# ---- rocc_mem_retry_queue ----
rocc_mem_retry_queue, cell outlines without signal wires:
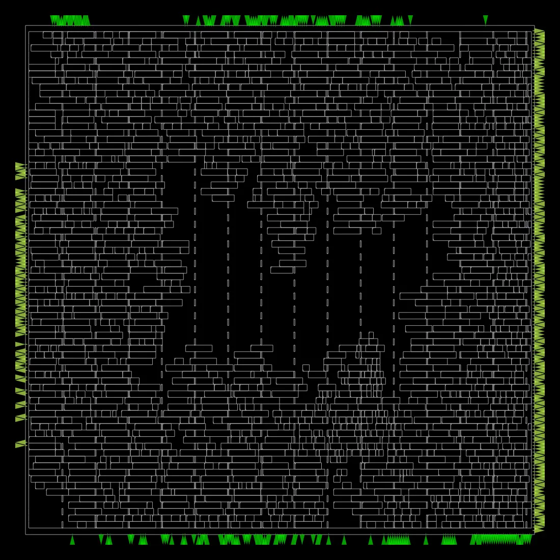

`src/rtl/rocc_mem_pkg.sv`:
```
// Shared types and constants for the RoCC memory retry queue.
// Field widths match the Rocket L1 D-cache RoCC memory interface.
package rocc_mem_pkg;

  localparam int ADDR_W = 40;
  localparam int TAG_W  = 10;
  localparam int CMD_W  = 5;
  localparam int TYP_W  = 3;
  localparam int DATA_W = 64;

  localparam logic [CMD_W-1:0] M_XRD = 5'd0;
  localparam logic [CMD_W-1:0] M_XWR = 5'd1;

  // Per-slot lifecycle: FREE -> ISSUE -> WAIT -> FREE, with WAIT -> ISSUE on nack.
  typedef enum logic [1:0] {
    FREE  = 2'd0,
    ISSUE = 2'd1,
    WAIT  = 2'd2
  } slot_state_t;

  // Everything needed to (re)issue a request and to answer the accelerator.
  typedef struct packed {
    logic [ADDR_W-1:0] addr;
    logic [TAG_W-1:0]  tag;
    logic [CMD_W-1:0]  cmd;
    logic [TYP_W-1:0]  typ;
    logic [DATA_W-1:0] data;
  } slot_t;

endpackage

```
`src/rtl/rocc_rr_pick.sv`:
```
// Round-robin picker: returns a one-hot grant for the first asserted request
// found when scanning upward from start_i (inclusive), wrapping at N.
// N must be a power of two so the index wraps by natural overflow.
module rocc_rr_pick #(
  parameter int N = 4
) (
  input  logic [N-1:0]         req_i,
  input  logic [$clog2(N)-1:0] start_i,
  output logic [N-1:0]         gnt_o
);

  localparam int IW = $clog2(N);

  logic [IW-1:0] idx;
  logic          found;

  // Scan from the start position and keep the first hit.
  always_comb begin
    gnt_o = '0;
    found = 1'b0;
    idx   = '0;
    for (int i = 0; i < N; i++) begin
      idx = start_i + IW'(i);
      if (!found && req_i[idx]) begin
        gnt_o[idx] = 1'b1;
        found      = 1'b1;
      end
    end
  end

endmodule

```
`src/rtl/rocc_mem_retry_queue.sv`:
```
// RoCC memory retry queue between the vv_add accelerator and the L1 D-cache.
// Holds up to NUM_ENTRIES outstanding requests, re-issues nacked ones, and
// maps the accelerator tag to a slot index on the cache side.
// Optional feature: define MEM_RETRY_TIMEOUT_EN to re-issue a slot that has
// waited TIMEOUT_CYCLES without any response (and flag err_o).
module rocc_mem_retry_queue
  import rocc_mem_pkg::*;
#(
  parameter int NUM_ENTRIES    = 4,
  parameter int TIMEOUT_CYCLES = 256
) (
  input  logic              clk,
  input  logic              rst,
  input  logic              acc_req_valid_i,
  output logic              acc_req_ready_o,
  input  logic [ADDR_W-1:0] acc_req_addr_i,
  input  logic [TAG_W-1:0]  acc_req_tag_i,
  input  logic [CMD_W-1:0]  acc_req_cmd_i,
  input  logic [TYP_W-1:0]  acc_req_typ_i,
  input  logic [DATA_W-1:0] acc_req_data_i,
  output logic              acc_resp_valid_o,
  output logic [TAG_W-1:0]  acc_resp_tag_o,
  output logic [DATA_W-1:0] acc_resp_data_o,
  output logic              acc_resp_has_data_o,
  input  logic              mem_req_ready_i,
  output logic              mem_req_valid_o,
  output logic [ADDR_W-1:0] mem_req_addr_o,
  output logic [TAG_W-1:0]  mem_req_tag_o,
  output logic [CMD_W-1:0]  mem_req_cmd_o,
  output logic [TYP_W-1:0]  mem_req_typ_o,
  output logic [DATA_W-1:0] mem_req_data_o,
  output logic              mem_req_phys_o,
  input  logic              mem_resp_valid_i,
  input  logic [TAG_W-1:0]  mem_resp_tag_i,
  input  logic [DATA_W-1:0] mem_resp_data_i,
  input  logic              mem_resp_has_data_i,
  input  logic              mem_resp_nack_i,
  output logic              busy_o,
  output logic              err_o
);

  localparam int IW = $clog2(NUM_ENTRIES);

  if (NUM_ENTRIES < 2 || NUM_ENTRIES > 8 || (NUM_ENTRIES & (NUM_ENTRIES - 1)) != 0 ||
      TIMEOUT_CYCLES < 2) begin : g_param_check
    $error("rocc_mem_retry_queue: NUM_ENTRIES must be 2, 4 or 8 and TIMEOUT_CYCLES >= 2");
  end

  slot_state_t       state_q [NUM_ENTRIES];
  slot_state_t       state_d [NUM_ENTRIES];
  slot_t             slot_q  [NUM_ENTRIES];
  slot_t             slot_d  [NUM_ENTRIES];
  logic [IW-1:0]     ptr_q, ptr_d;
  logic              hold_q, hold_d;
  logic [IW-1:0]     hold_idx_q, hold_idx_d;
  logic              err_q, err_d;
  logic              resp_vld_q, resp_vld_d;
  logic [TAG_W-1:0]  resp_tag_q, resp_tag_d;
  logic [DATA_W-1:0] resp_data_q, resp_data_d;
  logic              resp_has_data_q, resp_has_data_d;

  logic [NUM_ENTRIES-1:0] free_vec, issue_vec, busy_vec, pick_gnt, tmo_hit;
  logic [IW-1:0]          alloc_idx, pick_idx, gnt_idx, rsp_idx;
  logic                   accept, issue_hs, rsp_event, rsp_in_range, rsp_ok, rsp_stray;

  // Decode registered slot states into bit vectors.
  always_comb begin
    free_vec  = '0;
    issue_vec = '0;
    busy_vec  = '0;
    for (int i = 0; i < NUM_ENTRIES; i++) begin
      free_vec[i]  = (state_q[i] == FREE);
      issue_vec[i] = (state_q[i] == ISSUE);
      busy_vec[i]  = (state_q[i] != FREE);
    end
  end

  // Lowest-index FREE slot receives the next accepted request.
  always_comb begin
    alloc_idx = '0;
    for (int i = NUM_ENTRIES - 1; i >= 0; i--) begin
      if (free_vec[i]) alloc_idx = IW'(i);
    end
  end

  rocc_rr_pick #(
    .N (NUM_ENTRIES)
  ) u_pick (
    .req_i   (issue_vec),
    .start_i (ptr_q),
    .gnt_o   (pick_gnt)
  );

  // Encode the one-hot pick; a stalled request keeps its slot so the payload stays put.
  always_comb begin
    pick_idx = '0;
    for (int i = 0; i < NUM_ENTRIES; i++) begin
      if (pick_gnt[i]) pick_idx = pick_idx | IW'(i);
    end
    gnt_idx = hold_q ? hold_idx_q : pick_idx;
  end

  // Classify the cache response: legal only for an in-range slot that is waiting.
  always_comb begin
    rsp_event    = mem_resp_valid_i | mem_resp_nack_i;
    rsp_in_range = (mem_resp_tag_i < TAG_W'(NUM_ENTRIES));
    rsp_idx      = mem_resp_tag_i[IW-1:0];
    rsp_ok       = rsp_event && rsp_in_range && (state_q[rsp_idx] == WAIT);
    rsp_stray    = rsp_event && !rsp_ok;
  end

`ifdef MEM_RETRY_TIMEOUT_EN
  localparam int CW = $clog2(TIMEOUT_CYCLES) + 1;

  logic [CW-1:0] tmo_cnt_q [NUM_ENTRIES];
  logic [CW-1:0] tmo_cnt_d [NUM_ENTRIES];

  // Watchdog per slot: counts while in WAIT, reads zero on the first WAIT cycle.
  always_comb begin
    tmo_hit = '0;
    for (int i = 0; i < NUM_ENTRIES; i++) begin
      tmo_cnt_d[i] = (state_q[i] == WAIT) ? tmo_cnt_q[i] + CW'(1) : '0;
      tmo_hit[i]   = (state_q[i] == WAIT) && (tmo_cnt_q[i] == CW'(TIMEOUT_CYCLES - 1));
    end
  end

  // Watchdog counters are control state and clear on reset.
  always_ff @(posedge clk) begin
    for (int i = 0; i < NUM_ENTRIES; i++) begin
      if (rst) tmo_cnt_q[i] <= '0;
      else     tmo_cnt_q[i] <= tmo_cnt_d[i];
    end
  end
`else
  // Without the watchdog a slot waits for its response indefinitely.
  always_comb begin
    tmo_hit = '0;
  end
`endif

  assign accept   = acc_req_valid_i & acc_req_ready_o;
  assign issue_hs = mem_req_valid_o & mem_req_ready_i;

  // Next-state for slots, arbitration pointer, error flag and response register.
  always_comb begin
    for (int i = 0; i < NUM_ENTRIES; i++) begin
      state_d[i] = state_q[i];
      slot_d[i]  = slot_q[i];
      if (tmo_hit[i]) state_d[i] = ISSUE;
    end
    if (accept) begin
      state_d[alloc_idx] = ISSUE;
      slot_d[alloc_idx]  = '{addr: acc_req_addr_i, tag: acc_req_tag_i, cmd: acc_req_cmd_i,
                             typ: acc_req_typ_i, data: acc_req_data_i};
    end
    if (issue_hs) state_d[gnt_idx] = WAIT;
    // A real response outranks a watchdog expiry on the same slot.
    if (rsp_ok) state_d[rsp_idx] = mem_resp_nack_i ? ISSUE : FREE;

    ptr_d           = issue_hs ? gnt_idx + IW'(1) : ptr_q;
    hold_d          = mem_req_valid_o & ~mem_req_ready_i;
    hold_idx_d      = gnt_idx;
    err_d           = err_q | rsp_stray | (|tmo_hit);
    resp_vld_d      = rsp_ok & ~mem_resp_nack_i;
    resp_tag_d      = slot_q[rsp_idx].tag;
    resp_data_d     = mem_resp_data_i;
    resp_has_data_d = mem_resp_has_data_i;
  end

  // Control registers: reset drops every in-flight request.
  always_ff @(posedge clk) begin
    if (rst) begin
      for (int i = 0; i < NUM_ENTRIES; i++) state_q[i] <= FREE;
      ptr_q      <= '0;
      hold_q     <= 1'b0;
      hold_idx_q <= '0;
      err_q      <= 1'b0;
      resp_vld_q <= 1'b0;
    end else begin
      for (int i = 0; i < NUM_ENTRIES; i++) state_q[i] <= state_d[i];
      ptr_q      <= ptr_d;
      hold_q     <= hold_d;
      hold_idx_q <= hold_idx_d;
      err_q      <= err_d;
      resp_vld_q <= resp_vld_d;
    end
  end

  // Payload registers carry no reset; their outputs are qualified by valid.
  always_ff @(posedge clk) begin
    for (int i = 0; i < NUM_ENTRIES; i++) slot_q[i] <= slot_d[i];
    resp_tag_q      <= resp_tag_d;
    resp_data_q     <= resp_data_d;
    resp_has_data_q <= resp_has_data_d;
  end

  assign acc_req_ready_o     = |free_vec;
  assign busy_o              = |busy_vec;
  assign err_o               = err_q;

  assign mem_req_valid_o     = |issue_vec;
  assign mem_req_addr_o      = mem_req_valid_o ? slot_q[gnt_idx].addr : '0;
  assign mem_req_tag_o       = mem_req_valid_o ? {{(TAG_W - IW){1'b0}}, gnt_idx} : '0;
  assign mem_req_cmd_o       = mem_req_valid_o ? slot_q[gnt_idx].cmd : '0;
  assign mem_req_typ_o       = mem_req_valid_o ? slot_q[gnt_idx].typ : '0;
  assign mem_req_data_o      = mem_req_valid_o ? slot_q[gnt_idx].data : '0;
  assign mem_req_phys_o      = 1'b0;

  assign acc_resp_valid_o    = resp_vld_q;
  assign acc_resp_tag_o      = resp_vld_q ? resp_tag_q : '0;
  assign acc_resp_data_o     = resp_vld_q ? resp_data_q : '0;
  assign acc_resp_has_data_o = resp_vld_q & resp_has_data_q;

endmodule

```
`config.mk`:
```
export PLATFORM = sky130hd
export DESIGN_NAME = rocc_mem_retry_queue
export DESIGN_NICKNAME = d
export VERILOG_FILES = /design/src/rtl/rocc_mem_pkg.sv /design/src/rtl/rocc_rr_pick.sv /design/src/rtl/rocc_mem_retry_queue.sv
export SDC_FILE = /design/constraint.sdc
export NUM_CORES = 1
export LEC_CHECK = 0
export CAP_MARGIN = 15
export CORE_UTILIZATION = 50
export DETAILED_ROUTE_END_ITERATION = 10
export PLACE_DENSITY = 0.77
export SLEW_MARGIN = 20
export SYNTH_ARGS = -nofsm -noshare
export SYNTH_HDL_FRONTEND = slang
export SYNTH_SLANG_ARGS = --single-unit
```
`constraint.sdc`:
```
create_clock -name clk -period 19.9 [get_ports clk]
set_clock_uncertainty 0.1 [all_clocks]
set_input_delay 3.98 -clock clk [delete_from_list [all_inputs] [get_ports clk]]
set_output_delay 3.98 -clock clk [all_outputs]
set_load 0.03 [all_outputs]
```
# ---- imem_program_loader ----
===== src/rtl/imem_program_loader.sv =====
// Instruction-store writer: clears DEPTH words to NOP, then packs a little-endian byte stream into word writes.
// Holds the CPU off (cpu_hold) for the whole load; abort or reset drops the partial word.
module imem_program_loader #(
  parameter int          DEPTH    = 128,
  parameter int          ADDR_W   = 7,
  parameter logic [31:0] NOP_WORD = 32'h0000_0013
) (
  input  logic              clk,
  input  logic              rst_n,
  input  logic              start,
  input  logic [7:0]        load_len,
  input  logic              abort,
  input  logic              byte_valid,
  input  logic [7:0]        byte_data,
  output logic              byte_ready,
  output logic              wr_en,
  output logic [ADDR_W-1:0] wr_addr,
  output logic [31:0]       wr_data,
  output logic [7:0]        word_count,
  output logic              busy,
  output logic              done,
  output logic              cpu_hold
);

  typedef enum logic [2:0] {
    S_IDLE,
    S_CLEAR,
    S_RECV,
    S_WRITE,
    S_DONE
  } state_t;

  localparam logic [7:0]        DEPTH_LEN = 8'(DEPTH);
  localparam logic [ADDR_W-1:0] LAST_ADDR = ADDR_W'(DEPTH - 1);

  state_t            state_q, state_d;
  logic [ADDR_W-1:0] addr_q, addr_d;
  logic [1:0]        byte_cnt_q, byte_cnt_d;
  logic [23:0]       asm_q, asm_d;
  logic [31:0]       data_q, data_d;
  logic [7:0]        len_q, len_d;
  logic [7:0]        wcnt_q, wcnt_d;
  logic              accept;

  always_ff @(posedge clk or negedge rst_n) begin
    if (!rst_n) begin
      state_q    <= S_IDLE;
      addr_q     <= '0;
      byte_cnt_q <= '0;
      asm_q      <= '0;
      data_q     <= '0;
      len_q      <= '0;
      wcnt_q     <= '0;
    end else begin
      state_q    <= state_d;
      addr_q     <= addr_d;
      byte_cnt_q <= byte_cnt_d;
      asm_q      <= asm_d;
      data_q     <= data_d;
      len_q      <= len_d;
      wcnt_q     <= wcnt_d;
    end
  end

  // abort gates both the handshake and the write strobe so it wins in the same cycle
  assign byte_ready = (state_q == S_RECV) && !abort;
  assign wr_en      = ((state_q == S_CLEAR) || (state_q == S_WRITE)) && !abort;
  assign accept     = byte_ready && byte_valid;
  assign busy       = (state_q == S_CLEAR) || (state_q == S_RECV) || (state_q == S_WRITE);
  assign cpu_hold   = busy;
  assign done       = (state_q == S_DONE);
  assign wr_addr    = addr_q;
  assign wr_data    = data_q;
  assign word_count = wcnt_q;

  always_comb begin
    state_d    = state_q;
    addr_d     = addr_q;
    byte_cnt_d = byte_cnt_q;
    asm_d      = asm_q;
    data_d     = data_q;
    len_d      = len_q;
    wcnt_d     = wcnt_q;

    case (state_q)
      S_IDLE, S_DONE: begin
        if (start) begin
          len_d      = (load_len > DEPTH_LEN) ? DEPTH_LEN : load_len;
          wcnt_d     = '0;
          addr_d     = '0;
          byte_cnt_d = '0;
          asm_d      = '0;
          data_d     = NOP_WORD;
          state_d    = S_CLEAR;
        end
      end
      S_CLEAR: begin
        if (abort) begin
          addr_d  = '0;
          state_d = S_IDLE;
        end else if (addr_q == LAST_ADDR) begin
          addr_d  = '0;
          state_d = (len_q != 8'd0) ? S_RECV : S_DONE;
        end else begin
          addr_d = addr_q + ADDR_W'(1);
        end
      end
      S_RECV: begin
        if (abort) begin
          byte_cnt_d = '0;
          asm_d      = '0;
          state_d    = S_IDLE;
        end else if (accept) begin
          byte_cnt_d = byte_cnt_q + 2'd1;
          case (byte_cnt_q)
            2'd0: asm_d[7:0]   = byte_data;
            2'd1: asm_d[15:8]  = byte_data;
            2'd2: asm_d[23:16] = byte_data;
            default: begin
              data_d  = {byte_data, asm_q};
              state_d = S_WRITE;
            end
          endcase
        end
      end
      S_WRITE: begin
        if (abort) begin
          byte_cnt_d = '0;
          asm_d      = '0;
          state_d    = S_IDLE;
        end else begin
          wcnt_d  = wcnt_q + 8'd1;
          addr_d  = addr_q + ADDR_W'(1);
          state_d = ((wcnt_q + 8'd1) == len_q) ? S_DONE : S_RECV;
        end
      end
      default: state_d = S_IDLE;
    endcase
  end

endmodule


===== config.mk =====
export PLATFORM = sky130hd
export DESIGN_NAME = imem_program_loader
export DESIGN_NICKNAME = d
export VERILOG_FILES = /design/src/rtl/imem_program_loader.sv
export SDC_FILE = /design/constraint.sdc
export NUM_CORES = 1
export LEC_CHECK = 0
export ABC_AREA = 0
export CORE_MARGIN = 1.5
export CORE_UTILIZATION = 35
export DETAILED_ROUTE_END_ITERATION = 8
export MAX_ROUTING_LAYER = met4
export SYNTH_ARGS = -nofsm -noshare
export SYNTH_HDL_FRONTEND = slang
export SYNTH_SLANG_ARGS = --single-unit

===== constraint.sdc =====
create_clock -name clk -period 3.8 [get_ports clk]
set_clock_uncertainty 0.1 [all_clocks]
set_input_delay 0.76 -clock clk [delete_from_list [all_inputs] [get_ports clk]]
set_output_delay 0.76 -clock clk [all_outputs]
set_load 0.01 [all_outputs]

# ---- trap_ctrl ----
==> src/rtl/trap_pkg.sv <==
// rtl/trap_pkg.sv - shared state type, cause codes and mstatus helpers for trap_ctrl
package trap_pkg;

    typedef enum logic [1:0] {
        IDLE  = 2'd0,
        TRAP  = 2'd1,
        REDIR = 2'd2
    } state_t;

    localparam logic [3:0] IRQ_MEI     = 4'd11;
    localparam logic [3:0] IRQ_MSI     = 4'd3;
    localparam logic [3:0] IRQ_MTI     = 4'd7;
    localparam logic [3:0] EXC_ILLEGAL = 4'd2;
    localparam logic [3:0] EXC_ECALL_M = 4'd11;

    localparam int MSTATUS_MIE    = 3;
    localparam int MSTATUS_MPIE   = 7;
    localparam int MSTATUS_MPP_LO = 11;
    localparam int MSTATUS_MPP_HI = 12;

    localparam int MIP_MEIP = 11;
    localparam int MIP_MTIP = 7;
    localparam int MIP_MSIP = 3;

    // Entering a trap: stash MIE in MPIE, mask interrupts, record M-mode as previous privilege
    function automatic logic [31:0] mstatus_on_trap(input logic [31:0] m);
        logic [31:0] r;
        r = m;
        r[MSTATUS_MPIE] = m[MSTATUS_MIE];
        r[MSTATUS_MIE]  = 1'b0;
        r[MSTATUS_MPP_HI:MSTATUS_MPP_LO] = 2'b11;
        return r;
    endfunction

    // Returning with mret: restore MIE from MPIE, set MPIE, drop MPP to U
    function automatic logic [31:0] mstatus_on_mret(input logic [31:0] m);
        logic [31:0] r;
        r = m;
        r[MSTATUS_MIE]  = m[MSTATUS_MPIE];
        r[MSTATUS_MPIE] = 1'b1;
        r[MSTATUS_MPP_HI:MSTATUS_MPP_LO] = 2'b00;
        return r;
    endfunction

endpackage

==> src/rtl/trap_ctrl_mtimer.sv <==
// rtl/trap_ctrl_mtimer.sv - 64-bit mtime/mtimecmp pair with compare and read mux
module mtimer (
    input  logic        clk,
    input  logic        rst,
    input  logic        tmr_wr,
    input  logic [1:0]  tmr_sel,
    input  logic [31:0] tmr_wdata,
    output logic [31:0] tmr_rdata,
    output logic        mtip
);

    logic [63:0] mtime;
    logic [63:0] mtimecmp;

    // Free-running mtime; a software write to either half replaces that cycle's increment
    always_ff @(posedge clk or posedge rst) begin
        if (rst) begin
            mtime    <= 64'd0;
            mtimecmp <= '1;
        end else begin
            if (tmr_wr && tmr_sel == 2'd0) begin
                mtime <= {mtime[63:32], tmr_wdata};
            end else if (tmr_wr && tmr_sel == 2'd1) begin
                mtime <= {tmr_wdata, mtime[31:0]};
            end else begin
                mtime <= mtime + 64'd1;
            end
            if (tmr_wr && tmr_sel == 2'd2) begin
                mtimecmp <= {mtimecmp[63:32], tmr_wdata};
            end else if (tmr_wr && tmr_sel == 2'd3) begin
                mtimecmp <= {tmr_wdata, mtimecmp[31:0]};
            end
        end
    end

    // Read mux over the four 32-bit halves
    always_comb begin
        tmr_rdata = 32'd0;
        case (tmr_sel)
            2'd0:    tmr_rdata = mtime[31:0];
            2'd1:    tmr_rdata = mtime[63:32];
            2'd2:    tmr_rdata = mtimecmp[31:0];
            default: tmr_rdata = mtimecmp[63:32];
        endcase
    end

    assign mtip = (mtime >= mtimecmp);

endmodule

==> src/rtl/trap_ctrl.sv <==
// rtl/trap_ctrl.sv - machine-mode trap initiator; optional timer under TRAP_CTRL_TIMER_EN
module trap_ctrl
    import trap_pkg::*;
#(
    parameter logic [31:0] RESET_PC = 32'h0000_0000
) (
    input  logic        clk,
    input  logic        rst,
    input  logic        ex_valid,
    input  logic [31:0] ex_pc,
    input  logic        exc_req,
    input  logic [3:0]  exc_code,
    input  logic [31:0] exc_tval,
    input  logic        mret,
    input  logic        irq_ext,
    input  logic        irq_sw,
    input  logic [31:0] mstatus,
    input  logic [31:0] mie,
    input  logic [31:0] mtvec,
    input  logic [31:0] mepc_cur,
    input  logic        tmr_wr,
    input  logic [1:0]  tmr_sel,
    input  logic [31:0] tmr_wdata,
    output logic [31:0] tmr_rdata,
    output logic        trap,
    output logic [31:0] mcause,
    output logic [31:0] mepc,
    output logic [31:0] mtval,
    output logic [31:0] mip,
    output logic [31:0] mstatus_nxt,
    output logic        stall,
    output logic        redirect,
    output logic [31:0] redirect_pc
);

    state_t      state;
    logic        mtip;
    logic        trap_q;
    logic        redir_q;
    logic [31:0] redirect_pc_q;
    logic        irq_en;
    logic        take_mei;
    logic        take_msi;
    logic        take_mti;
    logic        take;
    logic        mret_fire;
    logic [3:0]  irq_code;
    logic [31:0] vec_off;
    logic [31:0] vec_pc;
    logic        unused_mie;

`ifdef TRAP_CTRL_TIMER_EN
    mtimer u_mtimer (
        .clk       (clk),
        .rst       (rst),
        .tmr_wr    (tmr_wr),
        .tmr_sel   (tmr_sel),
        .tmr_wdata (tmr_wdata),
        .tmr_rdata (tmr_rdata),
        .mtip      (mtip)
    );
`else
    logic unused_tmr;
    assign mtip       = 1'b0;
    assign tmr_rdata  = 32'd0;
    assign unused_tmr = ^{tmr_wr, tmr_sel, tmr_wdata};
`endif

    assign unused_mie = ^{mie[31:12], mie[10:8], mie[6:4], mie[2:0]};

    // Interrupts are eligible only from the registered pending bits, gated by MIE and mie
    assign irq_en   = mstatus[MSTATUS_MIE];
    assign take_mei = irq_en & mie[MIP_MEIP] & mip[MIP_MEIP];
    assign take_msi = irq_en & mie[MIP_MSIP] & mip[MIP_MSIP];
    assign take_mti = irq_en & mie[MIP_MTIP] & mip[MIP_MTIP];

    assign take      = (state == IDLE) & ex_valid & ~trap_q
                     & (exc_req | take_mei | take_msi | take_mti);
    // A trap on the same instruction flushes the mret
    assign mret_fire = (state == IDLE) & ex_valid & mret & ~take;

    // Interrupt cause code in priority order MEI, MSI, MTI
    always_comb begin
        irq_code = IRQ_MTI;
        if (take_mei) begin
            irq_code = IRQ_MEI;
        end else if (take_msi) begin
            irq_code = IRQ_MSI;
        end
    end

    // Handler address: direct base, plus 4*cause for vectored interrupts
    assign vec_off = (mtvec[1:0] == 2'b01 && mcause[31]) ? {26'd0, mcause[3:0], 2'b00} : 32'd0;
    assign vec_pc  = {mtvec[31:2], 2'b00} + vec_off;

    // Pending bits sampled every cycle so late arrivals are re-evaluated back in IDLE
    always_ff @(posedge clk or posedge rst) begin
        if (rst) begin
            mip <= 32'd0;
        end else begin
            mip <= '0;
            mip[MIP_MEIP] <= irq_ext;
            mip[MIP_MTIP] <= mtip;
            mip[MIP_MSIP] <= irq_sw;
        end
    end

    // Trap sequencer: IDLE detects, TRAP pulses trap, REDIR pulses the handler redirect
    always_ff @(posedge clk or posedge rst) begin
        if (rst) begin
            state         <= IDLE;
            trap_q        <= 1'b0;
            redir_q       <= 1'b0;
            stall         <= 1'b0;
            mcause        <= 32'd0;
            mepc          <= 32'd0;
            mtval         <= 32'd0;
            redirect_pc_q <= RESET_PC;
        end else begin
            case (state)
                IDLE: begin
                    if (take) begin
                        state  <= TRAP;
                        trap_q <= 1'b1;
                        stall  <= 1'b1;
                        mepc   <= ex_pc;
                        if (exc_req) begin
                            mcause <= {28'd0, exc_code};
                            mtval  <= exc_tval;
                        end else begin
                            mcause <= {1'b1, 27'd0, irq_code};
                            mtval  <= 32'd0;
                        end
                    end
                end
                TRAP: begin
                    state         <= REDIR;
                    trap_q        <= 1'b0;
                    redir_q       <= 1'b1;
                    redirect_pc_q <= vec_pc;
                end
                REDIR: begin
                    state   <= IDLE;
                    redir_q <= 1'b0;
                    stall   <= 1'b0;
                end
                default: begin
                    state   <= IDLE;
                    trap_q  <= 1'b0;
                    redir_q <= 1'b0;
                    stall   <= 1'b0;
                end
            endcase
        end
    end

    // mstatus write value for the trap pulse or an accepted mret
    always_comb begin
        mstatus_nxt = mstatus;
        if (trap_q) begin
            mstatus_nxt = mstatus_on_trap(mstatus);
        end else if (mret_fire) begin
            mstatus_nxt = mstatus_on_mret(mstatus);
        end
    end

    assign trap        = trap_q;
    assign redirect    = redir_q | mret_fire;
    assign redirect_pc = mret_fire ? mepc_cur : redirect_pc_q;

endmodule

==> config.mk <==
export PLATFORM = sky130hd
export DESIGN_NAME = trap_ctrl
export DESIGN_NICKNAME = d
export VERILOG_FILES = /design/src/rtl/trap_pkg.sv /design/src/rtl/trap_ctrl_mtimer.sv /design/src/rtl/trap_ctrl.sv
export SDC_FILE = /design/constraint.sdc
export NUM_CORES = 1
export LEC_CHECK = 0
export ABC_AREA = 1
export CAP_MARGIN = 20
export CORE_AREA = 10 10 171 173
export CTS_CLUSTER_DIAMETER = 150
export DETAILED_ROUTE_END_ITERATION = 8
export DIE_AREA = 0 0 181 183
export SLEW_MARGIN = 10
export SYNTH_ARGS = -nofsm -noshare
export SYNTH_HDL_FRONTEND = slang
export SYNTH_SLANG_ARGS = --single-unit
==> constraint.sdc <==
create_clock -name clk -period 7.2 [get_ports clk]
set_input_delay 1.44 -clock clk [delete_from_list [all_inputs] [get_ports clk]]
set_output_delay 1.44 -clock clk [all_outputs]
set_load 0.005 [all_outputs]

==> screenshots <==
Wire density map.
panel A
Scale: 3 px per µm. 22 x 22 tiles, from dark purple (low) to yellow (high), scaled to the fullest tile. Values are wire area over tile area, all layers added.
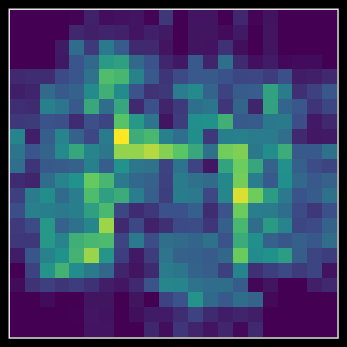
panel B
Scale: 2 px per µm. 36 x 37 tiles, from dark purple (low) to yellow (high), scaled to the fullest tile. Values are wire area over tile area, all layers added.
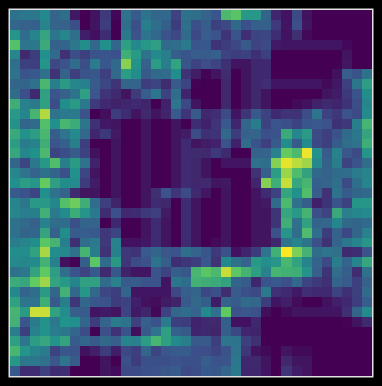
panel C
Scale: 2 px per µm. 21 x 21 tiles, from dark purple (low) to yellow (high), scaled to the fullest tile. Values are wire area over tile area, all layers added.
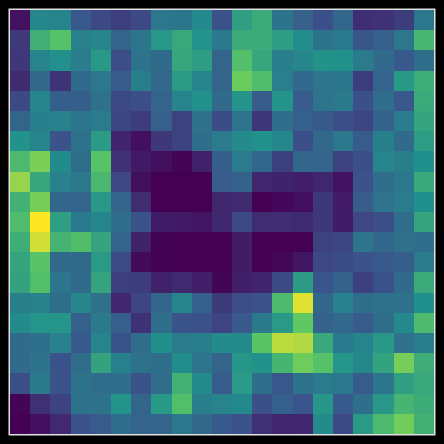
trap_ctrl is panel B.
rocc_mem_retry_queue is panel C.
imem_program_loader is panel A.
Of these, largest die: panel C
Of these, smallest die: panel A

imem_program_loader, cell outlines without signal wires:
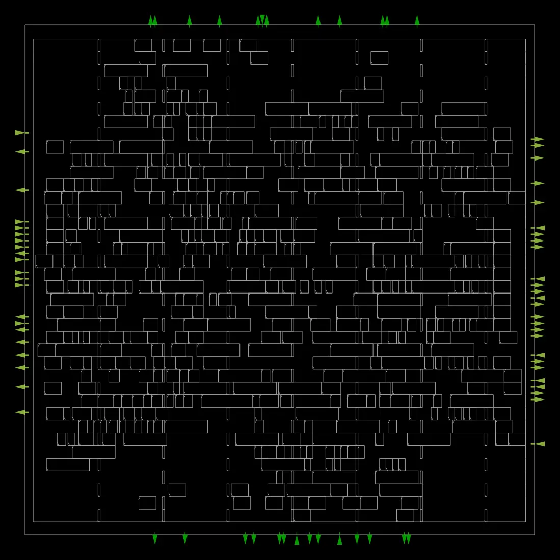
core region area: 10890 µm²
number of standard cells in the final layout excluding fillers: 615
sequential cell count of the final layout: 84

==> summary.txt, imem_program_loader <==
Flow results.

- The clock sink count is 84.
- From synthesis to final layout, the design area changed by 27.64%.
- The switching portion of total power comes to 24.87%.
- Along the worst path, the maximum fanout reaches 7.
- Across the whole layout, multi-input logic makes up 33.85% of the cell area.
- The starting density of the core is 36.18%.
- The met1 capacity usage during global routing is 21.28%.
- The run finished with clean final reports.
- The library cell used as clock root buffer is clkbuf_8.
- The total of endpoints with negative setup slack in the final report is 0.
- The number of cells on the worst hold path is 2.
- The max-slew headroom at the worst pin is 30.56%.
- For this run, the detailed router reports a per-instance via density of 5.029.
- STA reports the tightest min-delay check as being of type reg2reg.
- The number of iterations in the first detailed-routing pass is 4.
- Row generation in the floorplan step produced 38 rows.
- The cell-mix breakdown from Yosys lists the XOR/XNOR area share as 2.224%.
[imem_program_loader: metrics by stage]
step	cells	worst slack, ns	cell area, µm²	total power, mW	util [%]
global placement	599	0.5577	4787	1.201	43.97
global route	615	0.3761	5027	2.034	46.17
detailed placement	599	0.5138	4787	1.204	43.97
CTS	615	0.4969	5027	1.967	46.17
floorplan	401	1.602	3939	1.096	-
finish	615	0.5002	5027	1.939	46.17
[imem_program_loader: critical path, cell delays in order]
cell	delay, ns
clkdlybuf4s50_1	0.47
nor2_1	0.20
nand2_1	0.23
inv_1	0.19
clkdlybuf4s50_1	0.59
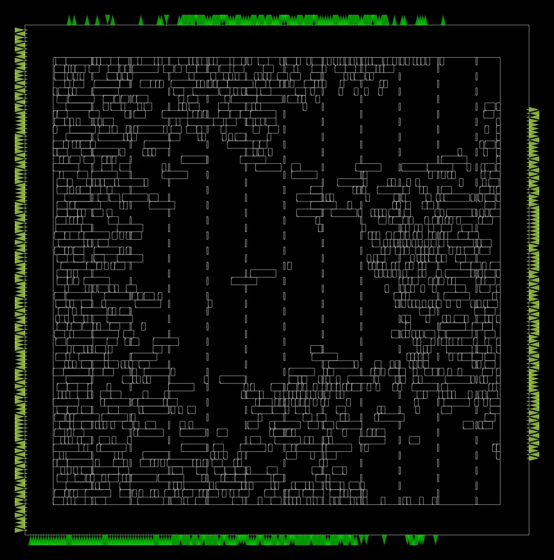
trap_ctrl: cell outlines without signal wires
Seq/total area: 29.71%
number of fillers in the final layout: 2757
well-tap cell count: 335
core region area: 25760 µm²
number of standard cells in the final layout excluding fillers: 1432

==> summary.txt, trap_ctrl <==
Flow results.

- The synthesized design devotes to its leading area cell type 41.62% of total area.
- Per the cell usage report, the commonest logic cells after layout are 395 x nand2_1, 254 x clkdlybuf4s50_1, 106 x dfrtp_1.
- For met2 alone, demand over resource in global routing was 20.38%.
- After detailed routing, the wire length on met1 is 9.247 mm.
- Total power normalized to cell area comes to 143.3 nW/µm².
- The required time at the worst-slack endpoint is 5.76 ns.
- The cell area after placement is 8641 µm².
- The final estimated routing congestion in global placement is 0.8195.
- The number of endpoints with negative hold slack in the final report is 0.
- The internal power consumption is 939.2 µW.
- Of the cells placed in the final design, the portion with a size suffix greater than 1 is 3.191%.
- The number of placed instances, taps included is 1416.
- For the worst flop-to-flop path, the logic depth is 8.
- Ranked by total cell area, the synthesized netlist is headed by dfrtp_1 42%, nand2_1 23%, buf_4 14%.
- The met3 capacity usage during global routing is 7.421%.
- Hold repair after CTS inserted 0 buffers.
- Measured along the x axis, the die boundary spans 181 µm.
- The registers reported with the highest flop counts are mepc x32, mtval x32, redirect_pc_q x30.
- The chip area line of the yosys report is 6374 µm².
- Yosys mapped a number of flops with a built-in enable equal to 0.
- The remaining antenna violation count after routing is 0.
- The total overflow left after global routing is 0.
- In this run the full chip footprint comes out at 33120 µm².
- TritonCTS built the clock tree.
- The fraction of power consumed by the clock network is 39.4%.
- The clock network area share is 3.210%.
- The starting density of the core is 24.74%.
- On the critical path the data arrives at 4.29 ns.
- The power spent charging and discharging nets is 340.1 µW.
- The run finished with clean final reports.
- The final layout contains routed wiring with a total length of 22.52 mm.
- The number of flip-flops and latches in the synthesized netlist is 106.
- Once the clock tree was built, the resizer swapped 0 gates to a different size.
- Ranked by instance count, the synthesized netlist is headed by 395 x nand2_1, 123 x buf_4, 106 x dfrtp_1, 77 x nand3_1, 51 x inv_1.
- The library cell used as clock root buffer is clkbuf_16.
- The highest clock frequency the design can meet is 174.4 MHz.
- The most used routing layer is met2.
- The number of global-route vias before repair came to 5911.
- The clock latency on the worst-skew pair is 0.36 ns.
- The number of buffers and inverters on the critical path is 3.
[trap_ctrl: tightest hold or removal path: stages (launching register included)]
cell,delay (ns)
dfrtp_1,0.35
nand2_1,0.05
nand2_1,0.05
[trap_ctrl: power by group through the flow]
stage	Sequential, mW	Combinational, mW	Clock (mW)
6_report	0.596	0.180	0.504
5_1_grt	0.596	0.200	0.550
4_1_cts	0.596	0.181	0.527
3_5_place_dp	0.607	0.180	0
3_3_place_gp	0.607	0.180	0
2_1_floorplan	0.608	0.106	0
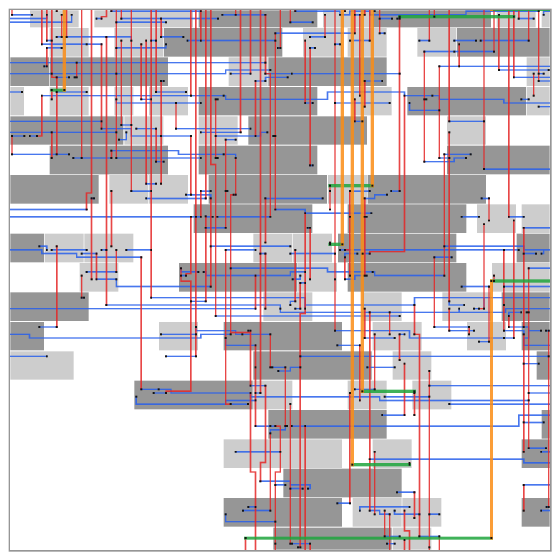
rocc_mem_retry_queue: a small window of the routed layout
Region (81, 123) to (131, 173) µm. Cells in grey, sequential cells in the stronger grey; small squares are vias.
legend:
  green:
    layer: metal 3
  orange:
    layer: metal 4
  red:
    layer: metal 2
  blue:
    layer: metal 1
sequential cells in the window: 29
most frequent: edfxtp_1 (29), clkdlybuf4s50_1 (17), mux2i_1 (16)
cells with their middle in the window: 75
netlist names of flops here include: `slot_q` (29)

## Picture notes: 'cell outlines without signal wires' of rocc_mem_retry_queue
number of fillers in the final layout: 2904
core region area: 43270 µm²
Seq/total area: 58.64%

==> summary.txt, rocc_mem_retry_queue <==
Flow results.

- The most frequent logic cell in the layout is edfxtp_1.
- The hold path endpoint is err_o$_SDFF_PP0_.
- The total area of multi-input combinational cells is 4954 µm².
- The final timing report lists a hold violation count of 0.
- The cell count in the Yosys report is 1205.
- The sequential standard cell area is 16460 µm².
- The number of cell rows is 76.
- Following the worst setup path forward leads to its endpoint at mem_req_addr_o[27].
- Per STA, the library cell used most along the worst path is buf_4.
- STA classifies the critical path endpoint as an output port.
- The async set-reset flop share out of synthesis is 0%.
- The post-DP HPWL is 28.08 mm.
- The layout buffer count excluding clock buffers is 415.
- By count the netlist is led by 488 x edfxtp_1, 224 x mux2i_1, 90 x dfxtp_1, 79 x and2_1, 69 x o22ai_2.
- The final report lists the setup-violating endpoint count as 0.
- The share of Yosys cell area claimed by the top area cell type is 66.46%.
- The non-clock inverter count in the final layout is 10.
- Counting distinct cell types in the post-synthesis netlist gives 44.
- The number of design-rule violations left by the first detailed-router iteration is 784.
- Per report_power, the sequential group accounts for 38.9% of the total.
- The critical path starts at ptr_q[0]$_SDFFE_PP0P_.
- The final worst-path cycle share is 54.44%.
- In this run the tools logged warnings totalling 35.
- The detailed router reports a met3 wire length of 3.969 mm.
- Before CTS, the worst setup slack after placement is 9.715 ns.
- The flow ran to the end, and the final reports show no timing, DRC or antenna violations.
- Summed over all layers, the routed wires come to 46.53 mm.
- The power spent charging and discharging nets is 1.286 mW.
- The buffer count from post-CTS setup fixing is 0.
- The startpoint type of the worst setup path is a flip-flop.
- The number of buffers and inverters on the critical path is 4.
- Per the placement log, port buffering inserted 396 buffers.
- The number of buffers created by CTS is 57.
- The pin count of the biggest net entering global routing is 77.
- Looking at the max-slew report, the worst-margin pin has a slew of 1.081 ns.
- The average vias per placed instance is 5.298.
- The leading cell type by number of instances after synthesis is edfxtp_1.
- The average routed wire per standard cell is 20.70 µm.
## rocc_mem_retry_queue: power by group through the flow
stage                     sequential [mW]  clock (mW)  combinational [mW]
final                                1.50        1.01                1.35
after global routing                 1.51        1.08                1.42
after CTS                            1.50        1.03                1.37
after detailed placement             1.53           0                1.36
after global placement               1.52           0                1.34
after floorplan                      1.55           0               0.945
## rocc_mem_retry_queue: cells by family after synthesis
kind of cell    share of synthesized area (%)
compound gates                          6.225
simple gates                            3.756
mux                                     11.50
buf+inv                                 3.251
fa+ha+maj                              0.6242
other cells                           0.01701
flops                                   74.63

# ---- micro_sequencer ----
micro_sequencer, drive-strength map:
Scale: 4 px per µm.
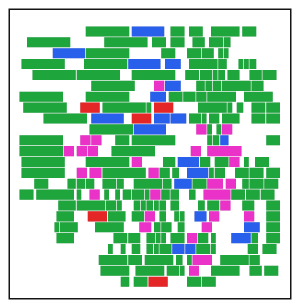

$ cat src/rtl/micro_sequencer.sv
// micro_sequencer
// ---------------
// Microprogram sequencer: produces the control-store address (mpc) for the
// microcoded processor. Each cycle in RUN it executes the sequencing opcode
// that the (asynchronous) control ROM returns for the current mpc. The
// opcodes are next, jump, conditional branch, call/return on a hardware
// stack, dispatch from the instruction register, end-of-routine and stop.
//
// Ports
//   clk           rising-edge clock
//   rst           synchronous active-high reset (highest priority)
//   start         leave IDLE and begin at FETCH_ADDR (ignored elsewhere)
//   hold          stall; freezes mpc, sp, state and stack, forces done low
//   op            sequencing opcode from the ROM word at mpc
//   target        jump/branch/call target from the ROM word
//   cond_sel      flag index for BRANCH
//   cond_inv      invert the selected flag for BRANCH
//   flags         status flags
//   dispatch_addr routine start address decoded from the IR
//   mpc           current control-store address (registered)
//   running       high while in RUN
//   done          one-cycle pulse, the cycle mpc first shows FETCH_ADDR after END
//   sp            return-stack occupancy
//   err_ovf       sticky: CALL attempted with a full stack
//   err_udf       sticky: RET attempted with an empty stack
module micro_sequencer #(
  parameter int unsigned ADDR_W      = 6,
  parameter int unsigned STACK_DEPTH = 4,
  parameter int unsigned NUM_FLAGS   = 4,
  parameter int unsigned FETCH_ADDR  = 0,
  localparam int unsigned SW = $clog2(STACK_DEPTH + 1),
  localparam int unsigned FW = $clog2(NUM_FLAGS)
) (
  input  logic              clk,
  input  logic              rst,
  input  logic              start,
  input  logic              hold,
  input  logic [2:0]        op,
  input  logic [ADDR_W-1:0] target,
  input  logic [FW-1:0]     cond_sel,
  input  logic              cond_inv,
  input  logic [NUM_FLAGS-1:0] flags,
  input  logic [ADDR_W-1:0] dispatch_addr,
  output logic [ADDR_W-1:0] mpc,
  output logic              running,
  output logic              done,
  output logic [SW-1:0]     sp,
  output logic              err_ovf,
  output logic              err_udf
);

  // Stack index width; a depth of one still needs a one-bit index.
  localparam int unsigned IW = (STACK_DEPTH > 1) ? $clog2(STACK_DEPTH) : 1;

  localparam logic [ADDR_W-1:0] FETCH    = ADDR_W'(FETCH_ADDR);
  localparam logic [ADDR_W-1:0] ADDR_ONE = ADDR_W'(1);
  localparam logic [SW-1:0]     SP_ONE   = SW'(1);
  localparam logic [SW-1:0]     SP_FULL  = SW'(STACK_DEPTH);

  typedef enum logic [1:0] {
    S_IDLE  = 2'd0,
    S_RUN   = 2'd1,
    S_FAULT = 2'd2
  } state_t;

  typedef enum logic [2:0] {
    OP_NEXT     = 3'd0,
    OP_JUMP     = 3'd1,
    OP_BRANCH   = 3'd2,
    OP_CALL     = 3'd3,
    OP_RET      = 3'd4,
    OP_DISPATCH = 3'd5,
    OP_END      = 3'd6,
    OP_STOP     = 3'd7
  } op_t;

  state_t            state;
  state_t            nxt_state;
  op_t               opc;
  logic [ADDR_W-1:0] stack [STACK_DEPTH];
  logic [ADDR_W-1:0] mpc_inc;
  logic [ADDR_W-1:0] nxt_mpc;
  logic [SW-1:0]     nxt_sp;
  logic [IW-1:0]     push_idx;
  logic [IW-1:0]     pop_idx;
  logic              push;
  logic              set_ovf;
  logic              set_udf;
  logic              end_exec;
  logic              taken;

  assign opc      = op_t'(op);
  // Natural wrap of the ADDR_W-bit adder gives the modulo-2^ADDR_W step.
  assign mpc_inc  = mpc + ADDR_ONE;
  assign taken    = flags[cond_sel] ^ cond_inv;
  assign push_idx = IW'(sp);
  assign pop_idx  = IW'(sp - SP_ONE);

  // Next-state decode; only consumed on non-held, non-reset edges.
  always_comb begin
    nxt_state = state;
    nxt_mpc   = mpc;
    nxt_sp    = sp;
    push      = 1'b0;
    set_ovf   = 1'b0;
    set_udf   = 1'b0;
    end_exec  = 1'b0;
    case (state)
      S_IDLE: begin
        if (start) begin
          nxt_mpc   = FETCH;
          nxt_state = S_RUN;
        end
      end
      S_RUN: begin
        case (opc)
          OP_NEXT:     nxt_mpc = mpc_inc;
          OP_JUMP:     nxt_mpc = target;
          OP_BRANCH:   nxt_mpc = taken ? target : mpc_inc;
          OP_CALL: begin
            if (sp == SP_FULL) begin
              set_ovf   = 1'b1;
              nxt_state = S_FAULT;
            end else begin
              push    = 1'b1;
              nxt_mpc = target;
              nxt_sp  = sp + SP_ONE;
            end
          end
          OP_RET: begin
            if (sp == '0) begin
              set_udf   = 1'b1;
              nxt_state = S_FAULT;
            end else begin
              nxt_mpc = stack[pop_idx];
              nxt_sp  = sp - SP_ONE;
            end
          end
          OP_DISPATCH: nxt_mpc = dispatch_addr;
          OP_END: begin
            nxt_mpc  = FETCH;
            nxt_sp   = '0;
            end_exec = 1'b1;
          end
          OP_STOP:     nxt_state = S_IDLE;
        endcase
      end
      default: ; // S_FAULT: frozen until reset
    endcase
  end

  always_ff @(posedge clk) begin
    if (rst) begin
      state   <= S_IDLE;
      mpc     <= FETCH;
      sp      <= '0;
      running <= 1'b0;
      done    <= 1'b0;
      err_ovf <= 1'b0;
      err_udf <= 1'b0;
    end else if (hold) begin
      done <= 1'b0;
    end else begin
      state   <= nxt_state;
      mpc     <= nxt_mpc;
      sp      <= nxt_sp;
      running <= (nxt_state == S_RUN);
      done    <= end_exec;
      err_ovf <= err_ovf | set_ovf;
      err_udf <= err_udf | set_udf;
    end
  end

  // Stack storage carries no reset: entries above sp are never read.
  always_ff @(posedge clk) begin
    if (!rst && !hold && push) begin
      stack[push_idx] <= mpc_inc;
    end
  end

endmodule

$ cat config.mk
export PLATFORM = sky130hd
export DESIGN_NAME = micro_sequencer
export DESIGN_NICKNAME = d
export VERILOG_FILES = /design/src/rtl/micro_sequencer.sv
export SDC_FILE = /design/constraint.sdc
export NUM_CORES = 1
export LEC_CHECK = 0
export CORE_AREA = 2 2 68 70
export DETAILED_ROUTE_END_ITERATION = 8
export DIE_AREA = 0 0 70 72
export PLACE_DENSITY = 0.75
export SLEW_MARGIN = 20
export SYNTH_ARGS = -nofsm -noshare
export SYNTH_HDL_FRONTEND = slang
export SYNTH_SLANG_ARGS = --single-unit
$ cat constraint.sdc
create_clock -name clk -period 2.4 [get_ports clk]
set_input_delay 0.48 -clock clk [delete_from_list [all_inputs] [get_ports clk]]
set_output_delay 0.48 -clock clk [all_outputs]
set_load 0.01 [all_outputs]
# ---- muldiv_ctrl ----
File: src/rtl/muldiv_ctrl_pkg.sv
// Shared definitions for the iterative multiply/divide unit.
// Latency: n/a (definitions only).
// Backpressure: n/a.
// Contents: operation encodings, FSM state encoding and small op-decode helpers.
package muldiv_ctrl_pkg;

    localparam logic [1:0] MDOP_MULT  = 2'd0;
    localparam logic [1:0] MDOP_MULTU = 2'd1;
    localparam logic [1:0] MDOP_DIV   = 2'd2;
    localparam logic [1:0] MDOP_DIVU  = 2'd3;

    typedef enum logic [1:0] {
        ST_IDLE = 2'd0,
        ST_RUN  = 2'd1,
        ST_FIX  = 2'd2
    } md_state_t;

    function automatic logic op_is_signed(input logic [1:0] o);
        return (o == MDOP_MULT) || (o == MDOP_DIV);
    endfunction

    function automatic logic op_is_div(input logic [1:0] o);
        return (o == MDOP_DIV) || (o == MDOP_DIVU);
    endfunction

endpackage

File: src/rtl/muldiv_ctrl.sv
// Iterative MULT/MULTU/DIV/DIVU unit with architectural HI/LO registers.
// Latency: done pulses in the cycle after edge start+N+1 (sampled by edge start+N+2); busy for N+1 cycles.
// Backpressure: none; start is ignored while busy, abort cancels an in-flight op without done.
// Ports: clk, reset (async active-low), start/op/s/t request, abort, hi_we/lo_we/wdata direct
//        HI/LO writes, busy/done/div_by_zero status, hi/lo architectural results.
module muldiv_ctrl
    import muldiv_ctrl_pkg::*;
#(
    parameter int N = 32
) (
    input  logic         clk,
    input  logic         reset,
    input  logic         start,
    input  logic [1:0]   op,
    input  logic [N-1:0] s,
    input  logic [N-1:0] t,
    input  logic         abort,
    input  logic         hi_we,
    input  logic         lo_we,
    input  logic [N-1:0] wdata,
    output logic         busy,
    output logic         done,
    output logic         div_by_zero,
    output logic [N-1:0] hi,
    output logic [N-1:0] lo
);

    localparam int CW = $clog2(N) + 1;

    md_state_t      r_state, w_state_nxt;
    logic [CW-1:0]  r_cnt;
    logic [1:0]     r_op;
    logic [N-1:0]   r_a;        // product high half / partial remainder
    logic [N-1:0]   r_b;        // product low half (multiplier) / quotient (dividend)
    logic [N-1:0]   r_m;        // multiplicand / divisor magnitude
    logic           r_neg_q;    // negate product or quotient
    logic           r_neg_r;    // negate remainder (dividend was negative)
    logic           r_dz;
    logic           r_done, r_dbz;
    logic [N-1:0]   r_hi, r_lo;

    logic           w_load, w_iter, w_commit;
    logic           w_signed;
    logic [N-1:0]   w_s_mag, w_t_mag;
    logic [N:0]     w_sum;
    logic [N:0]     w_shift;
    logic           w_ge;
    logic [2*N-1:0] w_prod, w_prod_fix;
    logic [N-1:0]   w_quo, w_rem, w_res_hi, w_res_lo;

    // ---------------- FSM ----------------
    always_ff @(posedge clk or negedge reset) begin
        if (!reset) r_state <= ST_IDLE;
        else        r_state <= w_state_nxt;
    end

    always_comb begin
        w_state_nxt = r_state;
        w_load      = 1'b0;
        w_iter      = 1'b0;
        w_commit    = 1'b0;
        case (r_state)
            ST_IDLE: begin
                // abort in IDLE suppresses a simultaneous start
                if (start && !abort) begin
                    w_load      = 1'b1;
                    w_state_nxt = ST_RUN;
                end
            end
            ST_RUN: begin
                if (abort) begin
                    w_state_nxt = ST_IDLE;
                end else begin
                    w_iter = 1'b1;
                    if (r_cnt == CW'(N - 1)) w_state_nxt = ST_FIX;
                end
            end
            ST_FIX: begin
                w_state_nxt = ST_IDLE;
                if (!abort) w_commit = 1'b1;
            end
            default: w_state_nxt = ST_IDLE;
        endcase
    end

    // ---------------- operand conditioning ----------------
    assign w_signed = op_is_signed(op);
    assign w_s_mag  = (w_signed && s[N-1]) ? -s : s;
    assign w_t_mag  = (w_signed && t[N-1]) ? -t : t;

    // ---------------- iteration datapath ----------------
    // Multiply: add multiplicand into the high half when the multiplier LSB is set, then
    // shift the {carry, hi, lo} triple right by one.
    assign w_sum   = {1'b0, r_a} + (r_b[0] ? {1'b0, r_m} : {(N+1){1'b0}});
    // Restoring divide: shift the next dividend bit into the remainder and subtract if it fits.
    // A fitting difference is below the divisor, so the low N bits hold it exactly.
    assign w_shift = {r_a, r_b[N-1]};
    assign w_ge    = (w_shift >= {1'b0, r_m});

    // ---------------- sign fix-up ----------------
    assign w_prod     = {r_a, r_b};
    assign w_prod_fix = r_neg_q ? -w_prod : w_prod;
    assign w_quo      = r_neg_q ? -r_b : r_b;
    assign w_rem      = r_neg_r ? -r_a : r_a;
    assign w_res_hi   = op_is_div(r_op) ? w_rem : w_prod_fix[2*N-1:N];
    assign w_res_lo   = op_is_div(r_op) ? w_quo : w_prod_fix[N-1:0];

    always_ff @(posedge clk or negedge reset) begin
        if (!reset) begin
            r_cnt   <= '0;
            r_op    <= MDOP_MULT;
            r_a     <= '0;
            r_b     <= '0;
            r_m     <= '0;
            r_neg_q <= 1'b0;
            r_neg_r <= 1'b0;
            r_dz    <= 1'b0;
            r_done  <= 1'b0;
            r_dbz   <= 1'b0;
            r_hi    <= '0;
            r_lo    <= '0;
        end else begin
            r_done <= w_commit;
            r_dbz  <= w_commit && r_dz;

            if (w_load) begin
                r_op    <= op;
                r_cnt   <= '0;
                r_a     <= '0;
                r_b     <= w_s_mag;
                r_m     <= w_t_mag;
                r_neg_q <= w_signed && (s[N-1] ^ t[N-1]);
                r_neg_r <= w_signed && s[N-1];
                r_dz    <= op_is_div(op) && (t == '0);
            end else if (w_iter) begin
                r_cnt <= r_cnt + CW'(1);
                if (op_is_div(r_op)) begin
                    r_a <= w_ge ? (w_shift[N-1:0] - r_m) : w_shift[N-1:0];
                    r_b <= {r_b[N-2:0], w_ge};
                end else begin
                    r_a <= w_sum[N:1];
                    r_b <= {w_sum[0], r_b[N-1:1]};
                end
            end

            // Direct writes land only while idle (including the start-accept cycle);
            // a divide by zero leaves HI/LO untouched.
            if (w_commit) begin
                if (!(op_is_div(r_op) && r_dz)) begin
                    r_hi <= w_res_hi;
                    r_lo <= w_res_lo;
                end
            end else if (r_state == ST_IDLE) begin
                if (hi_we) r_hi <= wdata;
                if (lo_we) r_lo <= wdata;
            end
        end
    end

    assign busy        = (r_state != ST_IDLE);
    assign done        = r_done;
    assign div_by_zero = r_dbz;
    assign hi          = r_hi;
    assign lo          = r_lo;

endmodule

File: config.mk
export PLATFORM = sky130hd
export DESIGN_NAME = muldiv_ctrl
export DESIGN_NICKNAME = d
export VERILOG_FILES = /design/src/rtl/muldiv_ctrl_pkg.sv /design/src/rtl/muldiv_ctrl.sv
export SDC_FILE = /design/constraint.sdc
export NUM_CORES = 1
export LEC_CHECK = 0
export ABC_AREA = 1
export CAP_MARGIN = 20
export CORE_ASPECT_RATIO = 1.1
export CORE_MARGIN = 5
export CORE_UTILIZATION = 40
export CTS_CLUSTER_SIZE = 16
export DETAILED_ROUTE_END_ITERATION = 7
export PLACE_DENSITY = 0.67
export SLEW_MARGIN = 20
export SYNTH_ARGS = -nofsm -noshare
export SYNTH_HDL_FRONTEND = slang
export SYNTH_SLANG_ARGS = --single-unit
File: constraint.sdc
create_clock -name clk -period 2.9 [get_ports clk]
set_input_delay 0.435 -clock clk [delete_from_list [all_inputs] [get_ports clk]]
set_output_delay 0.435 -clock clk [all_outputs]
set_load 0.1 [all_outputs]
# ---- x_delay_line_ctrl ----
<file path="config.mk">
export PLATFORM = sky130hd
export DESIGN_NAME = x_delay_line_ctrl
export DESIGN_NICKNAME = d
export VERILOG_FILES = /design/src/rtl/x_delay_line_ctrl.sv
export SDC_FILE = /design/constraint.sdc
export NUM_CORES = 1
export LEC_CHECK = 0
export ABC_AREA = 1
export CAP_MARGIN = 20
export CORE_MARGIN = 3
export CORE_UTILIZATION = 40
export DETAILED_ROUTE_END_ITERATION = 8
export GPL_TIMING_DRIVEN = 0
export HOLD_SLACK_MARGIN = 0.05
export PLACE_DENSITY_LB_ADDON = 0.15
export SYNTH_ARGS = -nofsm -noshare
export SYNTH_HDL_FRONTEND = slang
export SYNTH_SLANG_ARGS = --single-unit
</file>
<file path="constraint.sdc">
create_clock -name i_clk -period 12 [get_ports i_clk]
set_input_delay 3 -clock i_clk [delete_from_list [all_inputs] [get_ports i_clk]]
set_output_delay 3 -clock i_clk [all_outputs]
set_load 0.02 [all_outputs]
</file>
<file path="src/rtl/x_delay_line_ctrl.sv">
// Delay-line measurement controller: launch, capture, serial readout, decode, recover.
// Result held on a valid/ready port; the line stays parked in DONE until the consumer accepts.
module x_delay_line_ctrl #(
   parameter int N_CELLS        = 64,
   parameter int CAPTURE_DLY    = 2,
   parameter int RECOVER_CYCLES = 16,
   parameter int W_COUNT        = $clog2(N_CELLS + 1)
) (
   input  logic               i_clk,
   input  logic               i_nrst,
   input  logic               i_start,
   output logic               o_busy,
   output logic               o_dl,
   output logic               o_dl_en,
   output logic               o_shift_en,
   input  logic               i_shift,
   output logic               o_result_valid,
   input  logic               i_result_ready,
   output logic [N_CELLS-1:0] o_result_bits,
   output logic [W_COUNT-1:0] o_result_count,
   output logic               o_result_err
);

   localparam int MAX_DR  = (CAPTURE_DLY > RECOVER_CYCLES) ? CAPTURE_DLY : RECOVER_CYCLES;
   localparam int CNT_MAX = (MAX_DR > N_CELLS) ? MAX_DR : N_CELLS;
   localparam int W_CNT   = $clog2(CNT_MAX + 1);

   localparam logic [W_CNT-1:0] CNT_CAP   = W_CNT'(CAPTURE_DLY);
   localparam logic [W_CNT-1:0] CNT_SHIFT = W_CNT'(N_CELLS - 1);
   localparam logic [W_CNT-1:0] CNT_REC   = W_CNT'(RECOVER_CYCLES);
   localparam logic [W_CNT-1:0] CNT_ONE   = W_CNT'(1);

   localparam logic [2:0] S_IDLE    = 3'd0;
   localparam logic [2:0] S_WAIT    = 3'd1;
   localparam logic [2:0] S_CAPTURE = 3'd2;
   localparam logic [2:0] S_SHIFT   = 3'd3;
   localparam logic [2:0] S_DONE    = 3'd4;
   localparam logic [2:0] S_RECOVER = 3'd5;

   logic [2:0]         state_q,    state_d;
   logic [W_CNT-1:0]   cnt_q,      cnt_d;
   logic               busy_q,     busy_d;
   logic               dl_q,       dl_d;
   logic               dl_en_q,    dl_en_d;
   logic               shift_en_q, shift_en_d;
   logic [N_CELLS-1:0] sreg_q,     sreg_d;
   logic               valid_q,    valid_d;
   logic [N_CELLS-1:0] bits_q,     bits_d;
   logic [W_COUNT-1:0] count_q,    count_d;
   logic               err_q,      err_d;

   logic [N_CELLS-1:0] sreg_next;

   function automatic logic [W_COUNT-1:0] popcount(input logic [N_CELLS-1:0] v);
      logic [W_COUNT-1:0] c;
      c = '0;
      for (int k = 0; k < N_CELLS; k++) begin
         c = c + W_COUNT'(v[k]);
      end
      return c;
   endfunction

   // A thermometer code (ones contiguous from bit 0) has no bit in common with itself plus one.
   function automatic logic is_thermo(input logic [N_CELLS-1:0] v);
      logic [N_CELLS:0] ext;
      logic [N_CELLS:0] inc;
      ext = {1'b0, v};
      inc = ext + (N_CELLS + 1)'(1);
      return (ext & inc) == '0;
   endfunction

   // First sample is the last cell, so shifting in at bit 0 lands it at bit N_CELLS-1.
   assign sreg_next = (sreg_q << 1) | N_CELLS'(i_shift);

   always_comb begin
      state_d    = state_q;
      cnt_d      = cnt_q;
      dl_d       = dl_q;
      dl_en_d    = dl_en_q;
      shift_en_d = shift_en_q;
      sreg_d     = sreg_q;
      valid_d    = valid_q;
      bits_d     = bits_q;
      count_d    = count_q;
      err_d      = err_q;

      case (state_q)
         S_IDLE: begin
            if (i_start) begin
               dl_d    = 1'b1;
               cnt_d   = CNT_ONE;
               state_d = S_WAIT;
            end
         end
         S_WAIT: begin
            if (cnt_q == CNT_CAP) begin
               dl_en_d = 1'b1;
               state_d = S_CAPTURE;
            end else begin
               cnt_d = cnt_q + CNT_ONE;
            end
         end
         S_CAPTURE: begin
            dl_en_d    = 1'b0;
            shift_en_d = 1'b1;
            dl_d       = 1'b0;
            cnt_d      = '0;
            sreg_d     = '0;
            state_d    = S_SHIFT;
         end
         S_SHIFT: begin
            sreg_d = sreg_next;
            if (cnt_q == CNT_SHIFT) begin
               shift_en_d = 1'b0;
               valid_d    = 1'b1;
               bits_d     = sreg_next;
               count_d    = popcount(sreg_next);
               err_d      = ~is_thermo(sreg_next);
               state_d    = S_DONE;
            end else begin
               cnt_d = cnt_q + CNT_ONE;
            end
         end
         S_DONE: begin
            if (i_result_ready) begin
               valid_d = 1'b0;
               cnt_d   = CNT_ONE;
               state_d = S_RECOVER;
            end
         end
         S_RECOVER: begin
            if (cnt_q == CNT_REC) begin
               cnt_d   = '0;
               state_d = S_IDLE;
            end else begin
               cnt_d = cnt_q + CNT_ONE;
            end
         end
         default: begin
            dl_d       = 1'b0;
            dl_en_d    = 1'b0;
            shift_en_d = 1'b0;
            valid_d    = 1'b0;
            cnt_d      = '0;
            state_d    = S_IDLE;
         end
      endcase

      busy_d = (state_d != S_IDLE);
   end

   always_ff @(posedge i_clk or negedge i_nrst) begin
      if (!i_nrst) begin
         state_q    <= S_IDLE;
         cnt_q      <= '0;
         busy_q     <= 1'b0;
         dl_q       <= 1'b0;
         dl_en_q    <= 1'b0;
         shift_en_q <= 1'b0;
         sreg_q     <= '0;
         valid_q    <= 1'b0;
         bits_q     <= '0;
         count_q    <= '0;
         err_q      <= 1'b0;
      end else begin
         state_q    <= state_d;
         cnt_q      <= cnt_d;
         busy_q     <= busy_d;
         dl_q       <= dl_d;
         dl_en_q    <= dl_en_d;
         shift_en_q <= shift_en_d;
         sreg_q     <= sreg_d;
         valid_q    <= valid_d;
         bits_q     <= bits_d;
         count_q    <= count_d;
         err_q      <= err_d;
      end
   end

   assign o_busy         = busy_q;
   assign o_dl           = dl_q;
   assign o_dl_en        = dl_en_q;
   assign o_shift_en     = shift_en_q;
   assign o_result_valid = valid_q;
   assign o_result_bits  = bits_q;
   assign o_result_count = count_q;
   assign o_result_err   = err_q;

endmodule

</file>
# ---- data_memory_responder ----
**src/rtl/dmem_pkg.sv**
```systemverilog
// dmem_pkg: shared types and default sizes for the data-memory responder and MEM stage
package dmem_pkg;
  typedef enum logic [1:0] {IDLE, WAIT, RESP} state_e;
  localparam int CNT_W = 4;
  localparam int DMEM_DATA_WIDTH = 10;
  localparam int DMEM_ADDR_WIDTH = 10;
  localparam int DMEM_DEPTH = 256;
endpackage

```
**src/rtl/dmem_array.sv**
```systemverilog
// dmem_array: single-port word array with synchronous write and registered, clearable read
module dmem_array #(
  parameter int DATA_WIDTH = 10,
  parameter int DEPTH = 256,
  parameter int IW = 8
) (
  input  logic                  clk,
  input  logic                  rst_n,
  input  logic                  we,
  input  logic                  re,
  input  logic                  clr,
  input  logic [IW-1:0]         idx,
  input  logic [DATA_WIDTH-1:0] wdata,
  output logic [DATA_WIDTH-1:0] rdata_q
);
  logic [DATA_WIDTH-1:0] mem [DEPTH];
  // storage write; contents deliberately survive reset
  always_ff @(posedge clk) if (we) mem[idx] <= wdata;
  // read register doubles as the response data; stores and rejected accesses return 0
  always_ff @(posedge clk or negedge rst_n)
    if (!rst_n) rdata_q <= '0;
    else if (re) rdata_q <= mem[idx];
    else if (clr) rdata_q <= '0;
endmodule

```
**src/rtl/data_memory_responder.sv**
```systemverilog
// data_memory_responder: wait-state data-memory target with valid/ready request and response
// Optional feature: define DMEM_BOUNDS_CHECK_EN to reject addresses >= DEPTH instead of wrapping.
module data_memory_responder
  import dmem_pkg::*;
#(
  parameter int DATA_WIDTH = DMEM_DATA_WIDTH,
  parameter int ADDR_WIDTH = DMEM_ADDR_WIDTH,
  parameter int DEPTH = DMEM_DEPTH,
  parameter int LATENCY = 2
) (
  input  logic                  CLK,
  input  logic                  RESET,
  input  logic                  Req_Valid_IN,
  output logic                  Req_Ready_OUT,
  input  logic                  Req_Write_IN,
  input  logic [ADDR_WIDTH-1:0] Req_Address_IN,
  input  logic [DATA_WIDTH-1:0] Req_Data_IN,
  output logic                  Resp_Valid_OUT,
  input  logic                  Resp_Ready_IN,
  output logic [DATA_WIDTH-1:0] Resp_Data_OUT,
  output logic                  Resp_Error_OUT,
  output logic                  Busy_OUT
);
  localparam int IW = DEPTH > 1 ? $clog2(DEPTH) : 1;
  state_e state_q, state_d;
  logic [CNT_W-1:0] cnt_q, cnt_d;
  logic [ADDR_WIDTH-1:0] addr_q, addr_d, acc_addr;
  logic [DATA_WIDTH-1:0] data_q, data_d, acc_data;
  logic wr_q, wr_d, acc_wr;
  logic ready_q, ready_d, valid_q, valid_d, busy_q, busy_d;
  logic accept, access, in_range;
  assign accept = state_q == IDLE && Req_Valid_IN;
  assign access = LATENCY == 0 ? accept : (state_q == WAIT && cnt_q == CNT_W'(1));
  assign acc_addr = LATENCY == 0 ? Req_Address_IN : addr_q;
  assign acc_data = LATENCY == 0 ? Req_Data_IN : data_q;
  assign acc_wr = LATENCY == 0 ? Req_Write_IN : wr_q;
`ifdef DMEM_BOUNDS_CHECK_EN
  logic err_q, err_d;
  assign in_range = {1'b0, acc_addr} < (ADDR_WIDTH + 1)'(DEPTH);
  assign err_d = access ? !in_range : err_q;
  assign Resp_Error_OUT = err_q;
  // error flag is captured at the access edge and held through the response
  always_ff @(posedge CLK or negedge RESET)
    if (!RESET) err_q <= 1'b0;
    else err_q <= err_d;
`else
  logic unused_addr;
  assign in_range = 1'b1;
  assign unused_addr = ^acc_addr;
  assign Resp_Error_OUT = 1'b0;
`endif
  // next-state, counter and request capture
  always_comb begin
    state_d = state_q == IDLE ? (accept ? (LATENCY == 0 ? RESP : WAIT) : IDLE) :
              state_q == WAIT ? (access ? RESP : WAIT) :
              (Resp_Ready_IN ? IDLE : RESP);
    cnt_d = accept ? CNT_W'(LATENCY) : (state_q == WAIT ? cnt_q - 1'b1 : cnt_q);
    addr_d = accept ? Req_Address_IN : addr_q;
    data_d = accept ? Req_Data_IN : data_q;
    wr_d = accept ? Req_Write_IN : wr_q;
    ready_d = state_d == IDLE;
    valid_d = state_d == RESP;
    busy_d = state_d != IDLE;
  end
  // control state and registered handshake outputs
  always_ff @(posedge CLK or negedge RESET)
    if (!RESET) begin
      state_q <= IDLE;
      cnt_q <= '0;
      addr_q <= '0;
      data_q <= '0;
      wr_q <= 1'b0;
      ready_q <= 1'b1;
      valid_q <= 1'b0;
      busy_q <= 1'b0;
    end else begin
      state_q <= state_d;
      cnt_q <= cnt_d;
      addr_q <= addr_d;
      data_q <= data_d;
      wr_q <= wr_d;
      ready_q <= ready_d;
      valid_q <= valid_d;
      busy_q <= busy_d;
    end
  assign Req_Ready_OUT = ready_q;
  assign Resp_Valid_OUT = valid_q;
  assign Busy_OUT = busy_q;
  logic arr_we, arr_re;
  assign arr_we = access && acc_wr && in_range;
  assign arr_re = access && !acc_wr && in_range;
  dmem_array #(.DATA_WIDTH(DATA_WIDTH), .DEPTH(DEPTH), .IW(IW)) u_array (
    .clk(CLK),
    .rst_n(RESET),
    .we(arr_we),
    .re(arr_re),
    .clr(access && !arr_re),
    .idx(acc_addr[IW-1:0]),
    .wdata(acc_data),
    .rdata_q(Resp_Data_OUT)
  );
endmodule

```
**config.mk**
```make
export PLATFORM = sky130hd
export DESIGN_NAME = data_memory_responder
export DESIGN_NICKNAME = d
export VERILOG_FILES = /design/src/rtl/dmem_pkg.sv /design/src/rtl/dmem_array.sv /design/src/rtl/data_memory_responder.sv
export SDC_FILE = /design/constraint.sdc
export NUM_CORES = 2
export LEC_CHECK = 0
export CAP_MARGIN = 20
export CORE_MARGIN = 1.5
export CORE_UTILIZATION = 60
export CTS_CLUSTER_DIAMETER = 30
export DETAILED_ROUTE_END_ITERATION = 12
export HOLD_SLACK_MARGIN = 0.05
export PLACE_DENSITY = 0.76
export REMOVE_ABC_BUFFERS = 1
export SLEW_MARGIN = 20
export SYNTH_ARGS = -nofsm -noshare
export SYNTH_HDL_FRONTEND = slang
export SYNTH_SLANG_ARGS = --single-unit
```
**constraint.sdc**
```tcl
create_clock -name CLK -period 11.4 [get_ports CLK]
set_clock_uncertainty 0.15 [all_clocks]
set_input_delay 2.85 -clock CLK [delete_from_list [all_inputs] [get_ports CLK]]
set_output_delay 2.85 -clock CLK [all_outputs]
set_load 0.005 [all_outputs]
```
x_delay_line_ctrl, drive-strength map:
Scale: 2 px per µm.
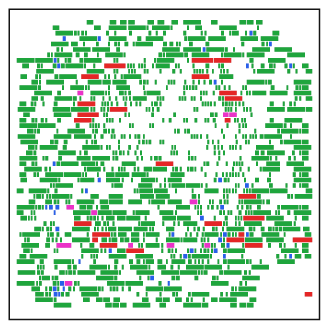
legend:
  blue:
    size: _2 cells
    cells: 41
  red:
    size: _6 and larger
    cells: 26
  green:
    size: _0 and _1 cells
    cells: 1109
  magenta:
    size: _3 and _4 cells
    cells: 11
count of non-CTS buffers in the layout: 110
post-route cell area: 10620 µm²
fin worst setup slack: 3.107 ns
area grow syn2layout: 20.53%

==> summary.txt, x_delay_line_ctrl <==
Flow results.

- The run finished with clean final reports.
- The post-synthesis instance area is 8807 µm².
- The flop count is 150.
- The CTS tree is built.
- The share of total power dissipated in the clock network is 52.4%.
- The startpoint type of the worst setup path is an input port.
- The met3 capacity usage during global routing is 5.260%.
- The tree is rooted in a clkbuf_16.
- Static timing analysis puts the maximum clock frequency at 112.4 MHz.
- Global routing finished with a remaining overflow of 0.
- The number of remaining DRC errors is 0.
- According to the tapcell log, the count of inserted taps is 275.
- Note that the worst hold path type here is reg2reg.
- The number of flip-flops and latches in the synthesized netlist is 150.
- The critical path starts at i_shift.
- Per the post-route antenna check, the number of violating nets is 0.
- The synthesis run shows the most used standard cells to be 281 x nand2_1, 150 x dfrtp_1, 149 x inv_1, 139 x nor2_1, 66 x o22ai_1.
- In this design, the stage delay of the slowest critical-path cell is 0.59 ns.
- Power attributed to the clock group is 576 µW.
- The transition time at the pin with the least slew margin is 0.8966 ns.
- The final core area utilization is 49.71%.
- Together, buffers and inverters on the worst path number 5.
- The xor and xnor area share after synthesis is 0.3978%.
- At floorplan, the net count of the design was reported as 1153.
- The layout report gives the multi-input gate share of total cell area as 40.94%.
- The endpoint of the worst register-to-register path is o_result_count[5]$_DFFE_PN0P_.
- The most used routing layer is met2.
- After detailed routing, no signal wire sits above met4.
- The heaviest power group is clock.
- The kind of cell adding the most delay to the critical path is adder cells.
- The filler cells instantiated in the layout total 2115.
- The post-synthesis simple-gate area fraction is 22.18%.
- The OpenROAD report gives the critical path a data arrival time of 9.18 ns.
- Per the OpenROAD floorplan log, the area of the core is 21350 µm².
- The average routed wire per standard cell is 17.89 µm.
- The power consumed by sequential cells is 506 µW.
- In the final layout, flip-flops and latches take up 35.36% of the cell area.
- The hold path endpoint is o_dl$_DFFE_PN0P_.
- The clock slew at the register clock pins of the worst setup and hold paths is 0.06 ns.
- The initial antenna violation count was 0.
- The finished layout holds 1462 standard cells, fillers aside.
- The first global-routing pass estimated 42.69 mm of wire.
- The critical path's slowest cell is clkdlybuf4s50_1.
[x_delay_line_ctrl: layout by cell type, fill, tap and decap left out, types with 2 or more instances in the layout]
cell               n
nor2_4             5
nand2_2            7
inv_6              3
clkinv_2           2
nand4_1            8
clkbuf_1          11
nor2_1           139
bufinv_16          4
o21ai_1           43
o31ai_1            3
xor2_1             2
nor3_1             8
o22ai_1           66
clkdlybuf4s50_1   80
o21ai_0           57
inv_1            149
clkbuf_16         17
fa_1              54
xnor2_1            2
dfrtp_1          150
nor2_2             8
inv_2              6
a21oi_1           12
nand3_1           15
clkinv_4           4
ha_1              20
nand2_1          281
buf_2             17
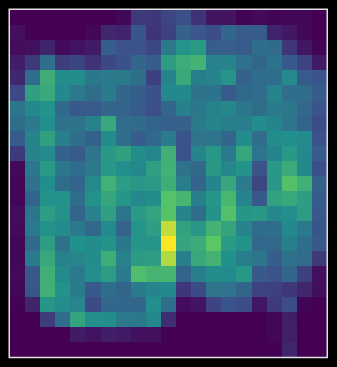
muldiv_ctrl: wire density map
Scale: 1.5 px per µm. 21 x 23 tiles, from dark purple (low) to yellow (high), scaled to the fullest tile. Values are wire area over tile area, all layers added.
nearly empty tiles: 15%
mean over tiles: 0.26
tiles over half the peak: 20%
routed wirelength normalized by instance count: 19.79 µm
Total Routing Usage GR: 29.55%
routed vias: 20.71k

==> summary.txt, muldiv_ctrl <==
Flow results.

- The setup slack of the worst register-to-register path is 0.18 ns.
- The starting density of the core is 40.17%.
- The number of OpenROAD warnings is 26.
- The I/O pin count is 171.
- STA lists the startpoint of the worst register-to-register path as r_b[31]$_DFFE_PN0P_.
- The worst register-to-register path ends at r_a[26]$_DFFE_PN0P_.
- The timing report gives the clock slew at the launch and capture registers of the worst setup and hold paths as 0.08 ns.
- In the Yosys report the total cell count is 2962.
- The run finished with clean final reports.
- The fraction of power consumed by the clock network is 11.3%.
- The total congestion overflow after global routing is 0.
- Per the run summary, max-cap violations total 0.
- The number of cell rows is 81.
- The combinational share of power is 69.4%.
- The maximum count of clock buffers along a single path is 2.
- The buffer count from post-CTS setup fixing is 0.
- The most critical min-delay path falls under reg2reg.
- The pin count of the biggest net entering global routing is 94.
- For this run, the share of the core covered by cells in the final layout is 47.38%.
- The post-DP HPWL is 60.73 mm.
- The number of nets in the synthesized netlist is 3137.
- The flop count is 174.
- The heaviest power group is combinational cells.
- The longest incremental delay of any stage on the critical path is reported as 0.47 ns.
- Once placement finished, the instance area stood at 20350 µm².
- The leading cell type by number of instances after synthesis is nand2_1.
- For this run, combinational gates with multiple inputs come to 2259.
- Measured on the final layout, the clock distribution area share stands at 2.939%.
- The number of tap cells inserted is 581.
- The final-layout fill cell count is 4674.
- The capturing element type of the critical path is a flip-flop.
- The number of global-route vias before repair came to 19.70k.
- The x dimension of the die is 211.1 µm.
## muldiv_ctrl: layer usage
layer,part of all wire [%],vias to the layer above,GRT usage [%],wire (µm)
li1,-,9966,-,-
met1,40,9564,36.83,29530
met2,46,966,49.23,34440
met3,6.7,212,3.262,4978
met4,7.0,0,17.57,5204
met5,0,-,0,0
## muldiv_ctrl: critical path: cells and delay by family (launching register included)
family | cells | cell delay (ns)
adders and majority gates | 2 | 0.64
DFF | 1 | 0.38
buffers and inverters | 2 | 0.23
and+or+nand+nor | 12 | 1.18
AOI/OAI and AO/OA | 1 | 0.20
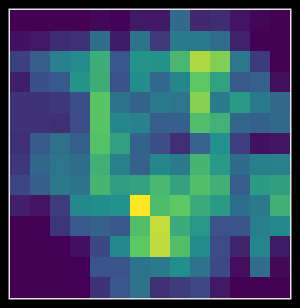
micro_sequencer: wire density map
Scale: 4 px per µm. 14 x 14 tiles, from dark purple (low) to yellow (high), scaled to the fullest tile. Values are wire area over tile area, all layers added.
nearly empty tiles: 13%
tiles over half the peak: 22%
emptiest ninth of the die: bottom left
mean over tiles: 0.15
fullest tile: 0.46
Total Routing Usage GR: 20.73%
routed vias: 1617
wire length reported by the detailed router: 4.812 mm

Notes on 'drive-strength map' of micro_sequencer above:
legend:
  blue:
    size: _2 cells
    cells: 19
  magenta:
    size: _3 and _4 cells
    cells: 29
  red:
    size: _6 and larger
    cells: 5
  green:
    size: _0 and _1 cells
    cells: 183
fin worst setup slack: 0.3188 ns
area grow syn2layout: 31.32%
count of non-CTS buffers in the layout: 60
post-route cell area: 2754 µm²

==> summary.txt, micro_sequencer <==
Flow results.

- The final-layout fill cell count is 326.
- Wire segments on met2 add up to 2.411 mm in the final route.
- The met1 capacity usage during global routing is 25.98%.
- Per the cell usage report, the commonest logic cells after layout are 38 x clkdlybuf4s50_1, 24 x edfxtp_1, 22 x buf_4.
- The most frequent logic cell in the layout is clkdlybuf4s50_1.
- After synthesis, the largest family of logic cells by area is simple AND/OR/NAND/NOR gates.
- The compound-cell area share of the yosys netlist is 11.63%.
- On the critical path the data arrives at 2.32 ns.
- Once the floorplan was initialized, standard cells occupied 49.18% of the core.
- STA lists the maximum fanout along the critical path as 6.
- The number of cell rows is 24.
- The flow ran to the end, and the final reports show no timing, DRC or antenna violations.
- The most common flop cell mapped by yosys is edfxtp_1.
- The flop share of the area is 37.07%.
- The clock latency on the worst-skew pair is 0.29 ns.
- Summed over all nets, the switching power comes to 321.4 µW.
- The CTS tree is built.
-- micro_sequencer: worst paths after layout --
check                               to  cells after the start
setup / recovery   mpc[3]$_SDFFE_PP0P_                      6
setup reg to reg   mpc[3]$_SDFFE_PP0P_                      5
hold / removal    err_udf$_SDFFE_PP0N_                      2
hold reg to reg   err_udf$_SDFFE_PP0N_                      2
-- micro_sequencer: state kept, by name (all words and copies together), names as in the netlist --
signal   flops
state        2
running      1
done         1
err_udf      1
mpc          6
sp           3
err_ovf      1
stack       24
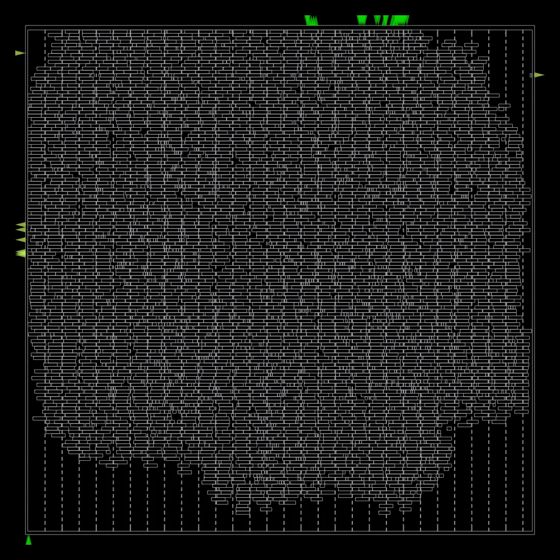
data_memory_responder: cell outlines without signal wires
number of fillers in the final layout: 8615
Site Rows: 149
core region area: 165400 µm²

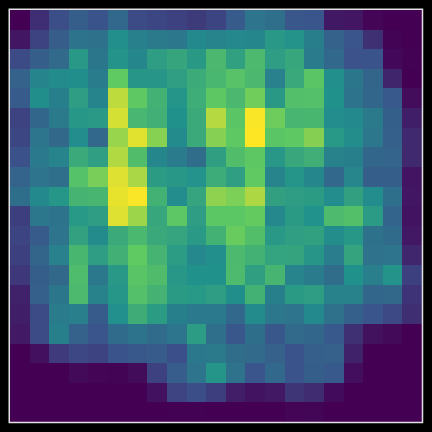
data_memory_responder: wire density map
Scale: 1 px per µm. 21 x 21 tiles, from dark purple (low) to yellow (high), scaled to the fullest tile. Values are wire area over tile area, all layers added.
mean over tiles: 0.27
fullest tile: 0.69
nearly empty tiles: 12%
tiles over half the peak: 36%
routed vias: 54.09k
wire length reported by the detailed router: 265.2 mm
Total Routing Usage GR: 31.52%
routed wirelength normalized by instance count: 34.35 µm

==> summary.txt, data_memory_responder <==
Flow results.

- The number of design-rule violations left by the first detailed-router iteration is 8500.
- In the final timing run, aggregate negative setup slack is 0 ns.
- The final-layout worst hold slack is 0.4575 ns.
- The fraction of final layout cells sized beyond drive strength 1 is 26.71%.
- The starting density of the core is 60.59%.
- The initial antenna violation count is 8.
- The relative area of non-clock buffer cells in the final design is 1.021%.
- In this run the maximum-capacitance check reported violations numbering 0.
- The post-synthesis instance area is 100200 µm².
- The flow ran to the end, and the final reports show no timing, DRC or antenna violations.
- The most common logic cell in the final layout is edfxtp_1.
- The capturing element type of the critical path is a flip-flop.
- For hold timing, the worst endpoint is cnt_q[3]$_DFFE_PN0P_.
- The tool warning count for the run is 51.
- The design has 2598 sequential cells.
- The number of flip-flops under the largest register name is 2560.
data_memory_responder: cells by family after synthesis:
kind of cell               share of synthesized area [%]
adders and majority gates                        0.02497
AOI/OAI and AO/OA                                  3.484
other                                           0.003743
muxes                                              14.56
and+or+nand+nor                                    2.779
DFF                                                77.68
buffers and inverters                              1.470
data_memory_responder: critical path, stage by stage, from the launching register on:
cell and delay [ns]:
dfrtp_4 0.99, buf_12 0.57, buf_4 0.74, mux4_2 0.64, a22oi_1 0.22, a21oi_1 0.13, or4_1 0.57, nor4_1 0.81
o21ai_1 0.20


==> gallery <==
Cell outlines without signal wires.
(a)
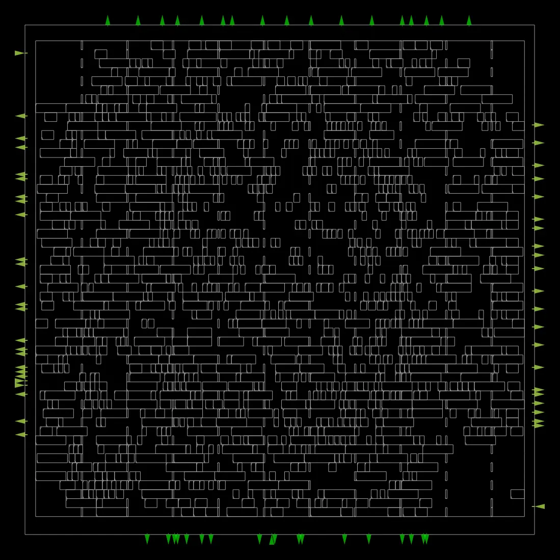
(b)
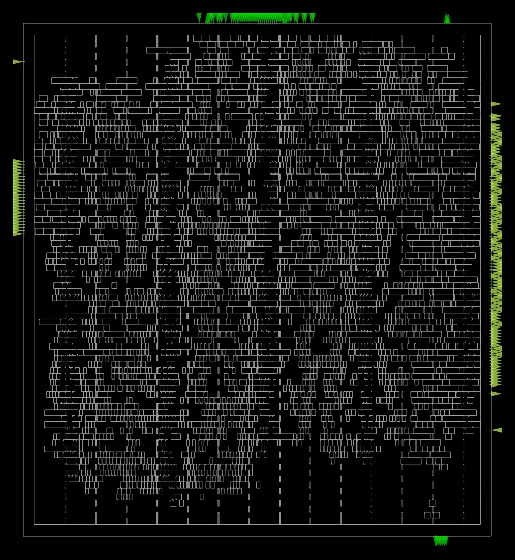
(c)
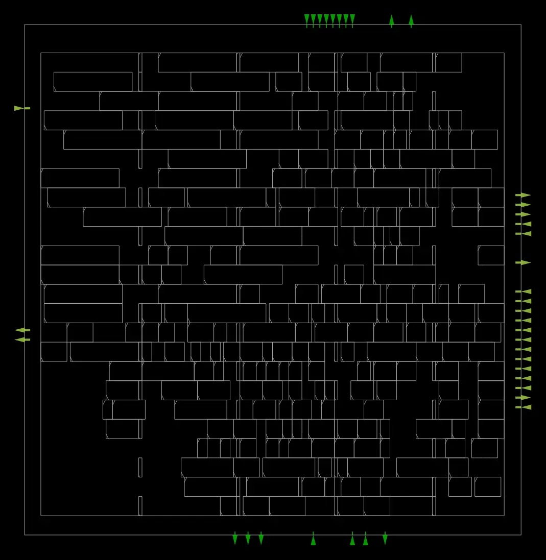
(a) comes from x_delay_line_ctrl.
(b) comes from muldiv_ctrl.
(c) comes from micro_sequencer.


==> gallery <==
Supply network.
Plate I
Scale: 4 px per µm. Pins as bars on the die edge.
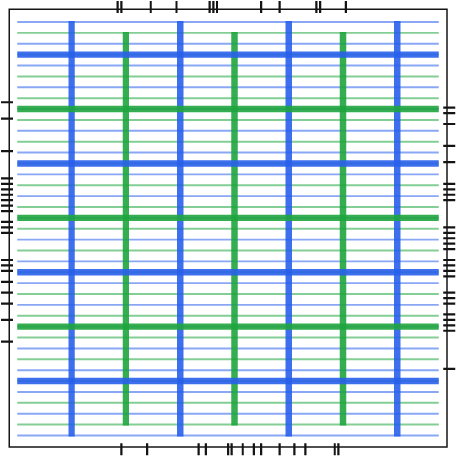
Plate II
Scale: 6 px per µm. Pins as bars on the die edge.
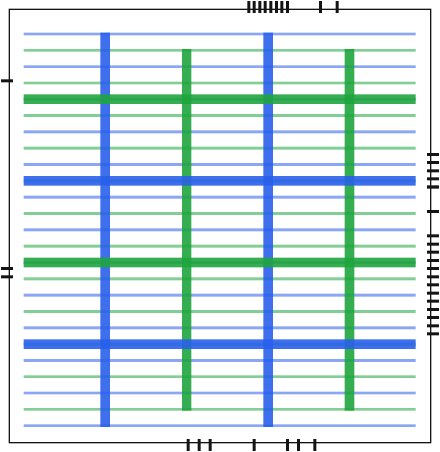
Plate III
Scale: 2 px per µm. Pins as bars on the die edge.
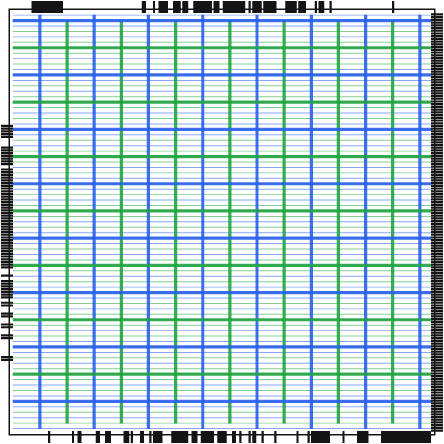
Plate IV
Scale: 2 px per µm. Pins as bars on the die edge.
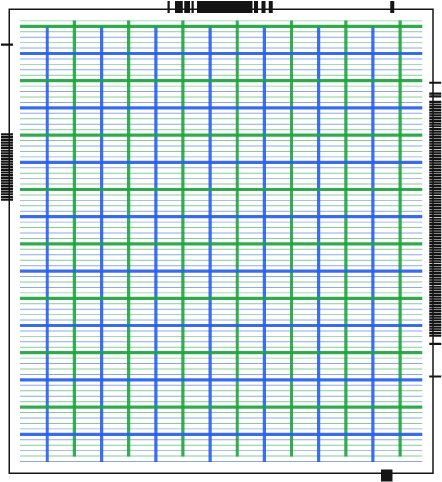
Plate V
Scale: 1 px per µm. Pins as bars on the die edge.
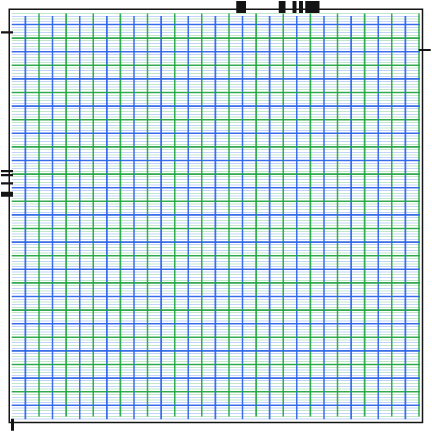
Plate VI
Scale: 3 px per µm. Pins as bars on the die edge.
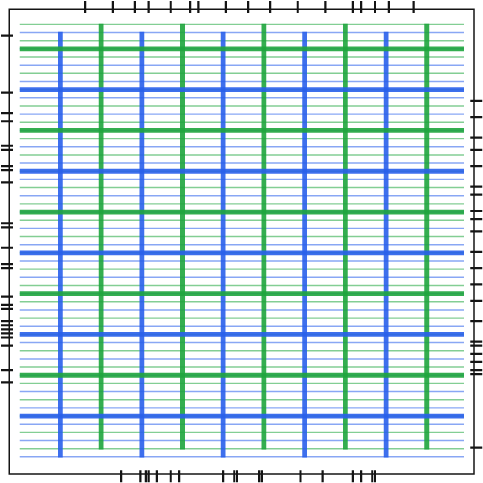
data_memory_responder -> Plate V
rocc_mem_retry_queue -> Plate III
micro_sequencer -> Plate II
x_delay_line_ctrl -> Plate VI
muldiv_ctrl -> Plate IV
imem_program_loader -> Plate I
- most pins: Plate III

No activity file was given, so power comes from the tool's default toggle rates.
